# link_rx_buffer

Figure 1. Routed metal, one color a layer (link_rx_buffer).
Drawn at 1 px/µm. Only two layers are drawn.
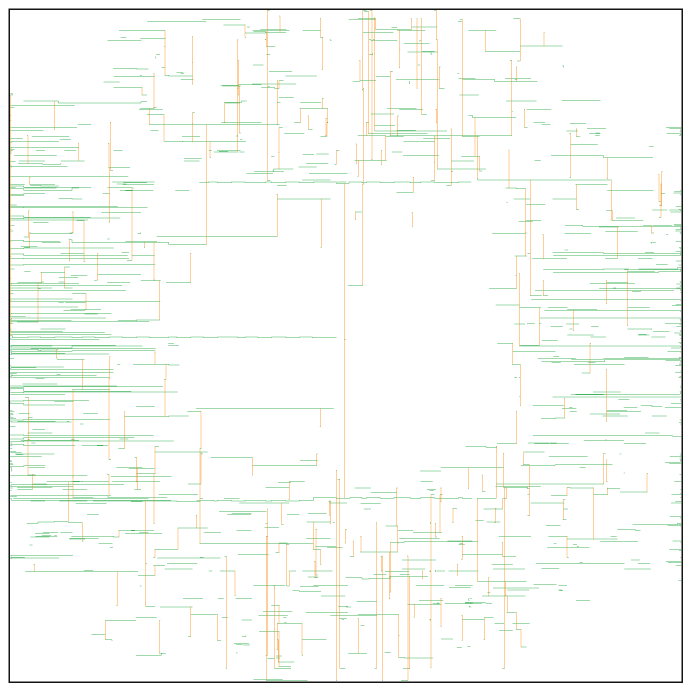

File: src/rtl/link_rx_buffer.sv
// Link receive buffer: show-ahead FIFO between the link receiver and a switch
// inject port, with credit return, sticky overflow and a per-window
// utilisation counter.
module link_rx_buffer #(
    parameter int unsigned DataWidth = 256,
    parameter int unsigned Depth     = 16,
    parameter int unsigned PtrWidth  = 4
) (
    input  logic                 clk,
    input  logic                 rst,
    input  logic [DataWidth-1:0] rx_data,
    input  logic                 rx_ready,
    output logic [DataWidth-1:0] out_data,
    output logic                 out_valid,
    input  logic                 out_slot_avail,
    output logic                 credit_return,
    output logic [PtrWidth:0]    occupancy,
    output logic                 overflow,
    output logic [7:0]           inject_util
);

    logic [DataWidth-1:0] mem [Depth];

    logic [PtrWidth-1:0] wr_ptr_q, wr_ptr_d;
    logic [PtrWidth-1:0] rd_ptr_q, rd_ptr_d;
    logic [PtrWidth:0]   occ_q, occ_d;
    logic                overflow_q, overflow_d;
    logic                credit_q, credit_d;
    logic [7:0]          win_q, win_d;
    logic [7:0]          acc_q, acc_d;
    logic [7:0]          util_q, util_d;
    logic [7:0]          acc_sum;

    logic full;
    logic wr_evt;
    logic rd_evt;
    logic wr_acc;

    assign full   = (occ_q == (PtrWidth + 1)'(Depth));
    assign wr_evt = rx_data[DataWidth-1] && rx_ready;
    assign rd_evt = out_valid && out_slot_avail;
    // A full FIFO still accepts a write when the head leaves in the same cycle.
    assign wr_acc = wr_evt && (!full || rd_evt);

    // Outputs are derived from registered state only.
    assign out_data      = mem[rd_ptr_q];
    assign out_valid     = (occ_q != '0);
    assign occupancy     = occ_q;
    assign overflow      = overflow_q;
    assign credit_return = credit_q;
    assign inject_util   = util_q;

    // Next-state for pointers, occupancy, flags and utilisation counters.
    always_comb begin
        wr_ptr_d   = wr_ptr_q;
        rd_ptr_d   = rd_ptr_q;
        occ_d      = occ_q;
        overflow_d = overflow_q;
        credit_d   = rd_evt;
        win_d      = win_q + 8'd1;
        acc_d      = acc_q;
        util_d     = util_q;
        acc_sum    = acc_q;

        if (wr_acc) wr_ptr_d = wr_ptr_q + PtrWidth'(1);
        if (rd_evt) rd_ptr_d = rd_ptr_q + PtrWidth'(1);

        case ({wr_acc, rd_evt})
            2'b10:   occ_d = occ_q + (PtrWidth + 1)'(1);
            2'b01:   occ_d = occ_q - (PtrWidth + 1)'(1);
            default: occ_d = occ_q;
        endcase

        if (wr_evt && full && !rd_evt) overflow_d = 1'b1;

        if (wr_acc && (acc_q != 8'hFF)) acc_sum = acc_q + 8'd1;

        // Window end: publish the count including this cycle's write, restart.
        if (win_q == 8'hFF) begin
            util_d = acc_sum;
            acc_d  = '0;
        end else begin
            acc_d  = acc_sum;
        end
    end

    // State registers with synchronous reset.
    always_ff @(posedge clk) begin
        if (rst) begin
            wr_ptr_q   <= '0;
            rd_ptr_q   <= '0;
            occ_q      <= '0;
            overflow_q <= 1'b0;
            credit_q   <= 1'b0;
            win_q      <= '0;
            acc_q      <= '0;
            util_q     <= '0;
        end else begin
            wr_ptr_q   <= wr_ptr_d;
            rd_ptr_q   <= rd_ptr_d;
            occ_q      <= occ_d;
            overflow_q <= overflow_d;
            credit_q   <= credit_d;
            win_q      <= win_d;
            acc_q      <= acc_d;
            util_q     <= util_d;
        end
    end

    // Flit storage; not cleared by reset, writes in the reset cycle dropped.
    always_ff @(posedge clk) begin
        if (!rst && wr_acc) mem[wr_ptr_q] <= rx_data;
    end

endmodule

File: config.mk
export PLATFORM = sky130hd
export DESIGN_NAME = link_rx_buffer
export DESIGN_NICKNAME = d
export VERILOG_FILES = /design/src/rtl/link_rx_buffer.sv
export SDC_FILE = /design/constraint.sdc
export NUM_CORES = 2
export LEC_CHECK = 0
export CAP_MARGIN = 20
export CORE_MARGIN = 2
export CORE_UTILIZATION = 35
export DETAILED_ROUTE_END_ITERATION = 6
export MAX_ROUTING_LAYER = met4
export PLACE_DENSITY = 0.54
export SLEW_MARGIN = 20
export SYNTH_ARGS = -nofsm -noshare
export SYNTH_HDL_FRONTEND = slang
export SYNTH_SLANG_ARGS = --single-unit
File: constraint.sdc
create_clock -name clk -period 46.3 [get_ports clk]
set_input_delay 9.26 -clock clk [delete_from_list [all_inputs] [get_ports clk]]
set_output_delay 9.26 -clock clk [all_outputs]
set_load 0.1 [all_outputs]
# chnl_acum_ctrl

==> src/rtl/acum_pkg.sv <==
// rtl/acum_pkg.sv - shared defaults and state encoding for the channel-accumulation sequencer
package acum_pkg;

    localparam int WID_DEF  = 56;
    localparam int CHNL_DEF = 64;

    typedef enum logic [1:0] {
        IDLE  = 2'd0,
        RUN   = 2'd1,
        DRAIN = 2'd2
    } acum_state_t;

endpackage

==> src/rtl/acum_idx_cnt.sv <==
// rtl/acum_idx_cnt.sv - nested column/channel index counter with clear, enable and last flags
module acum_idx_cnt #(
    parameter int WID  = 56,
    parameter int CHNL = 64,
    parameter int CW   = $clog2(WID),
    parameter int NW   = $clog2(CHNL) + 1
) (
    input  logic          clk,
    input  logic          rst_n,
    input  logic          clr,
    input  logic          en,
    input  logic [NW-1:0] chnl_max,
    output logic [CW-1:0] col,
    output logic          col_last,
    output logic          chnl_last,
    output logic          first_chnl
);

    logic [NW-1:0] chnl;

    always_ff @(posedge clk or negedge rst_n) begin
        if (!rst_n) begin
            col  <= '0;
            chnl <= '0;
        end else if (clr) begin
            col  <= '0;
            chnl <= '0;
        end else if (en) begin
            if (col_last) begin
                col  <= '0;
                chnl <= chnl + NW'(1);
            end else begin
                col  <= col + CW'(1);
            end
        end
    end

    assign col_last   = (col == CW'(WID - 1));
    assign chnl_last  = (chnl == chnl_max - NW'(1));
    assign first_chnl = (chnl == '0);

endmodule

==> src/rtl/chnl_acum_ctrl.sv <==
// rtl/chnl_acum_ctrl.sv - channel-accumulation sequencer; optional stall counter under ACUM_STALL_CNT_EN
module chnl_acum_ctrl
    import acum_pkg::*;
#(
    parameter int WID  = WID_DEF,
    parameter int CHNL = CHNL_DEF,
    parameter int CW   = $clog2(WID),
    parameter int NW   = $clog2(CHNL) + 1
) (
    input  logic          clk,
    input  logic          rst_n,
    input  logic          start,
    input  logic [NW-1:0] cfg_chnl,
    input  logic          in_valid,
    output logic          in_ready,
    output logic          acc_en,
    output logic          acc_load,
    output logic [CW-1:0] acc_col,
    output logic          out_valid,
    input  logic          out_ready,
    output logic [CW-1:0] out_col,
    output logic          busy,
    output logic          done,
    output logic [31:0]   stall_cnt
);

    acum_state_t   state, state_nxt;
    logic [NW-1:0] chnl_max, cfg_eff;
    logic          start_acc, beat, out_stall, out_hs;
    logic          col_last, chnl_last, first_chnl;

    always_comb begin
        cfg_eff = cfg_chnl;
        if (cfg_chnl == '0)
            cfg_eff = NW'(1);
        else if (cfg_chnl > NW'(CHNL))
            cfg_eff = NW'(CHNL);
    end

    assign start_acc = start && (state == IDLE);
    assign out_stall = out_valid && !out_ready;
    assign out_hs    = out_valid && out_ready;
    // Back-pressure from the output register stops intake so no finished column is overwritten.
    assign in_ready  = (state == RUN) && !out_stall;
    assign beat      = in_valid && in_ready;

    assign acc_en    = beat;
    assign acc_load  = beat && first_chnl;
    assign busy      = (state != IDLE);

    acum_idx_cnt #(.WID(WID), .CHNL(CHNL), .CW(CW), .NW(NW)) u_idx (
        .clk        (clk),
        .rst_n      (rst_n),
        .clr        (start_acc),
        .en         (beat),
        .chnl_max   (chnl_max),
        .col        (acc_col),
        .col_last   (col_last),
        .chnl_last  (chnl_last),
        .first_chnl (first_chnl)
    );

    always_ff @(posedge clk or negedge rst_n) begin
        if (!rst_n)
            state <= IDLE;
        else
            state <= state_nxt;
    end

    always_comb begin
        state_nxt = state;
        case (state)
            IDLE:    if (start)                          state_nxt = RUN;
            RUN:     if (beat && chnl_last && col_last)  state_nxt = DRAIN;
            DRAIN:   if (out_hs)                         state_nxt = IDLE;
            default:                                     state_nxt = IDLE;
        endcase
    end

    always_ff @(posedge clk or negedge rst_n) begin
        if (!rst_n) begin
            chnl_max  <= NW'(1);
            out_valid <= 1'b0;
            out_col   <= '0;
            done      <= 1'b0;
        end else begin
            done <= (state == DRAIN) && out_hs;
            if (start_acc)
                chnl_max <= cfg_eff;
            // A new last-channel beat can only land when the slot is empty or draining this cycle.
            if (beat && chnl_last) begin
                out_valid <= 1'b1;
                out_col   <= acc_col;
            end else if (out_hs) begin
                out_valid <= 1'b0;
            end
        end
    end

`ifdef ACUM_STALL_CNT_EN
    logic [31:0] stall_q;

    always_ff @(posedge clk or negedge rst_n) begin
        if (!rst_n)
            stall_q <= '0;
        else if (start_acc)
            stall_q <= '0;
        else if (out_stall && (stall_q != '1))
            stall_q <= stall_q + 32'd1;
    end

    assign stall_cnt = stall_q;
`else
    assign stall_cnt = '0;
`endif

endmodule

==> config.mk <==
export PLATFORM = sky130hd
export DESIGN_NAME = chnl_acum_ctrl
export DESIGN_NICKNAME = d
export VERILOG_FILES = /design/src/rtl/acum_pkg.sv /design/src/rtl/acum_idx_cnt.sv /design/src/rtl/chnl_acum_ctrl.sv
export SDC_FILE = /design/constraint.sdc
export NUM_CORES = 1
export LEC_CHECK = 0
export ABC_CLOCK_PERIOD_IN_PS = 2550
export CELL_PAD_IN_SITES_DETAIL_PLACEMENT = 0
export CELL_PAD_IN_SITES_GLOBAL_PLACEMENT = 2
export CORE_AREA = 2 2 75 112
export DETAILED_ROUTE_END_ITERATION = 12
export DIE_AREA = 0 0 77 114
export GPL_ROUTABILITY_DRIVEN = 0
export PLACE_DENSITY_LB_ADDON = 0.1
export SLEW_MARGIN = 20
export SYNTH_ARGS = -nofsm -noshare
export SYNTH_HDL_FRONTEND = slang
export SYNTH_SLANG_ARGS = --single-unit
export TNS_END_PERCENT = 5
==> constraint.sdc <==
create_clock -name clk -period 2.55 [get_ports clk]
set_input_delay 0.3825 -clock clk [delete_from_list [all_inputs] [get_ports clk]]
set_output_delay 0.3825 -clock clk [all_outputs]
set_load 0.005 [all_outputs]
# mem_arbiter

==> src/rtl/mem_arbiter.sv <==
// Single-port bus arbiter between instruction fetch (IF) and the memory stage (MEM).
// MEM normally wins a simultaneous request; IF wins once MEM has been granted four
// times in a row over a waiting IF. Each transaction is bounded by a bus timeout.
module mem_arbiter #(
  parameter int unsigned TIMEOUT = 16
) (
  input  logic        clk,
  input  logic        rst,
  // Fetch port
  input  logic        if_req,
  input  logic [31:0] if_addr,
  output logic [31:0] if_rdata,
  output logic        if_ack,
  // Load/store port
  input  logic        mem_req,
  input  logic        mem_we,
  input  logic [31:0] mem_addr,
  input  logic [31:0] mem_wdata,
  input  logic [3:0]  mem_sel,
  output logic [31:0] mem_rdata,
  output logic        mem_ack,
  // Bus side
  output logic        bus_req,
  output logic        bus_we,
  output logic [31:0] bus_addr,
  output logic [31:0] bus_wdata,
  output logic [3:0]  bus_sel,
  input  logic [31:0] bus_rdata,
  input  logic        bus_ack,
  output logic        bus_err,
  // Pipeline
  output logic        stallreq_o
);

  localparam int unsigned TmoW = (TIMEOUT > 2) ? $clog2(TIMEOUT) : 1;
  localparam logic [TmoW-1:0] TmoLast = TmoW'(TIMEOUT - 1);

  typedef enum logic [1:0] {
    StIdle,
    StGntIf,
    StGntMem,
    StDone
  } state_e;

  state_e          state_q, state_d;
  logic [2:0]      starve_q, starve_d;
  logic [TmoW-1:0] tmo_q, tmo_d;
  logic            bus_we_q, bus_we_d;
  logic [31:0]     bus_addr_q, bus_addr_d;
  logic [31:0]     bus_wdata_q, bus_wdata_d;
  logic [3:0]      bus_sel_q, bus_sel_d;
  logic [31:0]     if_rdata_q, if_rdata_d;
  logic [31:0]     mem_rdata_q, mem_rdata_d;
  logic            if_ack_q, if_ack_d;
  logic            mem_ack_q, mem_ack_d;
  logic            bus_err_q, bus_err_d;

  // Arbitration, bus transaction tracking and response capture.
  always_comb begin
    state_d     = state_q;
    starve_d    = starve_q;
    tmo_d       = tmo_q;
    bus_we_d    = bus_we_q;
    bus_addr_d  = bus_addr_q;
    bus_wdata_d = bus_wdata_q;
    bus_sel_d   = bus_sel_q;
    if_rdata_d  = if_rdata_q;
    mem_rdata_d = mem_rdata_q;
    if_ack_d    = 1'b0;
    mem_ack_d   = 1'b0;
    bus_err_d   = 1'b0;

    unique case (state_q)
      StIdle: begin
        tmo_d = '0;
        if (mem_req && ((starve_q < 3'd4) || !if_req)) begin
          state_d     = StGntMem;
          bus_we_d    = mem_we;
          bus_addr_d  = mem_addr;
          bus_wdata_d = mem_wdata;
          bus_sel_d   = mem_sel;
          // Only grants that made IF wait count towards starvation.
          if (if_req && (starve_q != 3'd7)) begin
            starve_d = starve_q + 3'd1;
          end
        end else if (if_req) begin
          state_d     = StGntIf;
          bus_we_d    = 1'b0;
          bus_addr_d  = if_addr;
          bus_wdata_d = '0;
          bus_sel_d   = 4'b1111;
          starve_d    = '0;
        end
      end

      StGntIf, StGntMem: begin
        if (bus_ack) begin
          state_d = StDone;
          tmo_d   = '0;
          if (state_q == StGntIf) begin
            if_ack_d   = 1'b1;
            if_rdata_d = bus_rdata;
          end else begin
            mem_ack_d = 1'b1;
            if (!bus_we_q) begin
              mem_rdata_d = bus_rdata;
            end
          end
        end else if (tmo_q == TmoLast) begin
          // Slave never answered: complete with an error and all-ones data.
          state_d   = StDone;
          tmo_d     = '0;
          bus_err_d = 1'b1;
          if (state_q == StGntIf) begin
            if_ack_d   = 1'b1;
            if_rdata_d = '1;
          end else begin
            mem_ack_d   = 1'b1;
            mem_rdata_d = '1;
          end
        end else begin
          tmo_d = tmo_q + TmoW'(1);
        end
      end

      StDone: begin
        state_d = StIdle;
      end

      default: begin
        state_d = StIdle;
      end
    endcase
  end

  // State and output registers; reset abandons any transaction in flight.
  always_ff @(posedge clk or posedge rst) begin
    if (rst) begin
      state_q     <= StIdle;
      starve_q    <= '0;
      tmo_q       <= '0;
      bus_we_q    <= 1'b0;
      bus_addr_q  <= '0;
      bus_wdata_q <= '0;
      bus_sel_q   <= '0;
      if_rdata_q  <= '0;
      mem_rdata_q <= '0;
      if_ack_q    <= 1'b0;
      mem_ack_q   <= 1'b0;
      bus_err_q   <= 1'b0;
    end else begin
      state_q     <= state_d;
      starve_q    <= starve_d;
      tmo_q       <= tmo_d;
      bus_we_q    <= bus_we_d;
      bus_addr_q  <= bus_addr_d;
      bus_wdata_q <= bus_wdata_d;
      bus_sel_q   <= bus_sel_d;
      if_rdata_q  <= if_rdata_d;
      mem_rdata_q <= mem_rdata_d;
      if_ack_q    <= if_ack_d;
      mem_ack_q   <= mem_ack_d;
      bus_err_q   <= bus_err_d;
    end
  end

  assign bus_req    = (state_q == StGntIf) || (state_q == StGntMem);
  assign bus_we     = bus_we_q;
  assign bus_addr   = bus_addr_q;
  assign bus_wdata  = bus_wdata_q;
  assign bus_sel    = bus_sel_q;
  assign bus_err    = bus_err_q;
  assign if_rdata   = if_rdata_q;
  assign if_ack     = if_ack_q;
  assign mem_rdata  = mem_rdata_q;
  assign mem_ack    = mem_ack_q;
  assign stallreq_o = (if_req & ~if_ack_q) | (mem_req & ~mem_ack_q);

endmodule

==> config.mk <==
export PLATFORM = sky130hd
export DESIGN_NAME = mem_arbiter
export DESIGN_NICKNAME = d
export VERILOG_FILES = /design/src/rtl/mem_arbiter.sv
export SDC_FILE = /design/constraint.sdc
export NUM_CORES = 1
export LEC_CHECK = 0
export ABC_CLOCK_PERIOD_IN_PS = 4000
export CAP_MARGIN = 25
export CORE_ASPECT_RATIO = 1.75
export CORE_MARGIN = 4
export CORE_UTILIZATION = 39
export CTS_BUF_LIST = sky130_fd_sc_hd__clkbuf_4
export CTS_CLUSTER_SIZE = 16
export DETAILED_ROUTE_END_ITERATION = 7
export PLACE_DENSITY_LB_ADDON = 0.3
export SLEW_MARGIN = 20
export SYNTH_ARGS = -nofsm -noshare
export SYNTH_HDL_FRONTEND = slang
export SYNTH_SLANG_ARGS = --single-unit
==> constraint.sdc <==
create_clock -name clk -period 4 [get_ports clk]
set_input_delay 0.4 -clock clk [delete_from_list [all_inputs] [get_ports clk]]
set_output_delay 0.4 -clock clk [all_outputs]
set_load 0.02 [all_outputs]
# apb_master_nslave

File: src/rtl/apb_master_nslave.sv
// APB3 bridge from the core data-bus handshake to NUM_SLAVES completers.
// Address-decoded PSEL, error response for unmapped addresses, optional PREADY timeout.
//
// state  | meaning
// IDLE   | bus idle, decoding addr while waiting for transfer
// SETUP  | APB setup phase, PSEL high, PENABLE low
// ACCESS | APB access phase, waiting for PREADY or timeout
// ERR    | one-cycle error completion for an unmapped address
module apb_master_nslave #(
  parameter int          NUM_SLAVES    = 6,
  parameter logic [31:0] BASE_ADDR     = 32'h1000_0000,
  parameter int          SLV_ADDR_BITS = 12,
  parameter int          TIMEOUT       = 16
) (
  input  logic                     PCLK,
  input  logic                     PRESET,
  input  logic                     transfer,
  input  logic                     write,
  input  logic [31:0]              addr,
  input  logic [31:0]              wdata,
  output logic [31:0]              rdata,
  output logic                     ready,
  output logic                     err,
  output logic [31:0]              PADDR,
  output logic [31:0]              PWDATA,
  output logic                     PWRITE,
  output logic                     PENABLE,
  output logic [NUM_SLAVES-1:0]    PSEL,
  input  logic [32*NUM_SLAVES-1:0] PRDATA,
  input  logic [NUM_SLAVES-1:0]    PREADY
);

  localparam int SEL_W = (NUM_SLAVES > 1) ? $clog2(NUM_SLAVES) : 1;
  localparam int CNT_W = (TIMEOUT > 1) ? $clog2(TIMEOUT) : 1;
  localparam logic [CNT_W-1:0] CNT_LAST = (TIMEOUT > 0) ? CNT_W'(TIMEOUT - 1) : '0;

  typedef enum logic [1:0] {
    S_IDLE,
    S_SETUP,
    S_ACCESS,
    S_ERR
  } state_t;

  state_t            state_q, state_d;
  logic [31:0]       paddr_q, paddr_d;
  logic [31:0]       pwdata_q, pwdata_d;
  logic              pwrite_q, pwrite_d;
  logic [SEL_W-1:0]  sel_q, sel_d;
  logic [CNT_W-1:0]  cnt_q, cnt_d;

  logic [31:0]           off;
  logic [31:0]           idx;
  logic                  hit;
  logic                  pready_sel;
  logic [31:0]           prdata_sel;
  logic [NUM_SLAVES-1:0] sel_onehot;

  // Unsigned compares: an address below BASE_ADDR wraps to a huge offset, never a hit.
  always_comb begin
    off = addr - BASE_ADDR;
    idx = off >> SLV_ADDR_BITS;
    hit = (addr >= BASE_ADDR) && (idx < 32'(NUM_SLAVES));
  end

  always_comb begin
    pready_sel = 1'b0;
    prdata_sel = '0;
    sel_onehot = '0;
    for (int i = 0; i < NUM_SLAVES; i++) begin
      if (sel_q == SEL_W'(i)) begin
        sel_onehot[i] = 1'b1;
        pready_sel    = PREADY[i];
        prdata_sel    = PRDATA[32*i +: 32];
      end
    end
  end

  always_comb begin
    state_d  = state_q;
    paddr_d  = paddr_q;
    pwdata_d = pwdata_q;
    pwrite_d = pwrite_q;
    sel_d    = sel_q;
    cnt_d    = cnt_q;
    PSEL     = '0;
    PENABLE  = 1'b0;
    ready    = 1'b0;
    err      = 1'b0;
    rdata    = '0;
    case (state_q)
      S_IDLE: begin
        if (transfer) begin
          if (hit) begin
            paddr_d  = addr;
            pwdata_d = wdata;
            pwrite_d = write;
            sel_d    = idx[SEL_W-1:0];
            state_d  = S_SETUP;
          end else begin
            state_d = S_ERR;
          end
        end
      end
      S_SETUP: begin
        PSEL    = sel_onehot;
        cnt_d   = '0;
        state_d = S_ACCESS;
      end
      S_ACCESS: begin
        PSEL    = sel_onehot;
        PENABLE = 1'b1;
        // PREADY wins over a timeout landing on the same cycle.
        if (pready_sel) begin
          ready   = 1'b1;
          rdata   = prdata_sel;
          state_d = S_IDLE;
        end else if ((TIMEOUT != 0) && (cnt_q == CNT_LAST)) begin
          ready   = 1'b1;
          err     = 1'b1;
          state_d = S_IDLE;
        end else begin
          cnt_d = cnt_q + CNT_W'(1);
        end
      end
      S_ERR: begin
        ready   = 1'b1;
        err     = 1'b1;
        state_d = S_IDLE;
      end
      default: state_d = S_IDLE;
    endcase
  end

  always_ff @(posedge PCLK or posedge PRESET) begin
    if (PRESET) begin
      state_q  <= S_IDLE;
      paddr_q  <= '0;
      pwdata_q <= '0;
      pwrite_q <= 1'b0;
      sel_q    <= '0;
      cnt_q    <= '0;
    end else begin
      state_q  <= state_d;
      paddr_q  <= paddr_d;
      pwdata_q <= pwdata_d;
      pwrite_q <= pwrite_d;
      sel_q    <= sel_d;
      cnt_q    <= cnt_d;
    end
  end

  assign PADDR  = paddr_q;
  assign PWDATA = pwdata_q;
  assign PWRITE = pwrite_q;

endmodule

File: config.mk
export PLATFORM = sky130hd
export DESIGN_NAME = apb_master_nslave
export DESIGN_NICKNAME = d
export VERILOG_FILES = /design/src/rtl/apb_master_nslave.sv
export SDC_FILE = /design/constraint.sdc
export NUM_CORES = 1
export LEC_CHECK = 0
export ABC_AREA = 0
export CORE_AREA = 2 2 143 145
export DETAILED_ROUTE_END_ITERATION = 6
export DIE_AREA = 0 0 145 147
export PLACE_DENSITY = 0.6
export REMOVE_ABC_BUFFERS = 1
export SLEW_MARGIN = 25
export SYNTH_ARGS = -nofsm -noshare
export SYNTH_HDL_FRONTEND = slang
export SYNTH_SLANG_ARGS = --single-unit
File: constraint.sdc
create_clock -name PCLK -period 3.19 [get_ports PCLK]
set_clock_uncertainty 0.15 [all_clocks]
set_input_delay 0.4785 -clock PCLK [delete_from_list [all_inputs] [get_ports PCLK]]
set_output_delay 0.4785 -clock PCLK [all_outputs]
set_load 0.05 [all_outputs]
# br_condition_unit

File: config.mk
export PLATFORM = sky130hd
export DESIGN_NAME = br_condition_unit
export DESIGN_NICKNAME = d
export VERILOG_FILES = /design/src/rtl/lc3b_pkg.sv /design/src/rtl/br_target_adder.sv /design/src/rtl/br_condition_unit.sv
export SDC_FILE = /design/constraint.sdc
export NUM_CORES = 1
export LEC_CHECK = 0
export ABC_AREA = 1
export CAP_MARGIN = 20
export CORE_ASPECT_RATIO = 1.5
export CORE_UTILIZATION = 47
export DETAILED_ROUTE_END_ITERATION = 8
export PLACE_DENSITY = 0.76
export SYNTH_ARGS = -nofsm -noshare
export SYNTH_HDL_FRONTEND = slang
export SYNTH_SLANG_ARGS = --single-unit
File: constraint.sdc
create_clock -name clk -period 1.7 [get_ports clk]
set_input_delay 0.34 -clock clk [delete_from_list [all_inputs] [get_ports clk]]
set_output_delay 0.34 -clock clk [all_outputs]
set_load 0.05 [all_outputs]
File: src/rtl/lc3b_pkg.sv
// Shared LC-3b definitions used by the branch-resolution logic: datapath width,
// condition-code bit positions, BR mask shorthands and the BR FSM state encoding.
package lc3b_pkg;

    localparam int WORD_W = 16;

    // Bit positions of the flags inside a {n,z,p} vector, matching IR[11:9].
    localparam int CC_N = 2;
    localparam int CC_Z = 1;
    localparam int CC_P = 0;

    localparam logic [2:0] NZP_NONE = 3'b000;
    localparam logic [2:0] NZP_ALL  = 3'b111;

    typedef enum logic [1:0] {
        BR_IDLE    = 2'd0,
        BR_WAIT_CC = 2'd1,
        BR_RESOLVE = 2'd2,
        BR_HOLD    = 2'd3
    } br_state_e;

    // Taken is strictly the OR of mask AND flags: nzp=111 with all flags clear is not taken.
    function automatic logic br_taken(input logic [2:0] nzp, input logic [2:0] cc);
        return |(nzp & cc);
    endfunction

endpackage

File: src/rtl/br_target_adder.sv
// Branch target arithmetic: pc + (sext(offset) << 1), wrapping modulo 2^WORD_W.
module br_target_adder #(
    parameter int WORD_W = 16,
    parameter int OFF_W  = 9
) (
    input  logic [WORD_W-1:0] pc,
    input  logic [OFF_W-1:0]  offset,
    output logic [WORD_W-1:0] target
);

    logic [WORD_W-1:0] off_sext;

    assign off_sext = {{(WORD_W-OFF_W){offset[OFF_W-1]}}, offset};
    assign target   = pc + (off_sext << 1);

endmodule

File: src/rtl/br_condition_unit.sv
// Resolves LC-3b BR instructions against the N/Z/P condition codes, waiting out any
// in-flight setcc write, and holds a registered taken/target result for the PC logic.
module br_condition_unit #(
    parameter int WORD_W  = lc3b_pkg::WORD_W,
    parameter int OFF_W   = 9,
    parameter int STALL_W = 8
) (
    input  logic               clk,
    input  logic               reset,
    input  logic               req_valid,
    output logic               req_ready,
    input  logic [2:0]         req_nzp,
    input  logic [WORD_W-1:0]  req_pc,
    input  logic [OFF_W-1:0]   req_offset,
    input  logic               ccr_n,
    input  logic               ccr_z,
    input  logic               ccr_p,
    input  logic               cc_pending,
    output logic               rsp_valid,
    input  logic               rsp_ready,
    output logic               rsp_taken,
    output logic [WORD_W-1:0]  rsp_target,
    output logic [STALL_W-1:0] stall_cnt
);

    import lc3b_pkg::*;

    br_state_e         state;
    logic [2:0]        nzp_q;
    logic [WORD_W-1:0] pc_q;
    logic [OFF_W-1:0]  off_q;

    logic [2:0]        cc_flags;
    logic              taken;
    logic [WORD_W-1:0] target_sum;

    always_comb begin
        cc_flags       = '0;
        cc_flags[CC_N] = ccr_n;
        cc_flags[CC_Z] = ccr_z;
        cc_flags[CC_P] = ccr_p;
    end

    assign taken     = br_taken(nzp_q, cc_flags);
    assign req_ready = reset && (state == BR_IDLE);

    br_target_adder #(
        .WORD_W (WORD_W),
        .OFF_W  (OFF_W)
    ) u_target_adder (
        .pc     (pc_q),
        .offset (off_q),
        .target (target_sum)
    );

    // State advances on the falling edge so results line up with the datapath registers.
    // NOTE: all state here uses non-blocking assignments so every register sees the pre-edge values.
    always_ff @(negedge clk or negedge reset) begin
        if (!reset) begin
            state      <= BR_IDLE;
            nzp_q      <= '0;
            pc_q       <= '0;
            off_q      <= '0;
            rsp_valid  <= 1'b0;
            rsp_taken  <= 1'b0;
            rsp_target <= '0;
            stall_cnt  <= '0;
        end else begin
            case (state)
                BR_IDLE: begin
                    if (req_valid) begin
                        nzp_q <= req_nzp;
                        pc_q  <= req_pc;
                        off_q <= req_offset;
                        state <= cc_pending ? BR_WAIT_CC : BR_RESOLVE;
                    end
                end
                BR_WAIT_CC: begin
                    if (stall_cnt != '1) begin
                        stall_cnt <= stall_cnt + STALL_W'(1);
                    end
                    if (!cc_pending) begin
                        state <= BR_RESOLVE;
                    end
                end
                BR_RESOLVE: begin
                    rsp_valid  <= 1'b1;
                    rsp_taken  <= taken;
                    rsp_target <= taken ? target_sum : pc_q;
                    state      <= BR_HOLD;
                end
                BR_HOLD: begin
                    if (rsp_ready) begin
                        rsp_valid <= 1'b0;
                        state     <= BR_IDLE;
                    end
                end
                default: state <= BR_IDLE;
            endcase
        end
    end

endmodule


==> gallery <==
Routed metal, one color a layer.
panel A
Drawn at 4 px/µm. Only two layers are drawn.
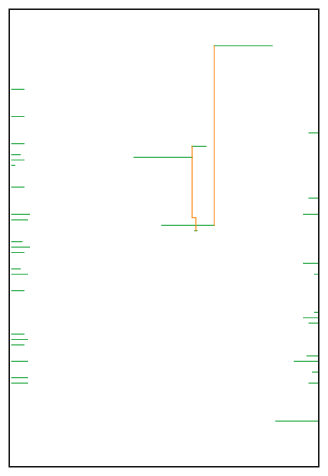
panel B
Drawn at 4 px/µm. Only two layers are drawn.
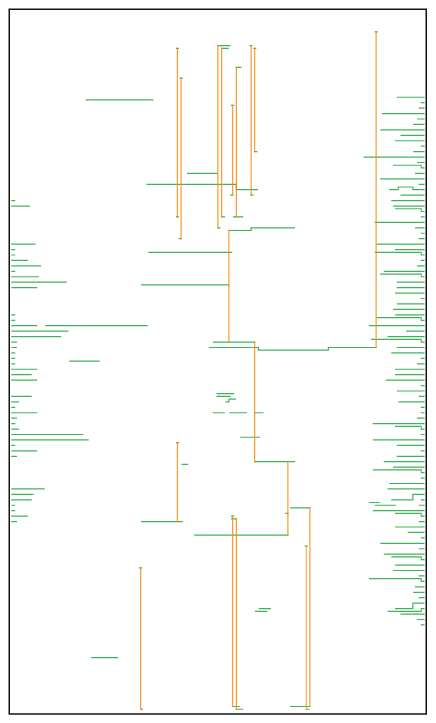
panel C
Drawn at 3 px/µm. Only two layers are drawn.
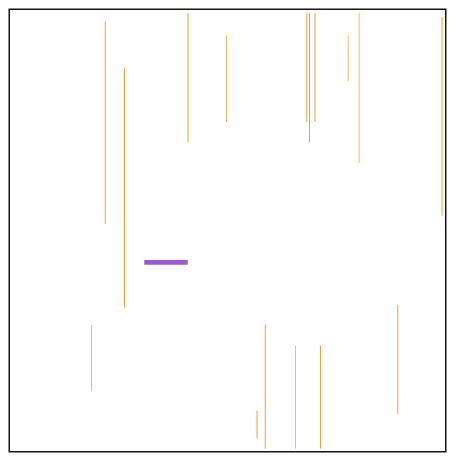
panel D
Drawn at 4 px/µm. Only two layers are drawn.
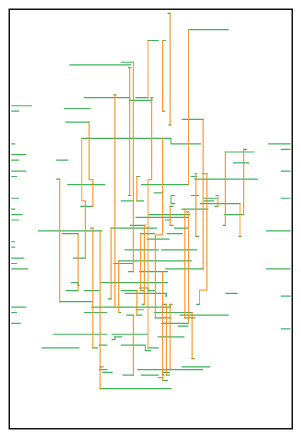
- smallest die: panel D
- least wire: panel A
| from | picture |
|---|---|
| mem_arbiter | panel B |
| br_condition_unit | panel D |
| apb_master_nslave | panel C |
| chnl_acum_ctrl | panel A |

Figure 2. Congestion heat map (mem_arbiter).
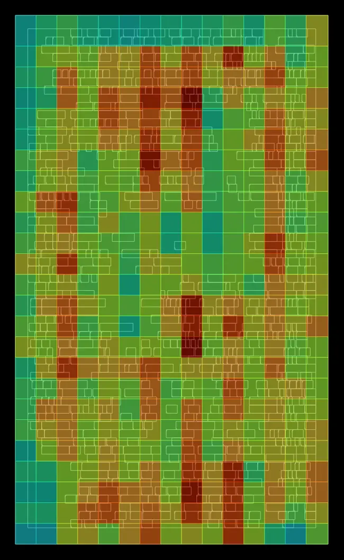
drt wl/cell: 18.6 µm
GR Util met1: 23.4%
Tot GR Track Use: 20.7%
Core Util, Final: 59.5%
GRT busiest layer: met2

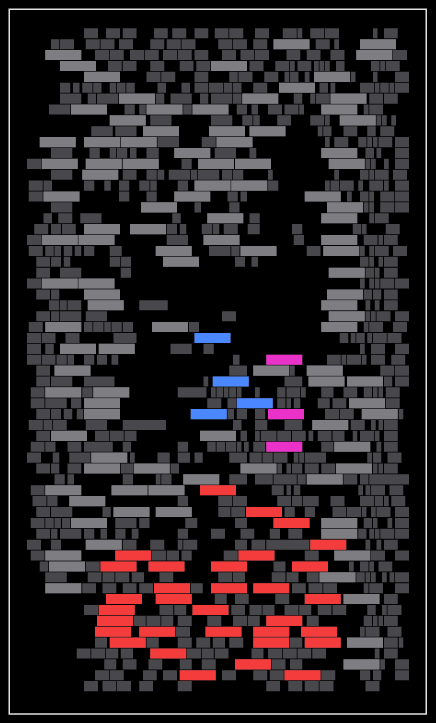
Figure 3: mem_arbiter, register map, names as in the netlist.
Drawn at 4 px/µm. Other sequential cells in the stronger gray, the rest of the logic in the fainter gray.
legend:
  blue:
    name_in_the_netlist: tmo_q
    placed_flops: 4
    where: middle
  magenta:
    name_in_the_netlist: starve_q
    placed_flops: 3
  red:
    name_in_the_netlist: bus_wdata
    placed_flops: 32
not colored: 106

==> results.sh, mem_arbiter <==
# implementation run metrics
export IMPL_finalClockSkew_ns=0.0204
export IMPL_drc=0
export IMPL_first_pass_iters=4
export IMPL_async_reset_ff_share_pct=100
export IMPL_seq_cells=145
export IMPL_die_x_um=104
export IMPL_die_h_um=176
export IMPL_top_cell_area_share_pct=57.8
export IMPL_synth_area_per_cell_um2=11.6
export IMPL_dieArea_um2=18300
export IMPL_synth_seq_share_pct=57.8
export IMPL_grt_overflow_total=0
export IMPL_timing_setup_tns_ns=0
export IMPL_postLayoutCellArea_um2=9450
export IMPL_rrSetupSlack_ns=1.84
export IMPL_tapCellCount=189
export IMPL_antenna_left=0
export IMPL_inverters=8
export IMPL_synthesis_instances=543
export IMPL_synth_distinct_cells=41
export IMPL_grt_max_degree=69
export IMPL_ys_flops=145
export IMPL_diodes=1
export IMPL_r2r_end="mem_rdata[6]$_DFFE_PP0P_"
export IMPL_cts_buffers=17
export IMPL_antenna_found_initial=1
export IMPL_wl_met2_um=9900
export IMPL_netlist_area_um2=6280
export IMPL_top_area_cell="dfrtp_1"
export IMPL_core_um2=15900
export IMPL_area_delta_synth_final_pct=50.5
export IMPL_critical_path_buf_inv_count=2
export IMPL_slew_headroom_pct=43.3
export IMPL_reg2reg_from="tmo_q[0]$_DFFE_PP0P_"
export IMPL_routed_wl_met3_um=1090
export IMPL_cpPeakStageDelay_ns=0.69
export IMPL_vias=5338
export IMPL_ys_sh_mux_pct=0.498
export IMPL_ys_cells=543
export IMPL_status="finished, final reports clean"
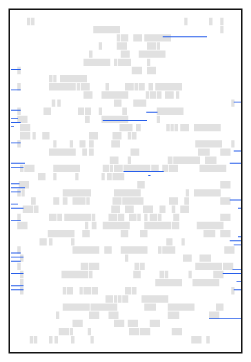
Figure 4: chnl_acum_ctrl, the metal 3 layer.
Drawn at 3 px/µm.
nets with wire on the layer: 36
longest straight run: 14.5 µm
main direction: horizontal
share of all routed wire: 3.5%
wire length on this layer: 152 µm

==> results.sh, chnl_acum_ctrl <==
# implementation run metrics
export IMPL_status="finished, final reports clean"
export IMPL_grt_max_degree=31
export IMPL_hp_start="state[0]$_DFFE_PN0P_"
export IMPL_cts_root_buf="clkbuf_16"
export IMPL_synth_edff_count=0
export IMPL_top_cell_area_share_pct=39.6
export IMPL_drv_cap=0
export IMPL_mostFrequentLayoutCells="32 x conb_1, 29 x dfrtp_1, 28 x clkdlybuf4s50_1, 22 x nand2_1, 16 x nor2_1"
export IMPL_reg2reg_from="chnl_max[0]$_DFFE_PN1P_"
export IMPL_comb_area_share_pct=38.8
export IMPL_wl_met2_um=2470
export IMPL_seq_cell_share_pct=32.0
export IMPL_crit_type="register to output pin"
export IMPL_crit_family="simple AND/OR/NAND/NOR gates"
export IMPL_cp_start_kind="register"
export IMPL_crit_path_end="acc_load"
export IMPL_dp_cells=339
export IMPL_synth_chip_area_um2=1830
export IMPL_ys_cells=197
export IMPL_vias=1380
export IMPL_diodes=0
export IMPL_final_nonclk_buf_share_pct=16.4
export IMPL_grt_overflow_total=0
export IMPL_worstSkewPairLatency_ns=0.27
export IMPL_routed_wirelength_um=4380
export IMPL_inverters=9
export IMPL_die_h_um=114
export IMPL_yosys_warnings=0
export IMPL_tritoncts="built"
export IMPL_vias_per_cell=3.98
export IMPL_setup_violations=0
export IMPL_netlist_area_um2=1830
export IMPL_fp_util_pct=23.1
export IMPL_grt_busiest_layer="met2"
export IMPL_grt_use_total_pct=10.7
export IMPL_ys_sh_aoi_pct=7.66
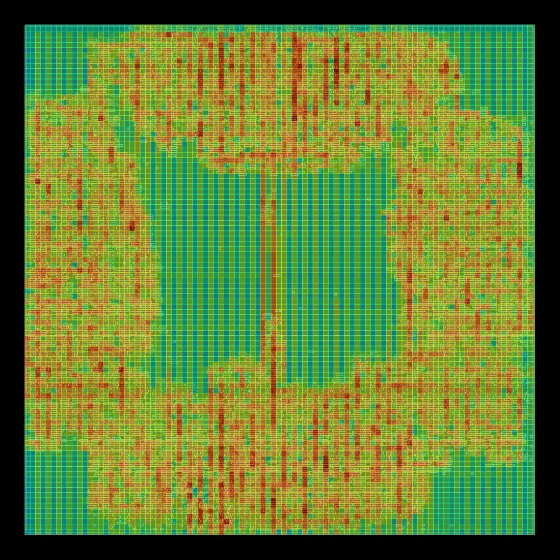
Figure 5: link_rx_buffer, congestion heat map.
Core Util, Final: 40.9%
GRT busiest layer: met2
Tot GR Track Use: 17.3%

## Picture notes: Figure 1
legend:
  orange:
    layer: metal 4
    wire_length: 9440 µm
  green:
    layer: metal 3
    wire_length: 23.3 mm

==> results.sh, link_rx_buffer <==
# implementation run metrics
export IMPL_status="finished, final reports clean"
export IMPL_final_layout_size_suffix_gt1_share_pct=27.2
export IMPL_slew_headroom_pct=21.3
export IMPL_ys_cells=6176
export IMPL_fp_row_count=245
export IMPL_grt_pass1_vias=73800
export IMPL_crit_type="register to output pin"
export IMPL_dieArea_um2=451000
export IMPL_crit_fanout=44
export IMPL_place_hpwl_um=200000
export IMPL_path_clk_slew_ns=0.06
export IMPL_core_um2=444000
export IMPL_top_cell_area_share_pct=78.9
export IMPL_die_x_um=671
export IMPL_crit_family="buffers and inverters"
export IMPL_grt_overflow_total=0
export IMPL_dp_cells=12500
export IMPL_whs_ns=0.449
export IMPL_antenna_left=0
export IMPL_nNetsFinal=7243
export IMPL_final_common_cell="edfxtp_1"
export IMPL_reg2reg_from="occupancy[1]$_SDFFE_PP0P_"
export IMPL_first_pass_iters=7
export IMPL_hp_start="win_q[0]$_SDFF_PP0_"
export IMPL_synth_seq_share_pct=79.4
export IMPL_cp_depth=8
export IMPL_mostFrequentLayoutCells="4096 x edfxtp_1, 1200 x mux4_2, 498 x clkdlybuf4s50_1, 430 x clkbuf_16, 146 x buf_4"
export IMPL_routed_wl_met3_um=23300
export IMPL_synth_edff_count=4096
export IMPL_ff2ff_path_depth=7
export IMPL_signal_buffers=693
export IMPL_inverters=4
export IMPL_tapCellCount=5928
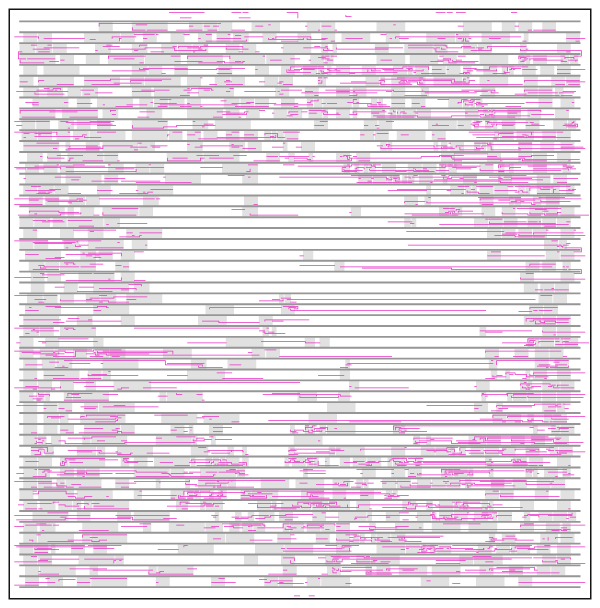
Figure 6: apb_master_nslave, met1 routing.
Drawn at 4 px/µm. Supply wires on this layer in gray.
nets with wire on the layer: 923
wire length on this layer: 8480 µm
share of all routed wire: 39%
longest straight run: 63.5 µm
main direction: horizontal

==> results.sh, apb_master_nslave <==
# implementation run metrics
export IMPL_status="finished, final reports clean"
export IMPL_place_hpwl_um=17400
export IMPL_grt_use_total_pct=20.1
export IMPL_io_pins=372
export IMPL_path_cells="inv_2 > buf_4 > o22ai_1 > o21ai_0 > o211a_1 > buf_12"
export IMPL_die_h_um=147
export IMPL_cts_path_max_buffers=2
export IMPL_final_nonclk_buf_share_pct=46.1
export IMPL_antenna_found_initial=3
export IMPL_routed_wirelength_um=21800
export IMPL_highest_layer="met5"
export IMPL_adder_share_pct=1.34
export IMPL_worst_pin_slew_ns=0.804
export IMPL_ys_sh_simple_pct=12.2
export IMPL_inverters=8
export IMPL_crit_family="buffers and inverters"
export IMPL_mostFrequentLayoutCells="332 x clkdlybuf4s50_1, 68 x dfrtp_1, 66 x o21ai_0, 48 x mux2_2, 43 x buf_12"
export IMPL_grt_max_degree=43
export IMPL_rsz0062_at_grt="no"
export IMPL_crit_path_end="rdata[11]"
export IMPL_vias_per_cell=4.60
export IMPL_ff_type="dfrtp_1"
export IMPL_synth_seq_share_pct=38.0
export IMPL_holdPathStages=1
export IMPL_first_pass_iters=5
export IMPL_worstPathRequired_ns=2.56
export IMPL_final_layout_size_suffix_gt1_share_pct=16.2
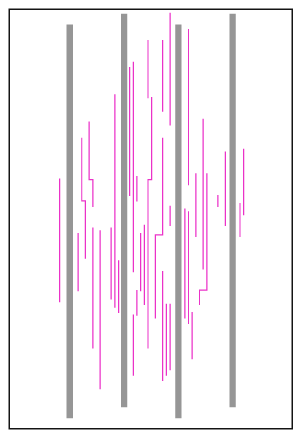
Figure 7: br_condition_unit, met4 routing.
Drawn at 4 px/µm. Supply wires on this layer in gray.
wire length on this layer: 871 µm
longest straight run: 53.0 µm
nets with wire on the layer: 33
share of all routed wire: 7.4%

==> results.sh, br_condition_unit <==
# implementation run metrics
export IMPL_cpPeakStageDelay_ns=0.45
export IMPL_worst_pin_slew_ns=0.276
export IMPL_setup_violations=42
export IMPL_floorplan_nets=454
export IMPL_seq_cells=56
export IMPL_core_um2=6810
export IMPL_clockBufferCount=7
export IMPL_comb_area_share_pct=39.8
export IMPL_regArea_um2=1400
export IMPL_grt_overflow_total=0
export IMPL_reg2reg_from="pc_q[1]$_DFFE_NN0P_"
export IMPL_fillers=314
export IMPL_grt_use_total_pct=27.7
export IMPL_largest_class="logic gates"
export IMPL_hold_viol_final=0
export IMPL_first_pass_iters=9
export IMPL_synth_area_per_cell_um2=8.30
export IMPL_nNetsFinal=590
export IMPL_synth_seq_share_pct=42.6
export IMPL_cp_start_kind="register"
export IMPL_routed_wirelength_um=11800
export IMPL_top_regs="pc_q (16), rsp_target (16), off_q (9)"
export IMPL_whs_ns=0.448
export IMPL_slew_headroom_pct=81.6
export IMPL_top_cell="nand2_1"
export IMPL_drv_cap=0
export IMPL_globalRouteMet2Util_pct=50.1
export IMPL_ys_cells=397
export IMPL_synth_chip_area_um2=3290
export IMPL_violations="design-rule violations, negative setup slack"
export IMPL_async_reset_ff_share_pct=100
export IMPL_die_x_um=70.3
export IMPL_finalClockSkew_ns=0.00426
export IMPL_startpoint="state[1]$_DFFE_NN0P_"
export IMPL_logic_area_um2=2280
export IMPL_crit_type="register to output pin"
export IMPL_tritoncts="built"
export IMPL_wl_met1_um=4260
export IMPL_dieArea_um2=7350
export IMPL_crit_fanout=2
export IMPL_worstPathRequired_ns=1.36
export IMPL_ys_flops=56
export IMPL_drc=1
export IMPL_dpl_worst_slack_ns=-0.839
export IMPL_xor_area_share_pct=3.19
export IMPL_ctsHtreeMaxLevel=2
export IMPL_status="complete, but fails checks"
export IMPL_cp_depth=5
export IMPL_post_cts_buffers=14
export IMPL_crit_path_end="req_ready"
export IMPL_r2r_end="rsp_target[9]$_DFFE_NN0P_"
export IMPL_tapCellCount=78
export IMPL_layout_setup_ws_ns=-0.803
export IMPL_routed_wl_met3_um=644
export IMPL_place_gp_congestion=0.938
export IMPL_clock_cell_area_share_pct=1.48
export IMPL_portBuffers=62
export IMPL_fp_row_count=37

# vector_control_sequencer

<file path="src/rtl/vector_control_sequencer.sv">
// Registered control decoder that expands vector instructions into
// LANES-wide element-group micro-ops and stalls decode while issuing.
module vector_control_sequencer #(
    parameter int LANES     = 4,
    parameter int MAX_ELEMS = 16,
    parameter int IDX_W     = $clog2(MAX_ELEMS)
) (
    input  logic             clk,
    input  logic             reset,
    input  logic             in_valid,
    output logic             in_ready,
    input  logic [2:0]       Opcode,
    input  logic             V,
    input  logic [2:0]       Funct,
    input  logic [IDX_W:0]   vl,
    input  logic             flush,
    output logic             out_valid,
    input  logic             out_ready,
    output logic             Branch,
    output logic             RegW,
    output logic             MemW,
    output logic             MemtoReg,
    output logic             ALUSrc,
    output logic             ALUOp,
    output logic [1:0]       ImmSrc,
    output logic [1:0]       RegSrc,
    output logic             VecOp,
    output logic [IDX_W-1:0] ElemIdx,
    output logic [LANES-1:0] LaneMask,
    output logic             Last,
    output logic             Illegal
);

    localparam int VW = IDX_W + 2;
    localparam logic [VW-1:0]  L_LANES = VW'(LANES);
    localparam logic [IDX_W:0] L_MAX   = (IDX_W + 1)'(MAX_ELEMS);

    typedef enum logic {S_IDLE, S_VSEQ} state_t;

    state_t r_state, w_next_state;

    logic             r_out_valid;
    logic             r_branch, r_regw, r_memw, r_memtoreg;
    logic             r_alusrc, r_aluop, r_vec, r_illegal, r_last;
    logic [1:0]       r_immsrc, r_regsrc;
    logic [IDX_W-1:0] r_elem;
    logic [LANES-1:0] r_mask;
    logic [IDX_W:0]   r_vl;

    logic             w_branch, w_regw, w_memw, w_memtoreg;
    logic             w_alusrc, w_aluop, w_vec, w_illegal;
    logic [1:0]       w_immsrc, w_regsrc;
    logic [IDX_W:0]   w_vl_c;
    logic [VW-1:0]    w_vl_x, w_nidx;
    logic             w_nlast, w_accept, w_fire, w_unused;

    function automatic logic [LANES-1:0] f_mask(
        input logic [VW-1:0] base,
        input logic [VW-1:0] len
    );
        logic [LANES-1:0] m;
        for (int i = 0; i < LANES; i++) begin
            m[i] = (base + VW'(i)) < len;
        end
        return m;
    endfunction

    assign w_unused = Funct[2];
    assign w_accept = in_valid && in_ready;
    assign w_fire   = r_out_valid && out_ready;
    assign w_vl_c   = (vl > L_MAX) ? L_MAX : vl;
    assign w_vl_x   = {1'b0, w_vl_c};
    assign w_nidx   = {2'b00, r_elem} + L_LANES;
    assign w_nlast  = (w_nidx + L_LANES) >= {1'b0, r_vl};

    always_comb begin
        w_branch   = 1'b0;
        w_regw     = 1'b0;
        w_memw     = 1'b0;
        w_memtoreg = 1'b0;
        w_alusrc   = 1'b0;
        w_aluop    = 1'b0;
        w_immsrc   = 2'b00;
        w_regsrc   = 2'b00;
        w_vec      = 1'b0;
        w_illegal  = 1'b0;
        unique case (Opcode)
            3'b000: begin
                w_regw  = 1'b1;
                w_aluop = 1'b1;
                w_vec   = V;
                if (Funct[1:0] == 2'b11) begin
                    w_alusrc = 1'b1;
                    w_immsrc = 2'b11;
                end
            end
            3'b100, 3'b101, 3'b110: begin
                w_alusrc = 1'b1;
                if (V) begin
                    w_regw  = 1'b1;
                    w_aluop = 1'b1;
                end else begin
                    w_branch = 1'b1;
                    w_regsrc = 2'b01;
                end
            end
            3'b001: begin
                w_memw   = 1'b1;
                w_alusrc = 1'b1;
                w_regsrc = 2'b10;
                w_vec    = V;
            end
            3'b010: begin
                w_memtoreg = 1'b1;
                w_regw     = 1'b1;
                w_alusrc   = 1'b1;
                w_vec      = V;
            end
            3'b111: begin
                w_branch = 1'b1;
                w_alusrc = 1'b1;
                w_regsrc = 2'b01;
                w_immsrc = V ? 2'b01 : 2'b00;
            end
            3'b011: w_illegal = 1'b1;
        endcase
    end

    always_ff @(posedge clk) begin
        if (reset || flush) begin
            r_state <= S_IDLE;
        end else begin
            r_state <= w_next_state;
        end
    end

    always_comb begin
        w_next_state = r_state;
        unique case (r_state)
            S_IDLE: begin
                if (w_accept && w_vec && (w_vl_x > L_LANES)) begin
                    w_next_state = S_VSEQ;
                end
            end
            S_VSEQ: begin
                if (w_fire && w_nlast) begin
                    w_next_state = S_IDLE;
                end
            end
        endcase
    end

    always_comb begin
        in_ready = 1'b0;
        if (r_state == S_IDLE) begin
            in_ready = !r_out_valid || out_ready;
        end
    end

    // A flushed cycle also drops whatever decode offered in that cycle.
    always_ff @(posedge clk) begin
        if (reset || flush) begin
            r_out_valid <= 1'b0;
            r_branch    <= 1'b0;
            r_regw      <= 1'b0;
            r_memw      <= 1'b0;
            r_memtoreg  <= 1'b0;
            r_alusrc    <= 1'b0;
            r_aluop     <= 1'b0;
            r_immsrc    <= 2'b00;
            r_regsrc    <= 2'b00;
            r_vec       <= 1'b0;
            r_illegal   <= 1'b0;
            r_elem      <= '0;
            r_mask      <= '0;
            r_last      <= 1'b0;
            r_vl        <= '0;
        end else if (w_accept) begin
            r_out_valid <= 1'b1;
            r_branch    <= w_branch;
            r_memtoreg  <= w_memtoreg;
            r_alusrc    <= w_alusrc;
            r_aluop     <= w_aluop;
            r_immsrc    <= w_immsrc;
            r_regsrc    <= w_regsrc;
            r_vec       <= w_vec;
            r_illegal   <= w_illegal;
            r_elem      <= '0;
            r_vl        <= w_vl_c;
            if (w_vec) begin
                r_regw <= w_regw && (w_vl_c != '0);
                r_memw <= w_memw && (w_vl_c != '0);
                r_mask <= f_mask('0, w_vl_x);
                r_last <= w_vl_x <= L_LANES;
            end else begin
                r_regw <= w_regw;
                r_memw <= w_memw;
                r_mask <= '1;
                r_last <= 1'b1;
            end
        end else if (w_fire) begin
            if (r_state == S_VSEQ) begin
                r_elem <= w_nidx[IDX_W-1:0];
                r_mask <= f_mask(w_nidx, {1'b0, r_vl});
                r_last <= w_nlast;
            end else begin
                r_out_valid <= 1'b0;
            end
        end
    end

    assign out_valid = r_out_valid;
    assign Branch    = r_branch;
    assign RegW      = r_regw;
    assign MemW      = r_memw;
    assign MemtoReg  = r_memtoreg;
    assign ALUSrc    = r_alusrc;
    assign ALUOp     = r_aluop;
    assign ImmSrc    = r_immsrc;
    assign RegSrc    = r_regsrc;
    assign VecOp     = r_vec;
    assign ElemIdx   = r_elem;
    assign LaneMask  = r_mask;
    assign Last      = r_last;
    assign Illegal   = r_illegal;

endmodule

</file>
<file path="config.mk">
export PLATFORM = sky130hd
export DESIGN_NAME = vector_control_sequencer
export DESIGN_NICKNAME = d
export VERILOG_FILES = /design/src/rtl/vector_control_sequencer.sv
export SDC_FILE = /design/constraint.sdc
export NUM_CORES = 1
export LEC_CHECK = 0
export CAP_MARGIN = 5
export CORE_MARGIN = 5
export CORE_UTILIZATION = 45
export CTS_BUF_LIST = sky130_fd_sc_hd__clkbuf_8
export DETAILED_ROUTE_END_ITERATION = 10
export HOLD_SLACK_MARGIN = 0.05
export PLACE_DENSITY = 0.76
export SYNTH_ARGS = -nofsm -noshare
export SYNTH_HDL_FRONTEND = slang
export SYNTH_SLANG_ARGS = --single-unit
</file>
<file path="constraint.sdc">
create_clock -name clk -period 2.8 [get_ports clk]
set_input_delay 0.56 -clock clk [delete_from_list [all_inputs] [get_ports clk]]
set_output_delay 0.56 -clock clk [all_outputs]
set_load 0.02 [all_outputs]
</file>
# rvc_asap_5pl_cr_arb

## src/rtl/rvc_asap_pkg.sv

```systemverilog
// rvc_asap_pkg: shared CR arbiter types, constants and the async-reset flop macro
`ifndef RVC_ASAP_FF_AR
`define RVC_ASAP_FF_AR(clk, rst, q, d, rv) always_ff @(posedge clk or posedge rst) if (rst) q <= (rv); else q <= (d);
`endif

package rvc_asap_pkg;

    localparam logic [1:0] CR_ARB_STARVE_MAX = 2'd3;

    localparam logic [31:0] CR_LED      = 32'h0000_0000;
    localparam logic [31:0] CR_SEG7_0   = 32'h0000_0004;
    localparam logic [31:0] CR_BUTTON_0 = 32'h0000_0008;
    localparam logic [31:0] CR_SWITCH   = 32'h0000_000C;

    typedef enum logic [1:0] {
        CR_ARB_NONE,
        CR_ARB_M0,
        CR_ARB_M1
    } t_cr_arb_owner;

endpackage

```

## src/rtl/rvc_asap_5pl_cr_arb.sv

```systemverilog
// rvc_asap_5pl_cr_arb: two-master CR access arbiter (core priority with debug anti-starvation)
module rvc_asap_5pl_cr_arb
    import rvc_asap_pkg::*;
(
    input  logic        Clock,
    input  logic        Rst,
    input  logic        m0_req,
    input  logic        m0_wren,
    input  logic [31:0] m0_address,
    input  logic [31:0] m0_data,
    output logic        m0_gnt,
    output logic        m0_rvalid,
    output logic [31:0] m0_q,
    input  logic        m1_req,
    input  logic        m1_wren,
    input  logic [31:0] m1_address,
    input  logic [31:0] m1_data,
    output logic        m1_gnt,
    output logic        m1_rvalid,
    output logic [31:0] m1_q,
    output logic        cr_wren,
    output logic        cr_rden,
    output logic [31:0] cr_address,
    output logic [31:0] cr_data,
    input  logic [31:0] cr_q
);

    logic [1:0]    starve_cnt;
    logic [1:0]    starve_cnt_next;
    t_cr_arb_owner owner;
    t_cr_arb_owner owner_next;
    logic          conflict;

    // Grant selection, CR mux and next-state for the starvation counter and read owner
    always_comb begin
        conflict        = m0_req & m1_req;
        m1_gnt          = m1_req & (~m0_req | (starve_cnt == CR_ARB_STARVE_MAX));
        m0_gnt          = m0_req & ~m1_gnt;
        cr_wren         = (m0_gnt & m0_wren) | (m1_gnt & m1_wren);
        cr_rden         = (m0_gnt & ~m0_wren) | (m1_gnt & ~m1_wren);
        cr_address      = m0_gnt ? m0_address : m1_gnt ? m1_address : 32'd0;
        cr_data         = m0_gnt ? m0_data : m1_gnt ? m1_data : 32'd0;
        starve_cnt_next = m1_gnt ? 2'd0 : conflict ? starve_cnt + 2'd1 : starve_cnt;
        owner_next      = (m0_gnt & ~m0_wren) ? CR_ARB_M0 :
                          (m1_gnt & ~m1_wren) ? CR_ARB_M1 : CR_ARB_NONE;
    end

    // Starvation counter: m1 loses at most CR_ARB_STARVE_MAX conflicts in a row
    `RVC_ASAP_FF_AR(Clock, Rst, starve_cnt, starve_cnt_next, 2'd0)

    // Read-return owner: which master receives cr_q in the next cycle
    `RVC_ASAP_FF_AR(Clock, Rst, owner, owner_next, CR_ARB_NONE)

    assign m0_rvalid = (owner == CR_ARB_M0);
    assign m1_rvalid = (owner == CR_ARB_M1);
    assign m0_q      = m0_rvalid ? cr_q : 32'd0;
    assign m1_q      = m1_rvalid ? cr_q : 32'd0;

endmodule

```

## config.mk

```make
export PLATFORM = sky130hd
export DESIGN_NAME = rvc_asap_5pl_cr_arb
export DESIGN_NICKNAME = d
export VERILOG_FILES = /design/src/rtl/rvc_asap_pkg.sv /design/src/rtl/rvc_asap_5pl_cr_arb.sv
export SDC_FILE = /design/constraint.sdc
export NUM_CORES = 1
export LEC_CHECK = 0
export CORE_AREA = 3 3 114 116
export DETAILED_ROUTE_END_ITERATION = 8
export DIE_AREA = 0 0 117 119
export PLACE_DENSITY = 0.56
export SETUP_SLACK_MARGIN = 0.15
export SYNTH_ARGS = -nofsm -noshare
export SYNTH_HDL_FRONTEND = slang
export SYNTH_SLANG_ARGS = --single-unit
```

## constraint.sdc

```tcl
create_clock -name Clock -period 2 [get_ports Clock]
set_input_delay 0.3 -clock Clock [delete_from_list [all_inputs] [get_ports Clock]]
set_output_delay 0.3 -clock Clock [all_outputs]
set_load 0.02 [all_outputs]
```

# debug_button_conditioner

File: src/rtl/debug_button_conditioner.sv
`default_nettype none
// ============================================================================
// Module   : debug_button_conditioner
// Purpose  : Synchronise, debounce and edge-detect the debug pushbuttons and
//            queue press events as a key code with a valid/ack handshake.
//            Optional auto-repeat on held buttons: DEBUG_BTN_AUTOREPEAT_EN.
// Revision : 1.0
// ============================================================================
module debug_button_conditioner #(
  parameter int N_BTN      = 5,
  parameter int DB_CYCLES  = 50000,
  parameter int REP_DELAY  = 2500000,
  parameter int REP_PERIOD = 500000
) (
  input  logic                       clk_5M,
  input  logic                       Rst,
  input  logic [N_BTN-1:0]           btn_raw,
  input  logic                       key_ack,
  output logic [N_BTN-1:0]           btn_level,
  output logic [N_BTN-1:0]           btn_press,
  output logic [N_BTN-1:0]           btn_release,
  output logic [N_BTN-1:0]           btn_repeat,
  output logic                       key_valid,
  output logic [$clog2(N_BTN)-1:0]   key_code,
  output logic                       key_overrun
);

  localparam int KW   = $clog2(N_BTN);
  localparam int DB_W = (DB_CYCLES > 1) ? $clog2(DB_CYCLES) : 1;
  localparam logic [DB_W-1:0] DB_LAST = DB_W'(DB_CYCLES - 1);

  logic [N_BTN-1:0] sync1_q;
  logic [N_BTN-1:0] sync2_q;
  logic [N_BTN-1:0] level_q;
  logic [N_BTN-1:0] level_d1_q;
  logic [N_BTN-1:0] press_q;
  logic [N_BTN-1:0] release_q;
  logic [N_BTN-1:0] repeat_q;
  logic [N_BTN-1:0] pend_q;
  logic [N_BTN-1:0] pend_d;
  logic             overrun_q;
  logic             overrun_d;

  logic [N_BTN-1:0] w_flip;
  logic [N_BTN-1:0] w_fire;
  logic [N_BTN-1:0] w_set;
  logic [N_BTN-1:0] w_clr;
  logic             w_valid;
  logic [KW-1:0]    w_code;

  // Per-bit debounce: the new level must persist DB_CYCLES samples in a row.
  for (genvar gi = 0; gi < N_BTN; gi++) begin : g_db
    logic [DB_W-1:0] cnt_q;
    logic [DB_W-1:0] cnt_d;
    logic            flip;

    always_comb begin
      cnt_d = cnt_q;
      flip  = 1'b0;
      if (sync2_q[gi] == level_q[gi]) begin
        cnt_d = '0;
      end else if (cnt_q == DB_LAST) begin
        cnt_d = '0;
        flip  = 1'b1;
      end else begin
        cnt_d = cnt_q + DB_W'(1);
      end
    end

    always_ff @(posedge clk_5M) begin
      if (Rst) begin
        cnt_q <= '0;
      end else begin
        cnt_q <= cnt_d;
      end
    end

    assign w_flip[gi] = flip;
  end

`ifdef DEBUG_BTN_AUTOREPEAT_EN
  localparam int REP_W = (REP_DELAY > 1) ? $clog2(REP_DELAY) : 1;
  // Hold counter restarts the cycle after the press pulse, hence the -2.
  localparam logic [REP_W-1:0] REP_FIRST = REP_W'(REP_DELAY - 2);
  localparam logic [REP_W-1:0] REP_NEXT  = REP_W'(REP_PERIOD - 1);

  for (genvar gr = 0; gr < N_BTN; gr++) begin : g_rep
    logic [REP_W-1:0] hold_q;
    logic [REP_W-1:0] hold_d;
    logic             armed_q;
    logic             armed_d;
    logic             fire;

    always_comb begin
      fire    = level_q[gr] & ~press_q[gr] &
                (armed_q ? (hold_q == REP_NEXT) : (hold_q == REP_FIRST));
      hold_d  = hold_q + REP_W'(1);
      armed_d = armed_q;
      if (!level_q[gr] || press_q[gr]) begin
        hold_d  = '0;
        armed_d = 1'b0;
      end else if (fire) begin
        hold_d  = '0;
        armed_d = 1'b1;
      end
    end

    always_ff @(posedge clk_5M) begin
      if (Rst) begin
        hold_q  <= '0;
        armed_q <= 1'b0;
      end else begin
        hold_q  <= hold_d;
        armed_q <= armed_d;
      end
    end

    assign w_fire[gr] = fire;
  end
`else
  assign w_fire = '0;
`endif

  always_ff @(posedge clk_5M) begin
    if (Rst) begin
      sync1_q    <= '0;
      sync2_q    <= '0;
      level_q    <= '0;
      level_d1_q <= '0;
      press_q    <= '0;
      release_q  <= '0;
      repeat_q   <= '0;
    end else begin
      sync1_q    <= btn_raw;
      sync2_q    <= sync1_q;
      level_q    <= level_q ^ w_flip;
      level_d1_q <= level_q;
      press_q    <= level_q & ~level_d1_q;
      release_q  <= ~level_q & level_d1_q;
      repeat_q   <= w_fire;
    end
  end

  assign w_valid = |pend_q;

  // Fixed priority: the lowest pending index is presented first.
  always_comb begin
    w_code = '0;
    for (int i = N_BTN - 1; i >= 0; i--) begin
      if (pend_q[i]) begin
        w_code = KW'(i);
      end
    end
  end

  always_comb begin
    w_set = press_q | repeat_q;
    w_clr = '0;
    for (int i = 0; i < N_BTN; i++) begin
      if (key_ack && w_valid && (w_code == KW'(i))) begin
        w_clr[i] = 1'b1;
      end
    end
    // Set is OR-ed in after the clear so a coincident set wins.
    pend_d    = (pend_q & ~w_clr) | w_set;
    overrun_d = overrun_q | (|(w_set & pend_q & ~w_clr));
  end

  always_ff @(posedge clk_5M) begin
    if (Rst) begin
      pend_q    <= '0;
      overrun_q <= 1'b0;
    end else begin
      pend_q    <= pend_d;
      overrun_q <= overrun_d;
    end
  end

  assign btn_level   = level_q;
  assign btn_press   = press_q;
  assign btn_release = release_q;
  assign btn_repeat  = repeat_q;
  assign key_valid   = w_valid;
  assign key_code    = w_code;
  assign key_overrun = overrun_q;

endmodule
`default_nettype wire
File: config.mk
export PLATFORM = sky130hd
export DESIGN_NAME = debug_button_conditioner
export DESIGN_NICKNAME = d
export VERILOG_FILES = /design/src/rtl/debug_button_conditioner.sv
export SDC_FILE = /design/constraint.sdc
export NUM_CORES = 1
export LEC_CHECK = 0
export CAP_MARGIN = 5
export CORE_MARGIN = 3
export CORE_UTILIZATION = 25
export CTS_CLUSTER_DIAMETER = 50
export DETAILED_ROUTE_END_ITERATION = 16
export GPL_TIMING_DRIVEN = 0
export PLACE_DENSITY_LB_ADDON = 0.2
export SYNTH_ARGS = -nofsm -noshare
export SYNTH_HDL_FRONTEND = slang
export SYNTH_SLANG_ARGS = --single-unit
File: constraint.sdc
create_clock -name clk_5M -period 2.4 [get_ports clk_5M]
set_input_delay 0.36 -clock clk_5M [delete_from_list [all_inputs] [get_ports clk_5M]]
set_output_delay 0.36 -clock clk_5M [all_outputs]
set_load 0.02 [all_outputs]
# branch_fetch_ctrl

### src/rtl/branch_fetch_ctrl.sv
// IF-stage PC generator with a direct-mapped BTB (2-bit counters) and EX-stage
// branch resolution: mispredict detection, PC redirect and IF/ID + ID/EX flush.
module branch_fetch_ctrl #(
   parameter int              XLEN        = 32,
   parameter logic [XLEN-1:0] RESET_PC    = 32'h0000_0000,
   parameter int              BTB_ENTRIES = 16,
   localparam int             IDX_W       = $clog2(BTB_ENTRIES)
) (
   input  logic            clk,
   input  logic            rst_n,
   input  logic            stall_i,
   input  logic            ex_valid_i,
   input  logic            ex_is_branch_i,
   input  logic            ex_taken_i,
   input  logic [XLEN-1:0] ex_pc_i,
   input  logic [XLEN-1:0] ex_target_i,
   input  logic            ex_pred_taken_i,
   input  logic [XLEN-1:0] ex_pred_target_i,
   output logic [XLEN-1:0] if_pc_o,
   output logic            if_pred_taken_o,
   output logic [XLEN-1:0] if_pred_target_o,
   output logic            flush_ifid_o,
   output logic            flush_idex_o,
   output logic [15:0]     mispred_cnt_o
);

   localparam int              TAG_W   = XLEN - IDX_W - 2;
   localparam logic [XLEN-1:0] PC_STEP = XLEN'(32'd4);

   function automatic logic [1:0] ctr_inc(input logic [1:0] c);
      return (c == 2'b11) ? 2'b11 : c + 2'b01;
   endfunction

   function automatic logic [1:0] ctr_dec(input logic [1:0] c);
      return (c == 2'b00) ? 2'b00 : c - 2'b01;
   endfunction

   logic             btb_valid_r  [BTB_ENTRIES];
   logic [TAG_W-1:0] btb_tag_r    [BTB_ENTRIES];
   logic [XLEN-1:0]  btb_target_r [BTB_ENTRIES];
   logic [1:0]       btb_ctr_r    [BTB_ENTRIES];

   logic [XLEN-1:0]  pc_r;
   logic [XLEN-1:0]  pc_next_s;
   logic [15:0]      mispred_cnt_r;

   logic [IDX_W-1:0] if_idx_s;
   logic             if_hit_s;
   logic             pred_taken_s;
   logic [XLEN-1:0]  pred_target_s;

   logic [IDX_W-1:0] ex_idx_s;
   logic [TAG_W-1:0] ex_tag_s;
   logic             ex_hit_s;
   logic [XLEN-1:0]  ex_next_s;
   logic             mispredict_s;

   logic             upd_we_s;
   logic [1:0]       upd_ctr_s;
   logic [XLEN-1:0]  upd_target_s;

   // BTB lookup on the current fetch PC
   always_comb begin
      if_idx_s      = pc_r[IDX_W+1:2];
      if_hit_s      = btb_valid_r[if_idx_s] && (btb_tag_r[if_idx_s] == pc_r[XLEN-1:IDX_W+2]);
      pred_taken_s  = if_hit_s & btb_ctr_r[if_idx_s][1];
      pred_target_s = if_hit_s ? btb_target_r[if_idx_s] : {XLEN{1'b0}};
   end

   // EX resolution: actual next PC and mispredict detection
   always_comb begin
      ex_idx_s     = ex_pc_i[IDX_W+1:2];
      ex_tag_s     = ex_pc_i[XLEN-1:IDX_W+2];
      ex_hit_s     = btb_valid_r[ex_idx_s] && (btb_tag_r[ex_idx_s] == ex_tag_s);
      ex_next_s    = ex_taken_i ? ex_target_i : ex_pc_i + PC_STEP;
      mispredict_s = ex_valid_i & ((ex_taken_i != ex_pred_taken_i) |
                                   (ex_taken_i & (ex_pred_target_i != ex_target_i)));
   end

   // Next fetch PC; a redirect wins over a hazard stall
   always_comb begin
      pc_next_s = pc_r;
      if (mispredict_s) begin
         pc_next_s = ex_next_s;
      end else if (stall_i) begin
         pc_next_s = pc_r;
      end else if (pred_taken_s) begin
         pc_next_s = pred_target_s;
      end else begin
         pc_next_s = pc_r + PC_STEP;
      end
   end

   // BTB training decision for the resolved EX instruction
   always_comb begin
      upd_we_s     = 1'b0;
      upd_ctr_s    = btb_ctr_r[ex_idx_s];
      upd_target_s = btb_target_r[ex_idx_s];
      if (ex_valid_i) begin
         case ({ex_hit_s, ex_taken_i})
            2'b11: begin
               upd_we_s     = 1'b1;
               upd_ctr_s    = ex_is_branch_i ? ctr_inc(btb_ctr_r[ex_idx_s]) : 2'b11;
               upd_target_s = ex_target_i;
            end
            2'b10: begin
               upd_we_s  = 1'b1;
               upd_ctr_s = ex_is_branch_i ? ctr_dec(btb_ctr_r[ex_idx_s]) : 2'b11;
            end
            2'b01: begin
               // New entries start weakly taken for branches, strongly for jumps
               upd_we_s     = 1'b1;
               upd_ctr_s    = ex_is_branch_i ? 2'b10 : 2'b11;
               upd_target_s = ex_target_i;
            end
            default: begin
               upd_we_s = 1'b0;
            end
         endcase
      end else begin
         upd_we_s = 1'b0;
      end
   end

   // Fetch PC register
   always_ff @(posedge clk or negedge rst_n) begin
      if (!rst_n) begin
         pc_r <= RESET_PC;
      end else begin
         pc_r <= pc_next_s;
      end
   end

   // BTB storage; the lookup above always sees pre-edge contents
   always_ff @(posedge clk or negedge rst_n) begin
      if (!rst_n) begin
         for (int i = 0; i < BTB_ENTRIES; i++) begin
            btb_valid_r[i]  <= 1'b0;
            btb_tag_r[i]    <= {TAG_W{1'b0}};
            btb_target_r[i] <= {XLEN{1'b0}};
            btb_ctr_r[i]    <= 2'b01;
         end
      end else if (upd_we_s) begin
         btb_valid_r[ex_idx_s]  <= 1'b1;
         btb_tag_r[ex_idx_s]    <= ex_tag_s;
         btb_target_r[ex_idx_s] <= upd_target_s;
         btb_ctr_r[ex_idx_s]    <= upd_ctr_s;
      end
   end

   // Mispredict event counter, free-running wrap
   always_ff @(posedge clk or negedge rst_n) begin
      if (!rst_n) begin
         mispred_cnt_r <= 16'd0;
      end else if (mispredict_s) begin
         mispred_cnt_r <= mispred_cnt_r + 16'd1;
      end
   end

   assign if_pc_o          = pc_r;
   assign if_pred_taken_o  = pred_taken_s;
   assign if_pred_target_o = pred_target_s;
   assign flush_ifid_o     = mispredict_s & rst_n;
   assign flush_idex_o     = mispredict_s & rst_n;
   assign mispred_cnt_o    = mispred_cnt_r;

endmodule
### config.mk
export PLATFORM = sky130hd
export DESIGN_NAME = branch_fetch_ctrl
export DESIGN_NICKNAME = d
export VERILOG_FILES = /design/src/rtl/branch_fetch_ctrl.sv
export SDC_FILE = /design/constraint.sdc
export NUM_CORES = 2
export LEC_CHECK = 0
export CAP_MARGIN = 20
export CORE_MARGIN = 2
export CORE_UTILIZATION = 35
export CTS_BUF_LIST = sky130_fd_sc_hd__clkbuf_2
export DETAILED_ROUTE_END_ITERATION = 8
export PLACE_DENSITY_LB_ADDON = 0.05
export SLEW_MARGIN = 20
export SYNTH_ARGS = -nofsm -noshare
export SYNTH_HDL_FRONTEND = slang
export SYNTH_SLANG_ARGS = --single-unit
### constraint.sdc
create_clock -name clk -period 8.1 [get_ports clk]
set_clock_uncertainty 0.2 [all_clocks]
set_input_delay 1.62 -clock clk [delete_from_list [all_inputs] [get_ports clk]]
set_output_delay 1.62 -clock clk [all_outputs]
set_load 0.01 [all_outputs]
# ifid_skid_stage

## src/rtl/ifid_skid_stage.sv

```systemverilog
// Valid/ready pipeline stage carrying PC and instruction through a 2-entry skid buffer.
// in_ready is decoded from the state register only; flush injects bubbles; stall_cnt saturates.
module ifid_skid_stage #(
  parameter int unsigned         PC_W      = 32,
  parameter int unsigned         IR_W      = 32,
  parameter logic [IR_W-1:0]     NOP_INSTR = '0,
  parameter int unsigned         CNT_W     = 16
) (
  input  logic             clk,
  input  logic             rst,
  input  logic             flush,
  input  logic             in_valid,
  output logic             in_ready,
  input  logic [PC_W-1:0]  in_pc,
  input  logic [IR_W-1:0]  in_ir,
  output logic             out_valid,
  input  logic             out_ready,
  output logic [PC_W-1:0]  out_pc,
  output logic [IR_W-1:0]  out_ir,
  output logic [1:0]       occupancy,
  output logic [CNT_W-1:0] stall_cnt
);

  typedef enum logic [1:0] {
    EMPTY = 2'd0,
    ONE   = 2'd1,
    FULL  = 2'd2
  } state_e;

  state_e           state_q, state_d;
  logic [PC_W-1:0]  main_pc_q, main_pc_d, skid_pc_q, skid_pc_d;
  logic [IR_W-1:0]  main_ir_q, main_ir_d, skid_ir_q, skid_ir_d;
  logic [CNT_W-1:0] stall_q, stall_d;
  logic             in_fire, out_fire;

  // Handshake outputs depend on the state register alone.
  assign out_valid = (state_q != EMPTY);
  assign in_ready  = (state_q != FULL);
  assign occupancy = 2'(state_q);
  assign out_pc    = main_pc_q;
  assign out_ir    = main_ir_q;
  assign stall_cnt = stall_q;

  assign in_fire  = in_valid & in_ready;
  assign out_fire = out_valid & out_ready;

  always_comb begin
    state_d   = state_q;
    main_pc_d = main_pc_q;
    main_ir_d = main_ir_q;
    skid_pc_d = skid_pc_q;
    skid_ir_d = skid_ir_q;
    stall_d   = stall_q;

    if (out_valid && !out_ready && (stall_q != {CNT_W{1'b1}})) begin
      stall_d = stall_q + CNT_W'(1);
    end

    // Main register is rewritten with the bubble whenever the stage drains.
    if (flush) begin
      state_d   = EMPTY;
      main_pc_d = '0;
      main_ir_d = NOP_INSTR;
      skid_pc_d = '0;
      skid_ir_d = NOP_INSTR;
    end else begin
      unique case (state_q)
        EMPTY: begin
          if (in_fire) begin
            main_pc_d = in_pc;
            main_ir_d = in_ir;
            state_d   = ONE;
          end
        end
        ONE: begin
          unique case ({in_fire, out_fire})
            2'b11: begin
              main_pc_d = in_pc;
              main_ir_d = in_ir;
            end
            2'b10: begin
              skid_pc_d = in_pc;
              skid_ir_d = in_ir;
              state_d   = FULL;
            end
            2'b01: begin
              main_pc_d = '0;
              main_ir_d = NOP_INSTR;
              state_d   = EMPTY;
            end
            default: ;
          endcase
        end
        FULL: begin
          if (out_fire) begin
            main_pc_d = skid_pc_q;
            main_ir_d = skid_ir_q;
            skid_pc_d = '0;
            skid_ir_d = NOP_INSTR;
            state_d   = ONE;
          end
        end
        default: begin
          state_d   = EMPTY;
          main_pc_d = '0;
          main_ir_d = NOP_INSTR;
          skid_pc_d = '0;
          skid_ir_d = NOP_INSTR;
        end
      endcase
    end
  end

  always_ff @(posedge clk or posedge rst) begin
    if (rst) begin
      state_q   <= EMPTY;
      main_pc_q <= '0;
      main_ir_q <= NOP_INSTR;
      skid_pc_q <= '0;
      skid_ir_q <= NOP_INSTR;
      stall_q   <= '0;
    end else begin
      state_q   <= state_d;
      main_pc_q <= main_pc_d;
      main_ir_q <= main_ir_d;
      skid_pc_q <= skid_pc_d;
      skid_ir_q <= skid_ir_d;
      stall_q   <= stall_d;
    end
  end

endmodule

```

## config.mk

```make
export PLATFORM = sky130hd
export DESIGN_NAME = ifid_skid_stage
export DESIGN_NICKNAME = d
export VERILOG_FILES = /design/src/rtl/ifid_skid_stage.sv
export SDC_FILE = /design/constraint.sdc
export NUM_CORES = 1
export LEC_CHECK = 0
export CAP_MARGIN = 20
export CORE_UTILIZATION = 54
export CTS_BUF_LIST = sky130_fd_sc_hd__clkbuf_8 sky130_fd_sc_hd__clkbuf_16
export CTS_CLUSTER_DIAMETER = 60
export DETAILED_ROUTE_END_ITERATION = 8
export HOLD_SLACK_MARGIN = 0.08
export PLACE_DENSITY = 0.87
export SLEW_MARGIN = 20
export SYNTH_ARGS = -nofsm -noshare
export SYNTH_HDL_FRONTEND = slang
export SYNTH_SLANG_ARGS = --single-unit
```

## constraint.sdc

```tcl
create_clock -name clk -period 10.7 [get_ports clk]
set_clock_uncertainty 0.2 [all_clocks]
set_input_delay 2.14 -clock clk [delete_from_list [all_inputs] [get_ports clk]]
set_output_delay 2.14 -clock clk [all_outputs]
set_load 0.01 [all_outputs]
```

Figure 8. Routed metal, one color a layer (vector_control_sequencer).
Drawn at 8 px/µm. Only two layers are drawn.
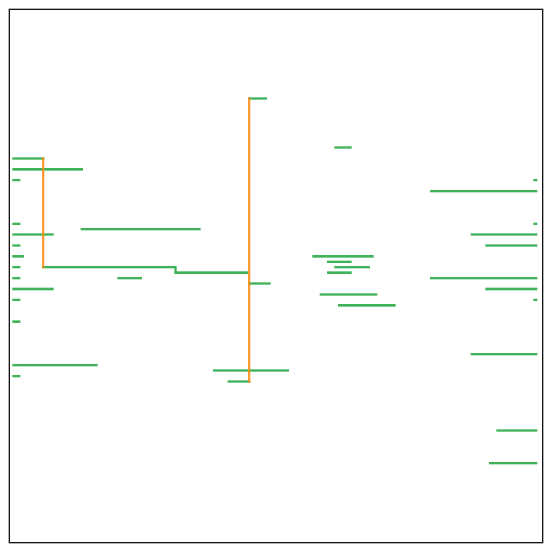
legend:
  orange:
    layer: metal 4
    wire_length: 49.0 µm
  green:
    layer: metal 3
    wire_length: 198 µm

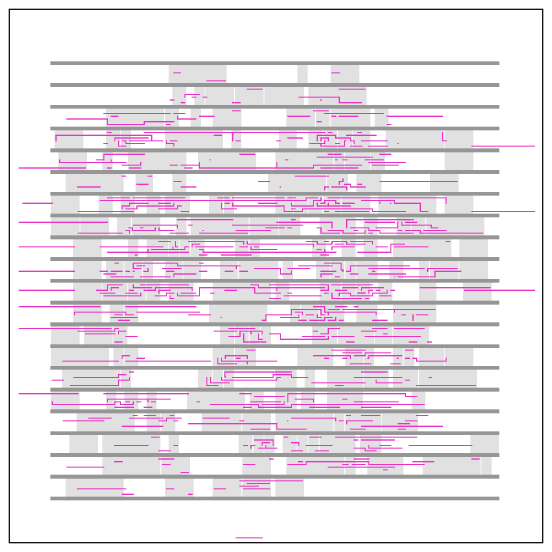
Figure 9: vector_control_sequencer, met1 routing.
Drawn at 8 px/µm. Supply wires on this layer in gray.
main direction: horizontal
longest straight run: 25.8 µm
share of all routed wire: 44%

==> results.sh, vector_control_sequencer <==
# implementation run metrics
export IMPL_dp_cells=243
export IMPL_cts_buffers=3
export IMPL_netlist_area_um2=1440
export IMPL_grt_busiest_layer="met2"
export IMPL_place_area_um2=1780
export IMPL_path_cells="clkdlybuf4s50_1 > inv_1 > a21oi_1 > clkdlybuf4s50_1"
export IMPL_cp_depth=4
export IMPL_setup_violations=0
export IMPL_grt_pass1_wl_um=5800
export IMPL_first_pass_iters=4
export IMPL_crit_family="buffers and inverters"
export IMPL_p_sw_share_pct=26.5
export IMPL_crit_fanout=4
export IMPL_slew_headroom_pct=49.3
export IMPL_common_cells="26 x a21oi_1, 26 x dfxtp_1, 20 x nand2_1"
export IMPL_top_area_cell="dfxtp_1"
export IMPL_comb_power_w=0.000133
export IMPL_yosys_warnings=0
export IMPL_comb_area_share_pct=44.6
export IMPL_status="finished, final reports clean"
export IMPL_top_cell_area_share_pct=36.2
export IMPL_startpoint="out_ready"
export IMPL_cp_start_kind="input pin"
export IMPL_powerDensity_nw_per_um2=400
export IMPL_synthesis_instances=174
export IMPL_whs_ns=0.453
export IMPL_cp_end_kind="output pin"
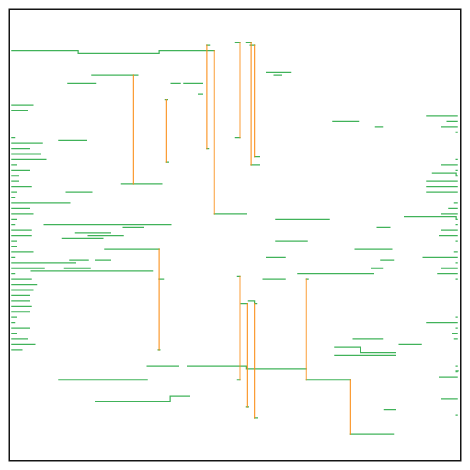
Figure 10: ifid_skid_stage, routed metal, one color a layer.
Drawn at 4 px/µm. Only two layers are drawn.
legend:
  orange:
    layer: metal 4
    wire_length: 336 µm
  green:
    layer: metal 3
    wire_length: 780 µm

==> results.sh, ifid_skid_stage <==
# implementation run metrics
export IMPL_status="finished, final reports clean"
export IMPL_async_reset_ff_share_pct=100
export IMPL_grt_pass1_wl_um=26900
export IMPL_antenna_left=0
export IMPL_globalRouteMet2Util_pct=45.1
export IMPL_rsz0062_at_grt="no"
export IMPL_crit_slowest_cell="buf_4"
export IMPL_ys_cells=590
export IMPL_synth_distinct_cells=36
export IMPL_synth_seq_share_pct=55.4
export IMPL_post_cts_buffers=0
export IMPL_synth_edff_count=0
export IMPL_fmax_ghz=0.231
export IMPL_drc=0
export IMPL_core_um2=11700
export IMPL_wl_met1_um=6960
export IMPL_worst_pin_slew_ns=1.10
export IMPL_cp_depth=6
export IMPL_cp_arrival_ns=4.47
export IMPL_regArea_um2=3650
export IMPL_p_comb_share_pct=15.3
export IMPL_whs_endpoint="out_pc[18]$_DFFE_PP0P_"
export IMPL_synthesis_instances=590
export IMPL_grt_overflow_total=0
export IMPL_nNetsFinal=794
export IMPL_first_pass_iters=7
export IMPL_mostFrequentLayoutCells="152 x clkdlybuf4s50_1, 146 x dfrtp_1, 70 x nand2_1, 68 x inv_1, 65 x mux2i_1"
export IMPL_top_cell_area_share_pct=55.4
export IMPL_hp_start="out_pc[18]$_DFFE_PP0P_"
export IMPL_die_x_um=113
export IMPL_top_area_cell="dfrtp_1"
export IMPL_top_power_group="registers"
export IMPL_final_nonclk_buf_share_pct=18.0
export IMPL_dieArea_um2=12700
export IMPL_power_frac_clock_pct=42.1
export IMPL_tool_warnings=26
export IMPL_holdPathStages=1
export IMPL_ir_worst_vdd_v=0.000115
export IMPL_seq_cell_power_w=0.000629
export IMPL_area_delta_synth_final_pct=33.3
export IMPL_seq_cells=146
export IMPL_comb_cells=331
export IMPL_drt_wirelength_per_cell_um=18.6
export IMPL_vias_per_cell=5.83
export IMPL_p_sw_share_pct=25.6
export IMPL_total_power_w=0.00147
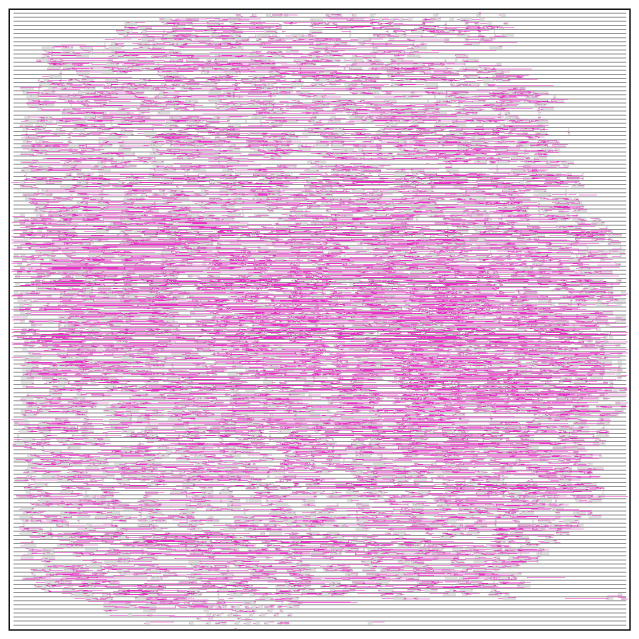
Figure 11: branch_fetch_ctrl, met1 routing.
Drawn at 1.5 px/µm. Supply wires on this layer in gray.
longest straight run: 123 µm
share of all routed wire: 44%
main direction: horizontal
wire length on this layer: 102 mm

==> results.sh, branch_fetch_ctrl <==
# implementation run metrics
export IMPL_status="finished, final reports clean"
export IMPL_crit_fanout=42
export IMPL_cp_start_kind="register"
export IMPL_wl_met1_um=102000
export IMPL_io_pins=186
export IMPL_power_frac_clock_pct=26.4
export IMPL_ctsHtreeMaxLevel=5
export IMPL_diodes=11
export IMPL_crit_path_end="if_pred_target_o[28]"
export IMPL_highest_layer="met5"
export IMPL_path_cells="buf_4 > buf_6 > mux4_2 > mux2i_1 > nor3_1 > a221oi_1 > nor4_1 > nand4_1 > buf_4 > buf_12 > nor2b_1 > buf_4 > clkdlybuf4s50_1"
export IMPL_place_gp_congestion=0.956
export IMPL_top_regs="btb_target_r (512), btb_tag_r (416)"
export IMPL_synth_edff_count=0
export IMPL_clock_cell_area_share_pct=3.87
export IMPL_signal_buffers=341
export IMPL_tool_warnings=40
export IMPL_grt_met3_usage_pct=6.45
export IMPL_nNetsFinal=4460
export IMPL_place_hpwl_um=145000
export IMPL_worstPathRequired_ns=6.28
export IMPL_power_switching_w=0.00543
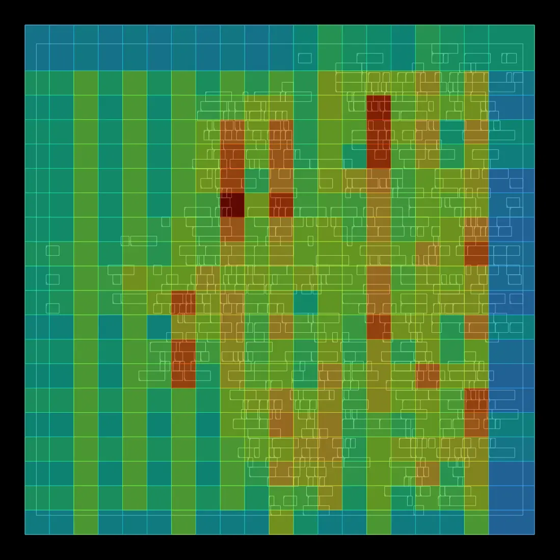
Figure 12: debug_button_conditioner, congestion heat map.
met2 Usage GRT: 14.2%
met3 Use GR: 2.55%

==> results.sh, debug_button_conditioner <==
# implementation run metrics
export IMPL_worstPathRequired_ns=2.04
export IMPL_routed_wirelength_um=9400
export IMPL_grt_max_degree=17
export IMPL_status="finished, final reports clean"
export IMPL_cpPeakStageDelay_ns=0.60
export IMPL_highest_layer="met4"
export IMPL_reg2reg_from="g_db[4].cnt_q[0]$_SDFF_PP0_"
export IMPL_powerDensity_nw_per_um2=774
export IMPL_clock_cell_area_share_pct=10.4
export IMPL_die_x_um=144
export IMPL_common_cells="116 x dfxtp_1, 95 x nor2_1, 58 x xnor2_1"
export IMPL_mostFrequentLayoutCells="116 x dfxtp_1, 95 x nor2_1, 58 x xnor2_1, 29 x nand3_1, 27 x clkdlybuf4s50_1"
export IMPL_tapCellCount=229
export IMPL_drc=0
export IMPL_vias=3560
export IMPL_holdPathStages=1
export IMPL_layout_min_cycle_time_ns=2.26
export IMPL_ys_sh_mux_pct=1.05
export IMPL_grt_use_total_pct=9.62
export IMPL_ff_type="dfxtp_1"
export IMPL_vias_per_cell=4.40
export IMPL_diodes=0
export IMPL_ff2ff_path_depth=7
export IMPL_power_switching_w=0.000933
export IMPL_cts_buffers=17
export IMPL_ys_cells=517
export IMPL_top_power_group="clock"
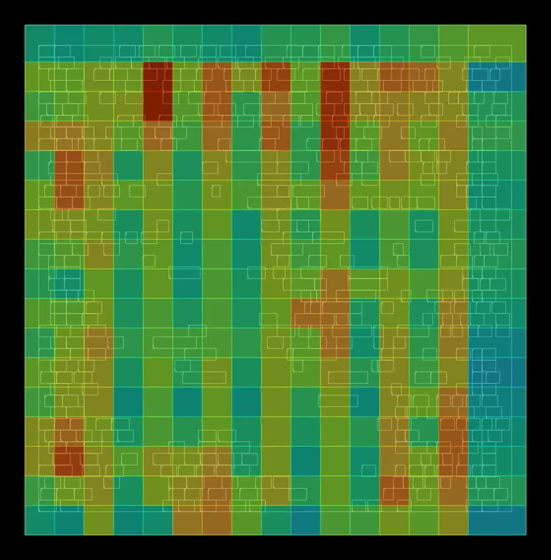
Figure 13: rvc_asap_5pl_cr_arb, congestion heat map.
Core Util, Final: 42.4%
Tot GR Track Use: 15.9%
met2 Usage GRT: 28.6%

==> results.sh, rvc_asap_5pl_cr_arb <==
# implementation run metrics
export IMPL_status="complete, but fails checks"
export IMPL_violations="negative setup slack"
export IMPL_portBuffers=299
export IMPL_seq_cell_power_w=0.0000967
export IMPL_p_clk_w=0.000310
export IMPL_synth_area_per_cell_um2=7.93
export IMPL_first_pass_iters=4
export IMPL_highest_layer="met5"
export IMPL_grt_overflow_total=0
export IMPL_slew_violations=0
export IMPL_topCellsByArea="a32o_1 46%, and2_1 29%, dfrtp_1 7.0%"
export IMPL_post_cts_buffers=7
export IMPL_ff_type="dfrtp_1"
export IMPL_layout_min_cycle_time_ns=2.03
export IMPL_yosys_warnings=0
export IMPL_grt_max_degree=34
export IMPL_tritoncts="built"
export IMPL_period_used_pct=101
export IMPL_core_um2=12000
export IMPL_cpPeakStageDelay_ns=0.40
export IMPL_routed_wirelength_um=12300
export IMPL_grt_met3_usage_pct=5.03
export IMPL_hold_buffers=0
export IMPL_floorplan_nets=346
export IMPL_top_power_group="combinational cells"
export IMPL_top_cell_area_share_pct=45.8
export IMPL_crit_type="register to output pin"
export IMPL_p_int_w=0.00116
export IMPL_worstPathRequired_ns=1.70
export IMPL_ctsHtreeMaxLevel=1
export IMPL_cp_arrival_ns=1.73
export IMPL_layout_setup_ws_ns=-0.0266
export IMPL_tool_warnings=28
export IMPL_routed_wl_met3_um=1320
export IMPL_vias_per_cell=4.54
export IMPL_async_reset_ff_share_pct=100
export IMPL_netlist_area_um2=1420
export IMPL_ys_sh_simple_pct=32.9
export IMPL_power_frac_clock_pct=17.4
export IMPL_crit_fanout=7
export IMPL_grt_busiest_layer="met2"
export IMPL_dp_cells=614
export IMPL_cp_depth=6
export IMPL_rsz0062_at_grt="yes"
export IMPL_antenna_found_initial=1
export IMPL_setup_violations=20
export IMPL_drt_wirelength_per_cell_um=19.3
export IMPL_cp_end_kind="output pin"
export IMPL_synthesis_instances=179
export IMPL_place_area_um2=4650
export IMPL_rrSetupSlack_ns=0.69
export IMPL_synth_distinct_cells=20
export IMPL_cts_root_buf="clkbuf_16"
export IMPL_cp_start_kind="register"
export IMPL_grt_pass1_vias=3019
export IMPL_place_hpwl_um=9440
export IMPL_finalClockSkew_ns=0.0000887
export IMPL_power_leakage_nw=2.45
export IMPL_fp_row_count=40
export IMPL_drc=0
export IMPL_final_layout_size_suffix_gt1_share_pct=28.6
export IMPL_grt_use_met1_pct=17.5
export IMPL_final_nonclk_buf_share_pct=68.5
export IMPL_largest_class="non-clock buffers"
export IMPL_finalNonFillerCells=637
export IMPL_place_gp_congestion=0.778
export IMPL_nNetsFinal=659
export IMPL_reg2reg_from="starve_cnt[1]$_DFFE_PP0P_"
export IMPL_area_delta_synth_final_pct=259

==> notes/layouts.md <==
Pictures saved along the way, in no particular order.

Met4 routing.
Plate I
Drawn at 1 px/µm. Supply wires on this layer in gray.
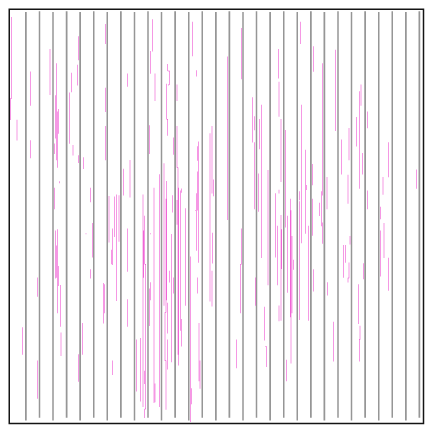
Plate II
Drawn at 4 px/µm. Supply wires on this layer in gray.
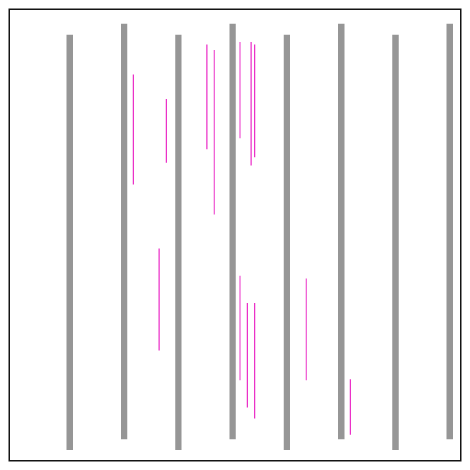
Plate III
Drawn at 3 px/µm. Supply wires on this layer in gray.
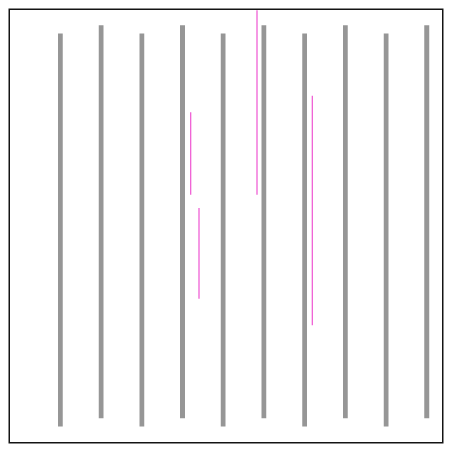
Plate I is branch_fetch_ctrl.
Plate III is debug_button_conditioner.
Plate II is ifid_skid_stage.
The one with the smallest die is Plate II.

Key to Plate II:
wire length on this layer: 336 µm
share of all routed wire: 2.1%


# div_iter_param

Figure 14. Met4 routing (div_iter_param).
Drawn at 3 px/µm. Supply wires on this layer in gray.
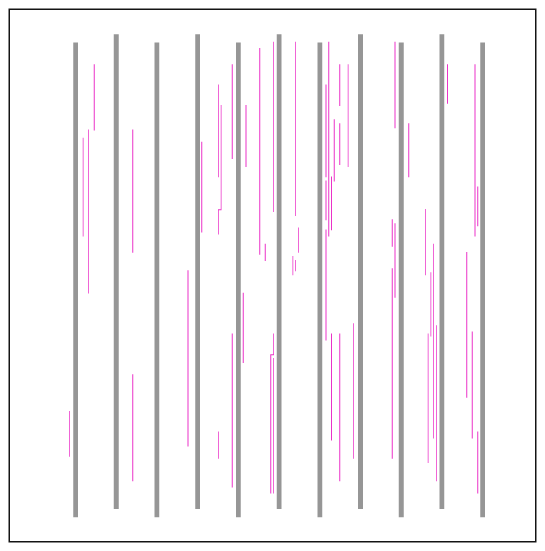

File: src/rtl/div_iter_param.sv
// Iterative restoring divider, one quotient bit per cycle, with valid/ready on
// both sides, fixed divide-by-zero/overflow results and a pipeline-flush abort.
module div_iter_param #(
  parameter int WIDTH = 32,
  parameter int CNT_W = $clog2(WIDTH + 1)
) (
  input  logic             div_clk,
  input  logic             resetn,
  input  logic             in_valid,
  output logic             in_ready,
  input  logic             div_signed,
  input  logic [WIDTH-1:0] x,
  input  logic [WIDTH-1:0] y,
  input  logic             abort,
  output logic             out_valid,
  input  logic             out_ready,
  output logic [WIDTH-1:0] s,
  output logic [WIDTH-1:0] r,
  output logic             div_by_zero
);

  typedef enum logic [1:0] {
    ST_IDLE = 2'd0,
    ST_CALC = 2'd1,
    ST_FIX  = 2'd2,
    ST_DONE = 2'd3
  } state_t;

  localparam logic [WIDTH-1:0] ONE_W    = {{(WIDTH-1){1'b0}}, 1'b1};
  localparam logic [WIDTH-1:0] MIN_W    = {1'b1, {(WIDTH-1){1'b0}}};
  localparam logic [WIDTH-1:0] ONES_W   = {WIDTH{1'b1}};
  localparam logic [WIDTH-1:0] ZERO_W   = {WIDTH{1'b0}};
  localparam logic [CNT_W-1:0] CNT_ONE  = {{(CNT_W-1){1'b0}}, 1'b1};
  localparam logic [CNT_W-1:0] CNT_LAST = CNT_W'(WIDTH - 1);

  // Two's-complement negate; MIN maps to itself, which is its unsigned magnitude.
  function automatic logic [WIDTH-1:0] f_neg(input logic [WIDTH-1:0] v);
    return ~v + ONE_W;
  endfunction

  state_t           r_state;
  logic [CNT_W-1:0] r_cnt;
  // The partial remainder always stays below |y|, so WIDTH bits hold it; the
  // extra bit only exists in the trial subtraction.
  logic [WIDTH-1:0] r_rem;
  logic [WIDTH-1:0] r_dvd;
  logic [WIDTH-1:0] r_dvs;
  logic [WIDTH-1:0] r_x;
  logic             r_sign_q;
  logic             r_sign_r;
  logic             r_zero;
  logic             r_ovf;
  logic             r_out_valid;
  logic [WIDTH-1:0] r_s;
  logic [WIDTH-1:0] r_r;
  logic             r_dbz;

  logic             w_xneg;
  logic             w_yneg;
  logic             w_accept;
  logic [WIDTH:0]   w_shift;
  logic [WIDTH:0]   w_trial;
  logic             w_qbit;
  logic [WIDTH-1:0] w_q_fix;
  logic [WIDTH-1:0] w_r_fix;

  // Ready depends only on state and out_ready so a stalled consumer blocks issue.
  always_comb begin
    in_ready = 1'b0;
    case (r_state)
      ST_IDLE: in_ready = 1'b1;
      ST_DONE: in_ready = out_ready;
      default: in_ready = 1'b0;
    endcase
  end

  // Operand sign handling, restoring-step datapath and final sign fix.
  always_comb begin
    w_xneg   = div_signed & x[WIDTH-1];
    w_yneg   = div_signed & y[WIDTH-1];
    w_accept = in_valid & in_ready & ~abort;
    w_shift  = {r_rem, r_dvd[WIDTH-1]};
    w_trial  = w_shift - {1'b0, r_dvs};
    w_qbit   = ~w_trial[WIDTH];
    if (r_sign_q) begin
      w_q_fix = f_neg(r_dvd);
    end else begin
      w_q_fix = r_dvd;
    end
    if (r_sign_r) begin
      w_r_fix = f_neg(r_rem);
    end else begin
      w_r_fix = r_rem;
    end
  end

  // Control FSM and datapath registers; reset beats abort, abort beats accept.
  always_ff @(posedge div_clk) begin
    if (!resetn) begin
      r_state     <= ST_IDLE;
      r_cnt       <= {CNT_W{1'b0}};
      r_rem       <= ZERO_W;
      r_dvd       <= ZERO_W;
      r_dvs       <= ZERO_W;
      r_x         <= ZERO_W;
      r_sign_q    <= 1'b0;
      r_sign_r    <= 1'b0;
      r_zero      <= 1'b0;
      r_ovf       <= 1'b0;
      r_out_valid <= 1'b0;
      r_s         <= ZERO_W;
      r_r         <= ZERO_W;
      r_dbz       <= 1'b0;
    end else if (abort) begin
      r_state     <= ST_IDLE;
      r_out_valid <= 1'b0;
    end else if (w_accept) begin
      // Accept happens from IDLE or from DONE while the result is consumed.
      r_state     <= ST_CALC;
      r_cnt       <= {CNT_W{1'b0}};
      r_rem       <= ZERO_W;
      r_dvd       <= w_xneg ? f_neg(x) : x;
      r_dvs       <= w_yneg ? f_neg(y) : y;
      r_x         <= x;
      r_sign_q    <= w_xneg ^ w_yneg;
      r_sign_r    <= w_xneg;
      r_zero      <= (y == ZERO_W);
      r_ovf       <= div_signed & (x == MIN_W) & (y == ONES_W);
      r_out_valid <= 1'b0;
    end else begin
      case (r_state)
        ST_IDLE: begin
          r_state <= ST_IDLE;
        end
        ST_CALC: begin
          r_rem <= w_qbit ? w_trial[WIDTH-1:0] : w_shift[WIDTH-1:0];
          r_dvd <= {r_dvd[WIDTH-2:0], w_qbit};
          r_cnt <= r_cnt + CNT_ONE;
          if (r_cnt == CNT_LAST) begin
            r_state <= ST_FIX;
          end else begin
            r_state <= ST_CALC;
          end
        end
        ST_FIX: begin
          if (r_zero) begin
            r_s   <= ONES_W;
            r_r   <= r_x;
            r_dbz <= 1'b1;
          end else if (r_ovf) begin
            r_s   <= MIN_W;
            r_r   <= ZERO_W;
            r_dbz <= 1'b0;
          end else begin
            r_s   <= w_q_fix;
            r_r   <= w_r_fix;
            r_dbz <= 1'b0;
          end
          r_out_valid <= 1'b1;
          r_state     <= ST_DONE;
        end
        ST_DONE: begin
          if (out_ready) begin
            r_out_valid <= 1'b0;
            r_state     <= ST_IDLE;
          end else begin
            r_state <= ST_DONE;
          end
        end
        default: begin
          r_state     <= ST_IDLE;
          r_out_valid <= 1'b0;
        end
      endcase
    end
  end

  assign out_valid   = r_out_valid;
  assign s           = r_s;
  assign r           = r_r;
  assign div_by_zero = r_dbz;

endmodule

File: config.mk
export PLATFORM = sky130hd
export DESIGN_NAME = div_iter_param
export DESIGN_NICKNAME = d
export VERILOG_FILES = /design/src/rtl/div_iter_param.sv
export SDC_FILE = /design/constraint.sdc
export NUM_CORES = 1
export LEC_CHECK = 0
export ABC_AREA = 1
export CAP_MARGIN = 15
export CORE_AREA = 8 8 167 169
export DETAILED_ROUTE_END_ITERATION = 7
export DIE_AREA = 0 0 175 177
export PLACE_DENSITY = 0.81
export SETUP_SLACK_MARGIN = 0.2
export SYNTH_ARGS = -nofsm -noshare
export SYNTH_HDL_FRONTEND = slang
export SYNTH_SLANG_ARGS = --single-unit
File: constraint.sdc
create_clock -name div_clk -period 2.7 [get_ports div_clk]
set_input_delay 0.27 -clock div_clk [delete_from_list [all_inputs] [get_ports div_clk]]
set_output_delay 0.27 -clock div_clk [all_outputs]
set_load 0.03 [all_outputs]
# filter_load_sequencer

### src/rtl/filter_load_sequencer.sv
// Loads DEPTH_F*WIDTH_F taps into filter SRAM, then emits one NoC packet per tap in row-major order.
// Latency: 3 cycles per packet (READ, WAIT, SEND) with pkt_ready high; first packet 3 edges after last write.
// Backpressure: tap_valid low stalls LOAD; pkt_ready low holds SEND with pkt stable and no SRAM access.
module filter_load_sequencer #(
    parameter int           WIDTH_DATA = 13,
    parameter int           DEPTH_F    = 5,
    parameter int           WIDTH_F    = 5,
    parameter int           ADDR_W     = 5,
    parameter logic [1:0]   DATA_TYPE  = 2'b00
) (
    input  logic                  clk,
    input  logic                  rst_n,
    input  logic                  start,
    input  logic                  tap_valid,
    output logic                  tap_ready,
    input  logic [WIDTH_DATA-1:0] tap_data,
    output logic                  mem_we,
    output logic [ADDR_W-1:0]     mem_waddr,
    output logic [WIDTH_DATA-1:0] mem_wdata,
    output logic                  mem_re,
    output logic [ADDR_W-1:0]     mem_raddr,
    input  logic [WIDTH_DATA-1:0] mem_rdata,
    output logic                  pkt_valid,
    input  logic                  pkt_ready,
    output logic [31:0]           pkt,
    output logic                  busy,
    output logic                  done
);

    localparam int N_TAPS = DEPTH_F * WIDTH_F;
    localparam logic [ADDR_W-1:0] LAST_WADDR = ADDR_W'(N_TAPS - 1);
    localparam logic [ADDR_W-1:0] ROW_STRIDE = ADDR_W'(WIDTH_F);
    localparam logic [7:0]        LAST_COL   = 8'(WIDTH_F - 1);
    localparam logic [7:0]        LAST_ROW   = 8'(DEPTH_F - 1);

    typedef enum logic [2:0] {
        S_IDLE,
        S_LOAD,
        S_READ,
        S_WAIT,
        S_SEND,
        S_DONE
    } state_t;

    state_t            state;
    logic [ADDR_W-1:0] wcnt;
    logic [7:0]        row;
    logic [7:0]        col;
    logic              wr_fire;
    logic [ADDR_W-1:0] raddr_calc;
    logic [12:0]       rdata_field;

    assign wr_fire     = tap_valid && (state == S_LOAD);
    assign raddr_calc  = ADDR_W'(row) * ROW_STRIDE + ADDR_W'(col);
    assign rdata_field = 13'(mem_rdata);

    // Every output decodes the state register, so reset forces them all to zero at once.
    assign tap_ready = (state == S_LOAD);
    assign mem_we    = wr_fire;
    assign mem_waddr = wr_fire ? wcnt : '0;
    assign mem_wdata = wr_fire ? tap_data : '0;
    assign mem_re    = (state == S_READ);
    assign mem_raddr = (state == S_READ) ? raddr_calc : '0;
    assign pkt_valid = (state == S_SEND);
    assign busy      = (state != S_IDLE);
    assign done      = (state == S_DONE);

    always_ff @(posedge clk or negedge rst_n) begin
        if (!rst_n) begin
            state <= S_IDLE;
            wcnt  <= '0;
            row   <= '0;
            col   <= '0;
            pkt   <= '0;
        end else begin
            case (state)
                S_IDLE: begin
                    if (start) begin
                        state <= S_LOAD;
                    end
                end
                S_LOAD: begin
                    if (wr_fire) begin
                        if (wcnt == LAST_WADDR) begin
                            wcnt  <= '0;
                            state <= S_READ;
                        end else begin
                            wcnt <= wcnt + 1'b1;
                        end
                    end
                end
                S_READ: begin
                    state <= S_WAIT;
                end
                S_WAIT: begin
                    pkt   <= {1'b0, DATA_TYPE, row, col, rdata_field};
                    state <= S_SEND;
                end
                S_SEND: begin
                    if (pkt_ready) begin
                        if (col == LAST_COL) begin
                            col <= '0;
                            row <= row + 8'd1;
                        end else begin
                            col <= col + 8'd1;
                        end
                        if ((row == LAST_ROW) && (col == LAST_COL)) begin
                            state <= S_DONE;
                        end else begin
                            state <= S_READ;
                        end
                    end
                end
                S_DONE: begin
                    row   <= '0;
                    col   <= '0;
                    state <= S_IDLE;
                end
                default: begin
                    state <= S_IDLE;
                end
            endcase
        end
    end

endmodule

### config.mk
export PLATFORM = sky130hd
export DESIGN_NAME = filter_load_sequencer
export DESIGN_NICKNAME = d
export VERILOG_FILES = /design/src/rtl/filter_load_sequencer.sv
export SDC_FILE = /design/constraint.sdc
export NUM_CORES = 1
export LEC_CHECK = 0
export CORE_ASPECT_RATIO = 0.5
export CORE_MARGIN = 4
export CORE_UTILIZATION = 23
export DETAILED_ROUTE_END_ITERATION = 10
export GPL_TIMING_DRIVEN = 0
export HOLD_SLACK_MARGIN = 0.15
export PLACE_DENSITY = 0.47
export SYNTH_ARGS = -nofsm -noshare
export SYNTH_HDL_FRONTEND = slang
export SYNTH_SLANG_ARGS = --single-unit
export TNS_END_PERCENT = 20
### constraint.sdc
create_clock -name clk -period 3.2 [get_ports clk]
set_input_delay 0.64 -clock clk [delete_from_list [all_inputs] [get_ports clk]]
set_output_delay 0.64 -clock clk [all_outputs]
set_load 0.01 [all_outputs]
# mac_accum_stage

File: config.mk
export PLATFORM = sky130hd
export DESIGN_NAME = mac_accum_stage
export DESIGN_NICKNAME = d
export VERILOG_FILES = /design/src/rtl/mac_accum_stage.sv
export SDC_FILE = /design/constraint.sdc
export NUM_CORES = 1
export LEC_CHECK = 0
export CAP_MARGIN = 5
export CORE_ASPECT_RATIO = 0.9
export CORE_MARGIN = 2
export CORE_UTILIZATION = 63
export CTS_CLUSTER_SIZE = 16
export DETAILED_ROUTE_END_ITERATION = 6
export PLACE_DENSITY = 0.83
export SLEW_MARGIN = 10
export SYNTH_ARGS = -nofsm -noshare
export SYNTH_HDL_FRONTEND = slang
export SYNTH_SLANG_ARGS = --single-unit
File: constraint.sdc
create_clock -name clk -period 3.3 [get_ports clk]
set_input_delay 0.33 -clock clk [delete_from_list [all_inputs] [get_ports clk]]
set_output_delay 0.33 -clock clk [all_outputs]
set_load 0.05 [all_outputs]
File: src/rtl/mac_accum_stage.sv
// Signed MAC stage: LEN products summed, rescaled by FRAC, valid/ready out.
// Optional clipping to DATA_W when MAC_SATURATE_EN is defined.
module mac_accum_stage #(
  parameter int DATA_W = 16,
  parameter int ACC_W  = 40,
  parameter int LEN    = 8,
  parameter int FRAC   = 8
) (
  input  logic                     clk,
  input  logic                     rst,
  input  logic                     in_valid,
  input  logic signed [DATA_W-1:0] in_data,
  input  logic signed [DATA_W-1:0] in_weight,
  output logic                     in_ready,
  output logic                     out_valid,
  output logic        [DATA_W-1:0] out_data,
  output logic                     out_sat,
  input  logic                     out_ready
);

  localparam int CNT_W = (LEN > 1) ? $clog2(LEN) : 1;
  localparam int PW    = 2 * DATA_W;
  localparam logic [CNT_W-1:0] CNT_LAST = CNT_W'(LEN - 1);

  typedef enum logic [1:0] {
    ACCUM  = 2'd0,
    FLUSH  = 2'd1,
    OUTPUT = 2'd2
  } state_t;

  state_t                  state;
  logic [CNT_W-1:0]        cnt;
  logic signed [PW-1:0]    prod;
  logic                    prod_v;
  logic                    prod_last;
  logic signed [ACC_W-1:0] acc;
  logic signed [ACC_W-1:0] acc_sum;
  logic [DATA_W-1:0]       res_data;
  logic                    res_sat;
  logic                    accept;
  logic                    take_last;
  logic                    finish;

  assign in_ready  = (state == ACCUM) && !rst;
  assign accept    = in_valid && in_ready;
  assign take_last = accept && (cnt == CNT_LAST);
  assign finish    = prod_v && prod_last;
  assign acc_sum   = acc + {{(ACC_W-PW){prod[PW-1]}}, prod};

`ifdef MAC_SATURATE_EN
  localparam logic signed [ACC_W-1:0] R_MAX =
    ACC_W'((64'sd1 <<< (DATA_W-1)) - 64'sd1);
  localparam logic signed [ACC_W-1:0] R_MIN = -R_MAX - 1;

  logic signed [ACC_W-1:0] r;
  assign r = acc_sum >>> FRAC;

  // Clip the rescaled sum into the signed output range
  always_comb begin
    res_sat  = 1'b0;
    res_data = r[DATA_W-1:0];
    if (r > R_MAX) begin
      res_sat  = 1'b1;
      res_data = {1'b0, {(DATA_W-1){1'b1}}};
    end else if (r < R_MIN) begin
      res_sat  = 1'b1;
      res_data = {1'b1, {(DATA_W-1){1'b0}}};
    end
  end
`else
  // Wrap: keep the low DATA_W bits of the rescaled sum
  always_comb begin
    res_sat  = 1'b0;
    res_data = DATA_W'(acc_sum >>> FRAC);
  end
`endif

  // Stage 1: register the product of each accepted sample
  always_ff @(posedge clk or posedge rst) begin
    if (rst) begin
      prod      <= '0;
      prod_v    <= 1'b0;
      prod_last <= 1'b0;
      cnt       <= '0;
    end else begin
      prod_v    <= accept;
      prod_last <= take_last;
      if (accept) begin
        prod <= in_data * in_weight;
        cnt  <= take_last ? '0 : cnt + 1'b1;
      end
    end
  end

  // Stage 2: accumulate, and on the last product emit the result
  always_ff @(posedge clk or posedge rst) begin
    if (rst) begin
      acc       <= '0;
      out_valid <= 1'b0;
      out_data  <= '0;
`ifdef MAC_SATURATE_EN
      out_sat   <= 1'b0;
`endif
    end else begin
      if (finish) begin
        acc       <= '0;
        out_valid <= 1'b1;
        out_data  <= res_data;
`ifdef MAC_SATURATE_EN
        out_sat   <= res_sat;
`endif
      end else begin
        if (prod_v)
          acc <= acc_sum;
        if (out_valid && out_ready)
          out_valid <= 1'b0;
      end
    end
  end

`ifndef MAC_SATURATE_EN
  assign out_sat = res_sat;
`endif

  // Control: accumulate, wait for the last product, hold the result
  always_ff @(posedge clk or posedge rst) begin
    if (rst) begin
      state <= ACCUM;
    end else begin
      unique case (state)
        ACCUM:   if (take_last) state <= FLUSH;
        FLUSH:   if (finish) state <= OUTPUT;
        OUTPUT:  if (out_valid && out_ready) state <= ACCUM;
        default: state <= ACCUM;
      endcase
    end
  end

endmodule

Figure 15. Routed metal, one color a layer (mac_accum_stage).
Drawn at 3 px/µm. Only two layers are drawn.
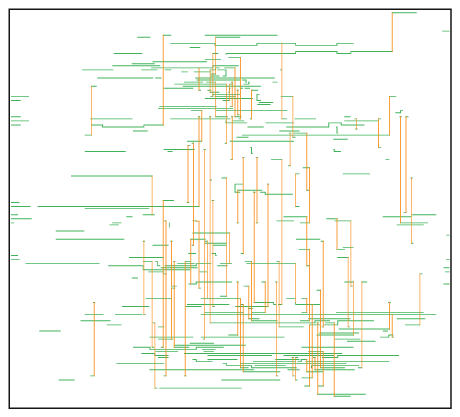
legend:
  orange:
    layer: metal 4
    wire_length: 1830 µm
  green:
    layer: metal 3
    wire_length: 2450 µm

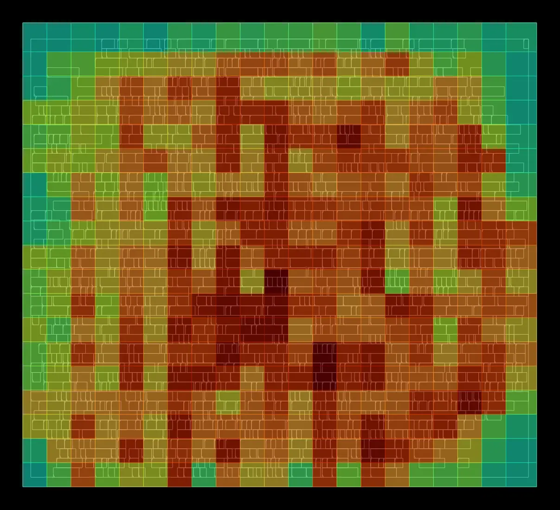
Figure 16: mac_accum_stage, congestion heat map.
Core Util, Final: 83.1%
met3 Use GR: 6.97%
Tot GR Track Use: 34.6%

==> results.sh, mac_accum_stage <==
# implementation run metrics
export IMPL_ys_cells=1281
export IMPL_ff_type="dfrtp_1"
export IMPL_crit_type="input pin to register"
export IMPL_cts_buffers=9
export IMPL_comb_cells=898
export IMPL_setup_violations=18
export IMPL_cp_start_kind="input pin"
export IMPL_place_area_um2=13700
export IMPL_floorplan_nets=1603
export IMPL_vias_per_cell=5.86
export IMPL_status="complete, but fails checks"
export IMPL_regArea_um2=1800
export IMPL_grt_pass1_vias=11000
export IMPL_ys_flops=72
export IMPL_seq_cells=72
export IMPL_synth_seq_share_pct=15.6
export IMPL_routed_wirelength_um=33600
export IMPL_ff2ff_path_depth=9
export IMPL_startpoint="in_data[14]"
export IMPL_hold_viol_final=0
export IMPL_cpPeakStageDelay_ns=0.59
export IMPL_rrSetupSlack_ns=0.22
export IMPL_synth_distinct_cells=62
export IMPL_path_clk_slew_ns=0.06
export IMPL_area_delta_synth_final_pct=27.9
export IMPL_ctsHtreeMaxLevel=3
export IMPL_portBuffers=53
export IMPL_fillers=900
export IMPL_nNetsFinal=1796
export IMPL_ys_sh_simple_pct=17.1
export IMPL_antenna_found_initial=0
export IMPL_ys_sh_mux_pct=0.0866
export IMPL_worst_pin_slew_ns=1.09
export IMPL_die_h_um=132
export IMPL_whs_ns=0.435
export IMPL_drt_wirelength_per_cell_um=19.5
export IMPL_synthesis_instances=1281
export IMPL_violations="negative setup slack"
export IMPL_async_reset_ff_share_pct=100
export IMPL_layout_setup_ws_ns=-2.10
export IMPL_die_x_um=147
export IMPL_topCellsByArea="fa_1 33%, dfrtp_1 16%, ha_1 11%"
export IMPL_dpl_worst_slack_ns=-2.77
export IMPL_fmax_ghz=0.185
export IMPL_finalNonFillerCells=1719
export IMPL_crit_family="adder cells"
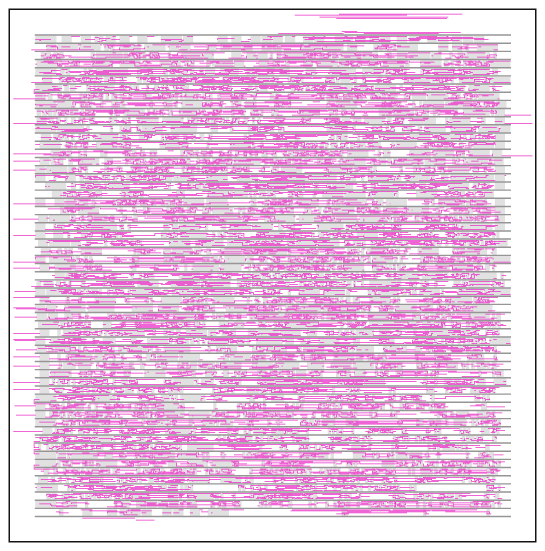
Figure 17: div_iter_param, met1 routing.
Drawn at 3 px/µm. Supply wires on this layer in gray.
nets with wire on the layer: 2474
wire length on this layer: 23.2 mm
main direction: horizontal

Notes on Figure 14 above:
main direction: vertical
wire length on this layer: 1710 µm
nets with wire on the layer: 44
share of all routed wire: 3.2%

==> results.sh, div_iter_param <==
# implementation run metrics
export IMPL_status="finished, final reports clean"
export IMPL_grt_use_met1_pct=45.6
export IMPL_grt_overflow_total=0
export IMPL_layout_min_cycle_time_ns=2.40
export IMPL_comb_area_share_pct=50.7
export IMPL_logic_family="simple AND/OR/NAND/NOR gates"
export IMPL_drt_iter0_markers=2059
export IMPL_hold_buffers=0
export IMPL_startpoint="r_dvs[6]$_SDFFE_PN0P_"
export IMPL_mostFrequentLayoutCells="616 x nand2_1, 358 x inv_1, 206 x dfxtp_1, 194 x nand3_1, 185 x a21oi_1"
export IMPL_rrSetupSlack_ns=0.30
export IMPL_vias_per_cell=5.79
export IMPL_dp_cells=2790
export IMPL_grt_pass1_wl_um=81400
export IMPL_holdPathStages=3
export IMPL_final_layout_size_suffix_gt1_share_pct=7.66
export IMPL_seq_cell_share_pct=23.7
export IMPL_slew_violations=0
export IMPL_crit_type="register to register"
export IMPL_fp_row_count=59
export IMPL_finalClockSkew_ns=0.0125
export IMPL_drt_wirelength_per_cell_um=18.6
export IMPL_topCellsByArea="dfxtp_1 28%, nand2_1 16%, inv_1 9.3%"
export IMPL_slew_headroom_pct=50.0
export IMPL_crit_fanout=10
export IMPL_signal_buffers=183
export IMPL_cts_root_buf="clkbuf_16"
export IMPL_ys_sh_aoi_pct=17.4
export IMPL_synth_seq_share_pct=28.3
export IMPL_portBuffers=136
export IMPL_die_h_um=177
export IMPL_synth_edff_count=0
export IMPL_r2r_end="r_rem[21]$_SDFFE_PN0P_"
export IMPL_crit_family="simple AND/OR/NAND/NOR gates"
export IMPL_min_path_type="input pin to register"
export IMPL_ctsHtreeMaxLevel=1
export IMPL_finalNonFillerCells=2841
export IMPL_tool_warnings=32
export IMPL_place_gp_congestion=0.998
export IMPL_antenna_found_initial=0
export IMPL_die_x_um=175
export IMPL_clock_cell_area_share_pct=4.67
export IMPL_period_used_pct=89.0
export IMPL_hold_viol_final=0
export IMPL_regArea_um2=4120
export IMPL_cpPeakStageDelay_ns=0.35
export IMPL_synthesis_instances=2368
export IMPL_wl_met2_um=22800
export IMPL_comb_cells=1701
export IMPL_ys_flops=206
export IMPL_yosys_warnings=0
export IMPL_grt_pass1_vias=14900
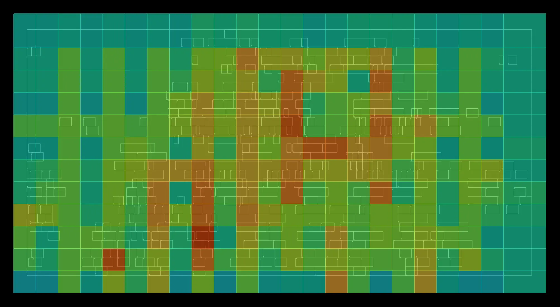
Figure 18: filter_load_sequencer, congestion heat map.
Tot GR Track Use: 10.9%
GR Util met1: 14.5%

==> results.sh, filter_load_sequencer <==
# implementation run metrics
export IMPL_largest_register="pkt"
export IMPL_rsz0062_at_grt="no"
export IMPL_first_pass_iters=4
export IMPL_largest_class="logic gates"
export IMPL_crit_slowest_cell="dfrtp_2"
export IMPL_hold_buffers=0
export IMPL_r2r_end="col[6]$_DFFE_PN0P_"
export IMPL_antenna_found_initial=0
export IMPL_ys_sh_mux_pct=9.05
export IMPL_finalNonFillerCells=531
export IMPL_tool_warnings=29
export IMPL_globalRouteMet2Util_pct=18.6
export IMPL_grt_overflow_total=0
export IMPL_comb_area_share_pct=34.1
export IMPL_seq_cells=53
export IMPL_final_common_cell="clkdlybuf4s50_1"
export IMPL_place_gp_congestion=0.778
export IMPL_wl_met1_um=3400
export IMPL_ys_cells=268
export IMPL_vias_per_cell=4.34
export IMPL_top_cell_area_share_pct=46.8
export IMPL_timing_setup_tns_ns=0
export IMPL_period_used_pct=95.4
export IMPL_startpoint="row[3]$_DFFE_PN0P_"
export IMPL_setup_violations=0
export IMPL_clock_cell_area_share_pct=3.40
export IMPL_critical_path_buf_inv_count=1
export IMPL_routed_wirelength_um=7470
export IMPL_drv_cap=0
export IMPL_layout_setup_ws_ns=0.146
export IMPL_fmax_ghz=0.327
export IMPL_seq_cell_share_pct=32.6
export IMPL_dp_cells=524
export IMPL_slew_headroom_pct=50.2
export IMPL_die_h_um=86.5
export IMPL_crit_type="register to output pin"
export IMPL_vias=2306
export IMPL_clock_sinks=53
export IMPL_final_core_util_pct=34.3
export IMPL_top_regs="pkt (29), col (8), row (8)"
export IMPL_crit_family="adder cells"
export IMPL_crit_fanout=8
export IMPL_highest_layer="met4"
export IMPL_grt_pass1_vias=2477
export IMPL_portBuffers=88
export IMPL_crit_path_end="mem_raddr[3]"
export IMPL_place_area_um2=3940
export IMPL_mostFrequentLayoutCells="84 x clkdlybuf4s50_1, 50 x dfrtp_1, 21 x and2_1, 21 x mux2_2, 19 x nand2_1"
export IMPL_worst_pin_slew_ns=0.738
export IMPL_grt_pass1_wl_um=12600
export IMPL_dieArea_um2=14300
export IMPL_synth_chip_area_um2=2830
export IMPL_postLayoutCellArea_um2=4080
export IMPL_largest_reg_flops=29
export IMPL_synth_edff_count=0
export IMPL_routed_wl_met3_um=356
export IMPL_finalClockSkew_ns=0.00582
export IMPL_status="finished, final reports clean"
export IMPL_comb_cells=188
export IMPL_synth_distinct_cells=48
export IMPL_cts_buffers=5


==> layout pictures side by side <==
Register map, names as in the netlist.
picture 1
Drawn at 8 px/µm. Other sequential cells in the stronger gray, the rest of the logic in the fainter gray.
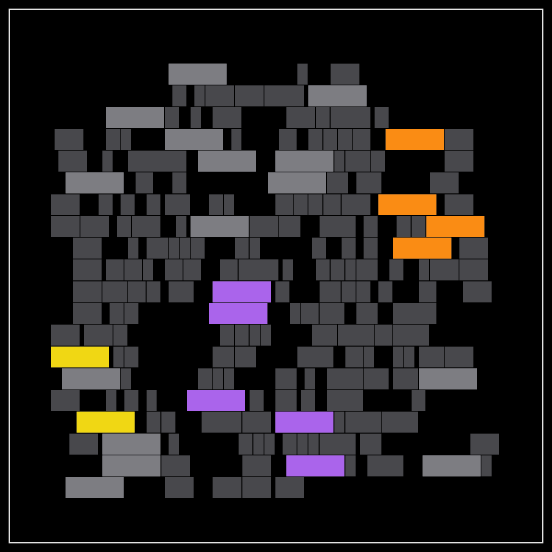
picture 2
Drawn at 1 px/µm. Other sequential cells in the stronger gray, the rest of the logic in the fainter gray.
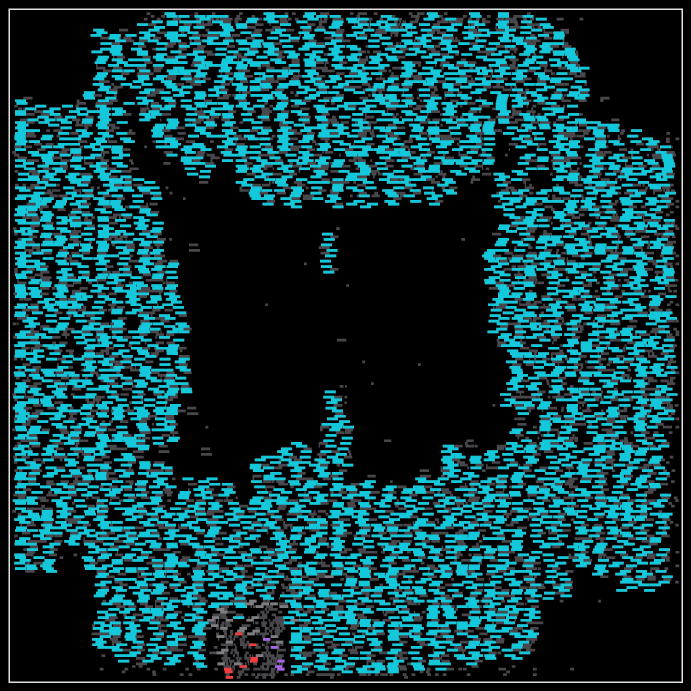
picture 3
Drawn at 4 px/µm. Other sequential cells in the stronger gray, the rest of the logic in the fainter gray.
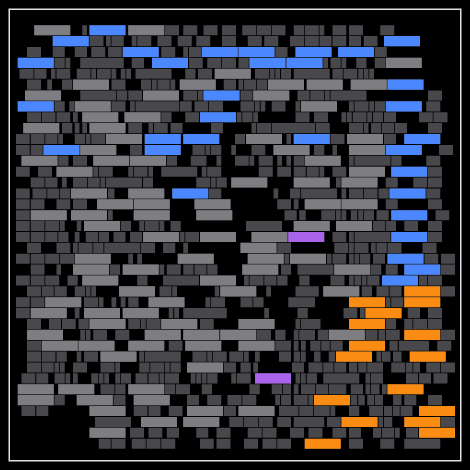
picture 4
Drawn at 3 px/µm. Other sequential cells in the stronger gray, the rest of the logic in the fainter gray.
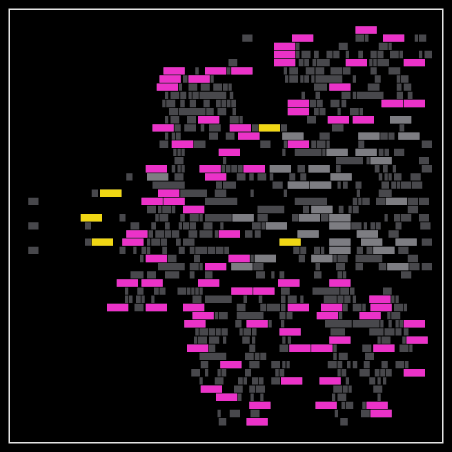
picture 5
Drawn at 3 px/µm. Other sequential cells in the stronger gray, the rest of the logic in the fainter gray.
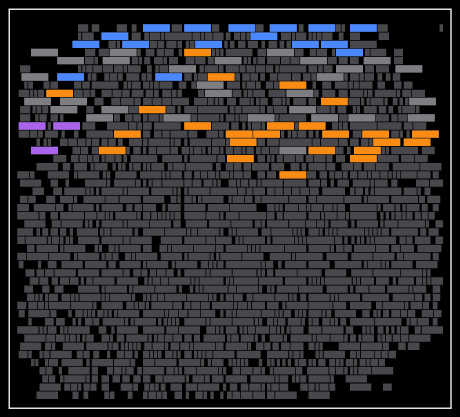
picture 6
Drawn at 4 px/µm. Other sequential cells in the stronger gray, the rest of the logic in the fainter gray.
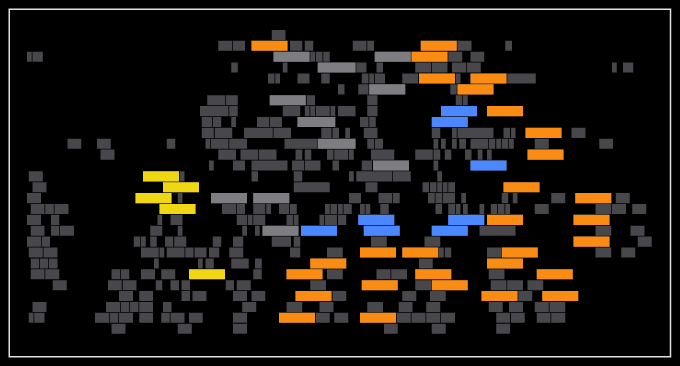
- picture 3 = ifid_skid_stage
- picture 5 = mac_accum_stage
- picture 4 = debug_button_conditioner
- picture 6 = filter_load_sequencer
- picture 2 = link_rx_buffer
- picture 1 = vector_control_sequencer
The one with the largest die is picture 2.
The one with the fewest sequential cells is picture 1.

Key to picture 1:
legend:
  purple:
    name_in_the_netlist: r_vl
    placed_flops: 5
  yellow:
    name_in_the_netlist: ImmSrc
    placed_flops: 2
  orange:
    name_in_the_netlist: LaneMask
    placed_flops: 4
    where: right middle


==> notes/layouts.md <==
Pictures saved along the way, in no particular order.

Register map, names as in the netlist.
(a)
Drawn at 1 px/µm. Other sequential cells in the stronger gray, the rest of the logic in the fainter gray.
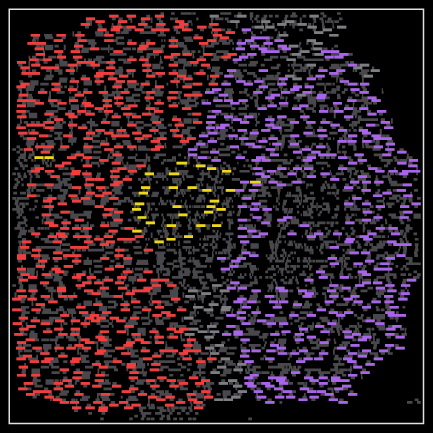
(b)
Drawn at 3 px/µm. Other sequential cells in the stronger gray, the rest of the logic in the fainter gray.
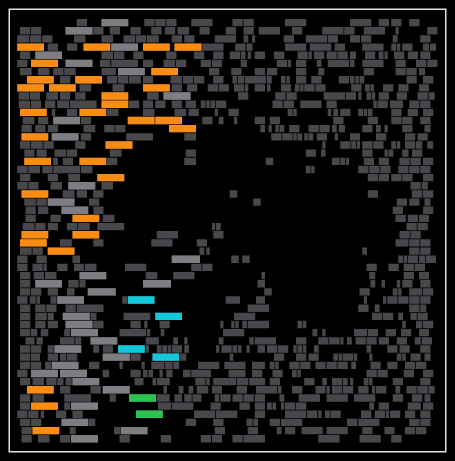
(c)
Drawn at 4 px/µm. Other sequential cells in the stronger gray, the rest of the logic in the fainter gray.
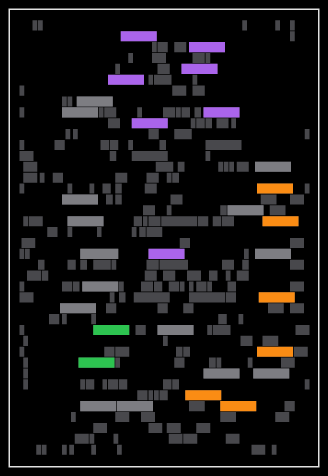
(d)
Drawn at 4 px/µm. Other sequential cells in the stronger gray, the rest of the logic in the fainter gray.
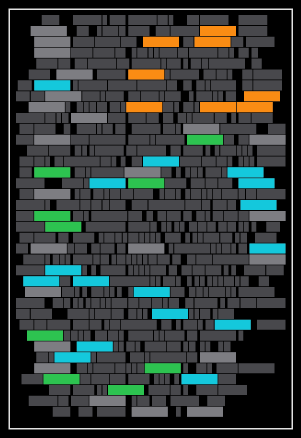
(d) is br_condition_unit.
(b) is apb_master_nslave.
(c) is chnl_acum_ctrl.
(a) is branch_fetch_ctrl.
The one with the fewest cells is (c).
The one with the most cells is (a).

Key to (d):
legend:
  cyan:
    name_in_the_netlist: rsp_target
    placed_flops: 16
  orange:
    name_in_the_netlist: stall_cnt
    placed_flops: 8
  green:
    name_in_the_netlist: off_q
    placed_flops: 9
not colored: 23

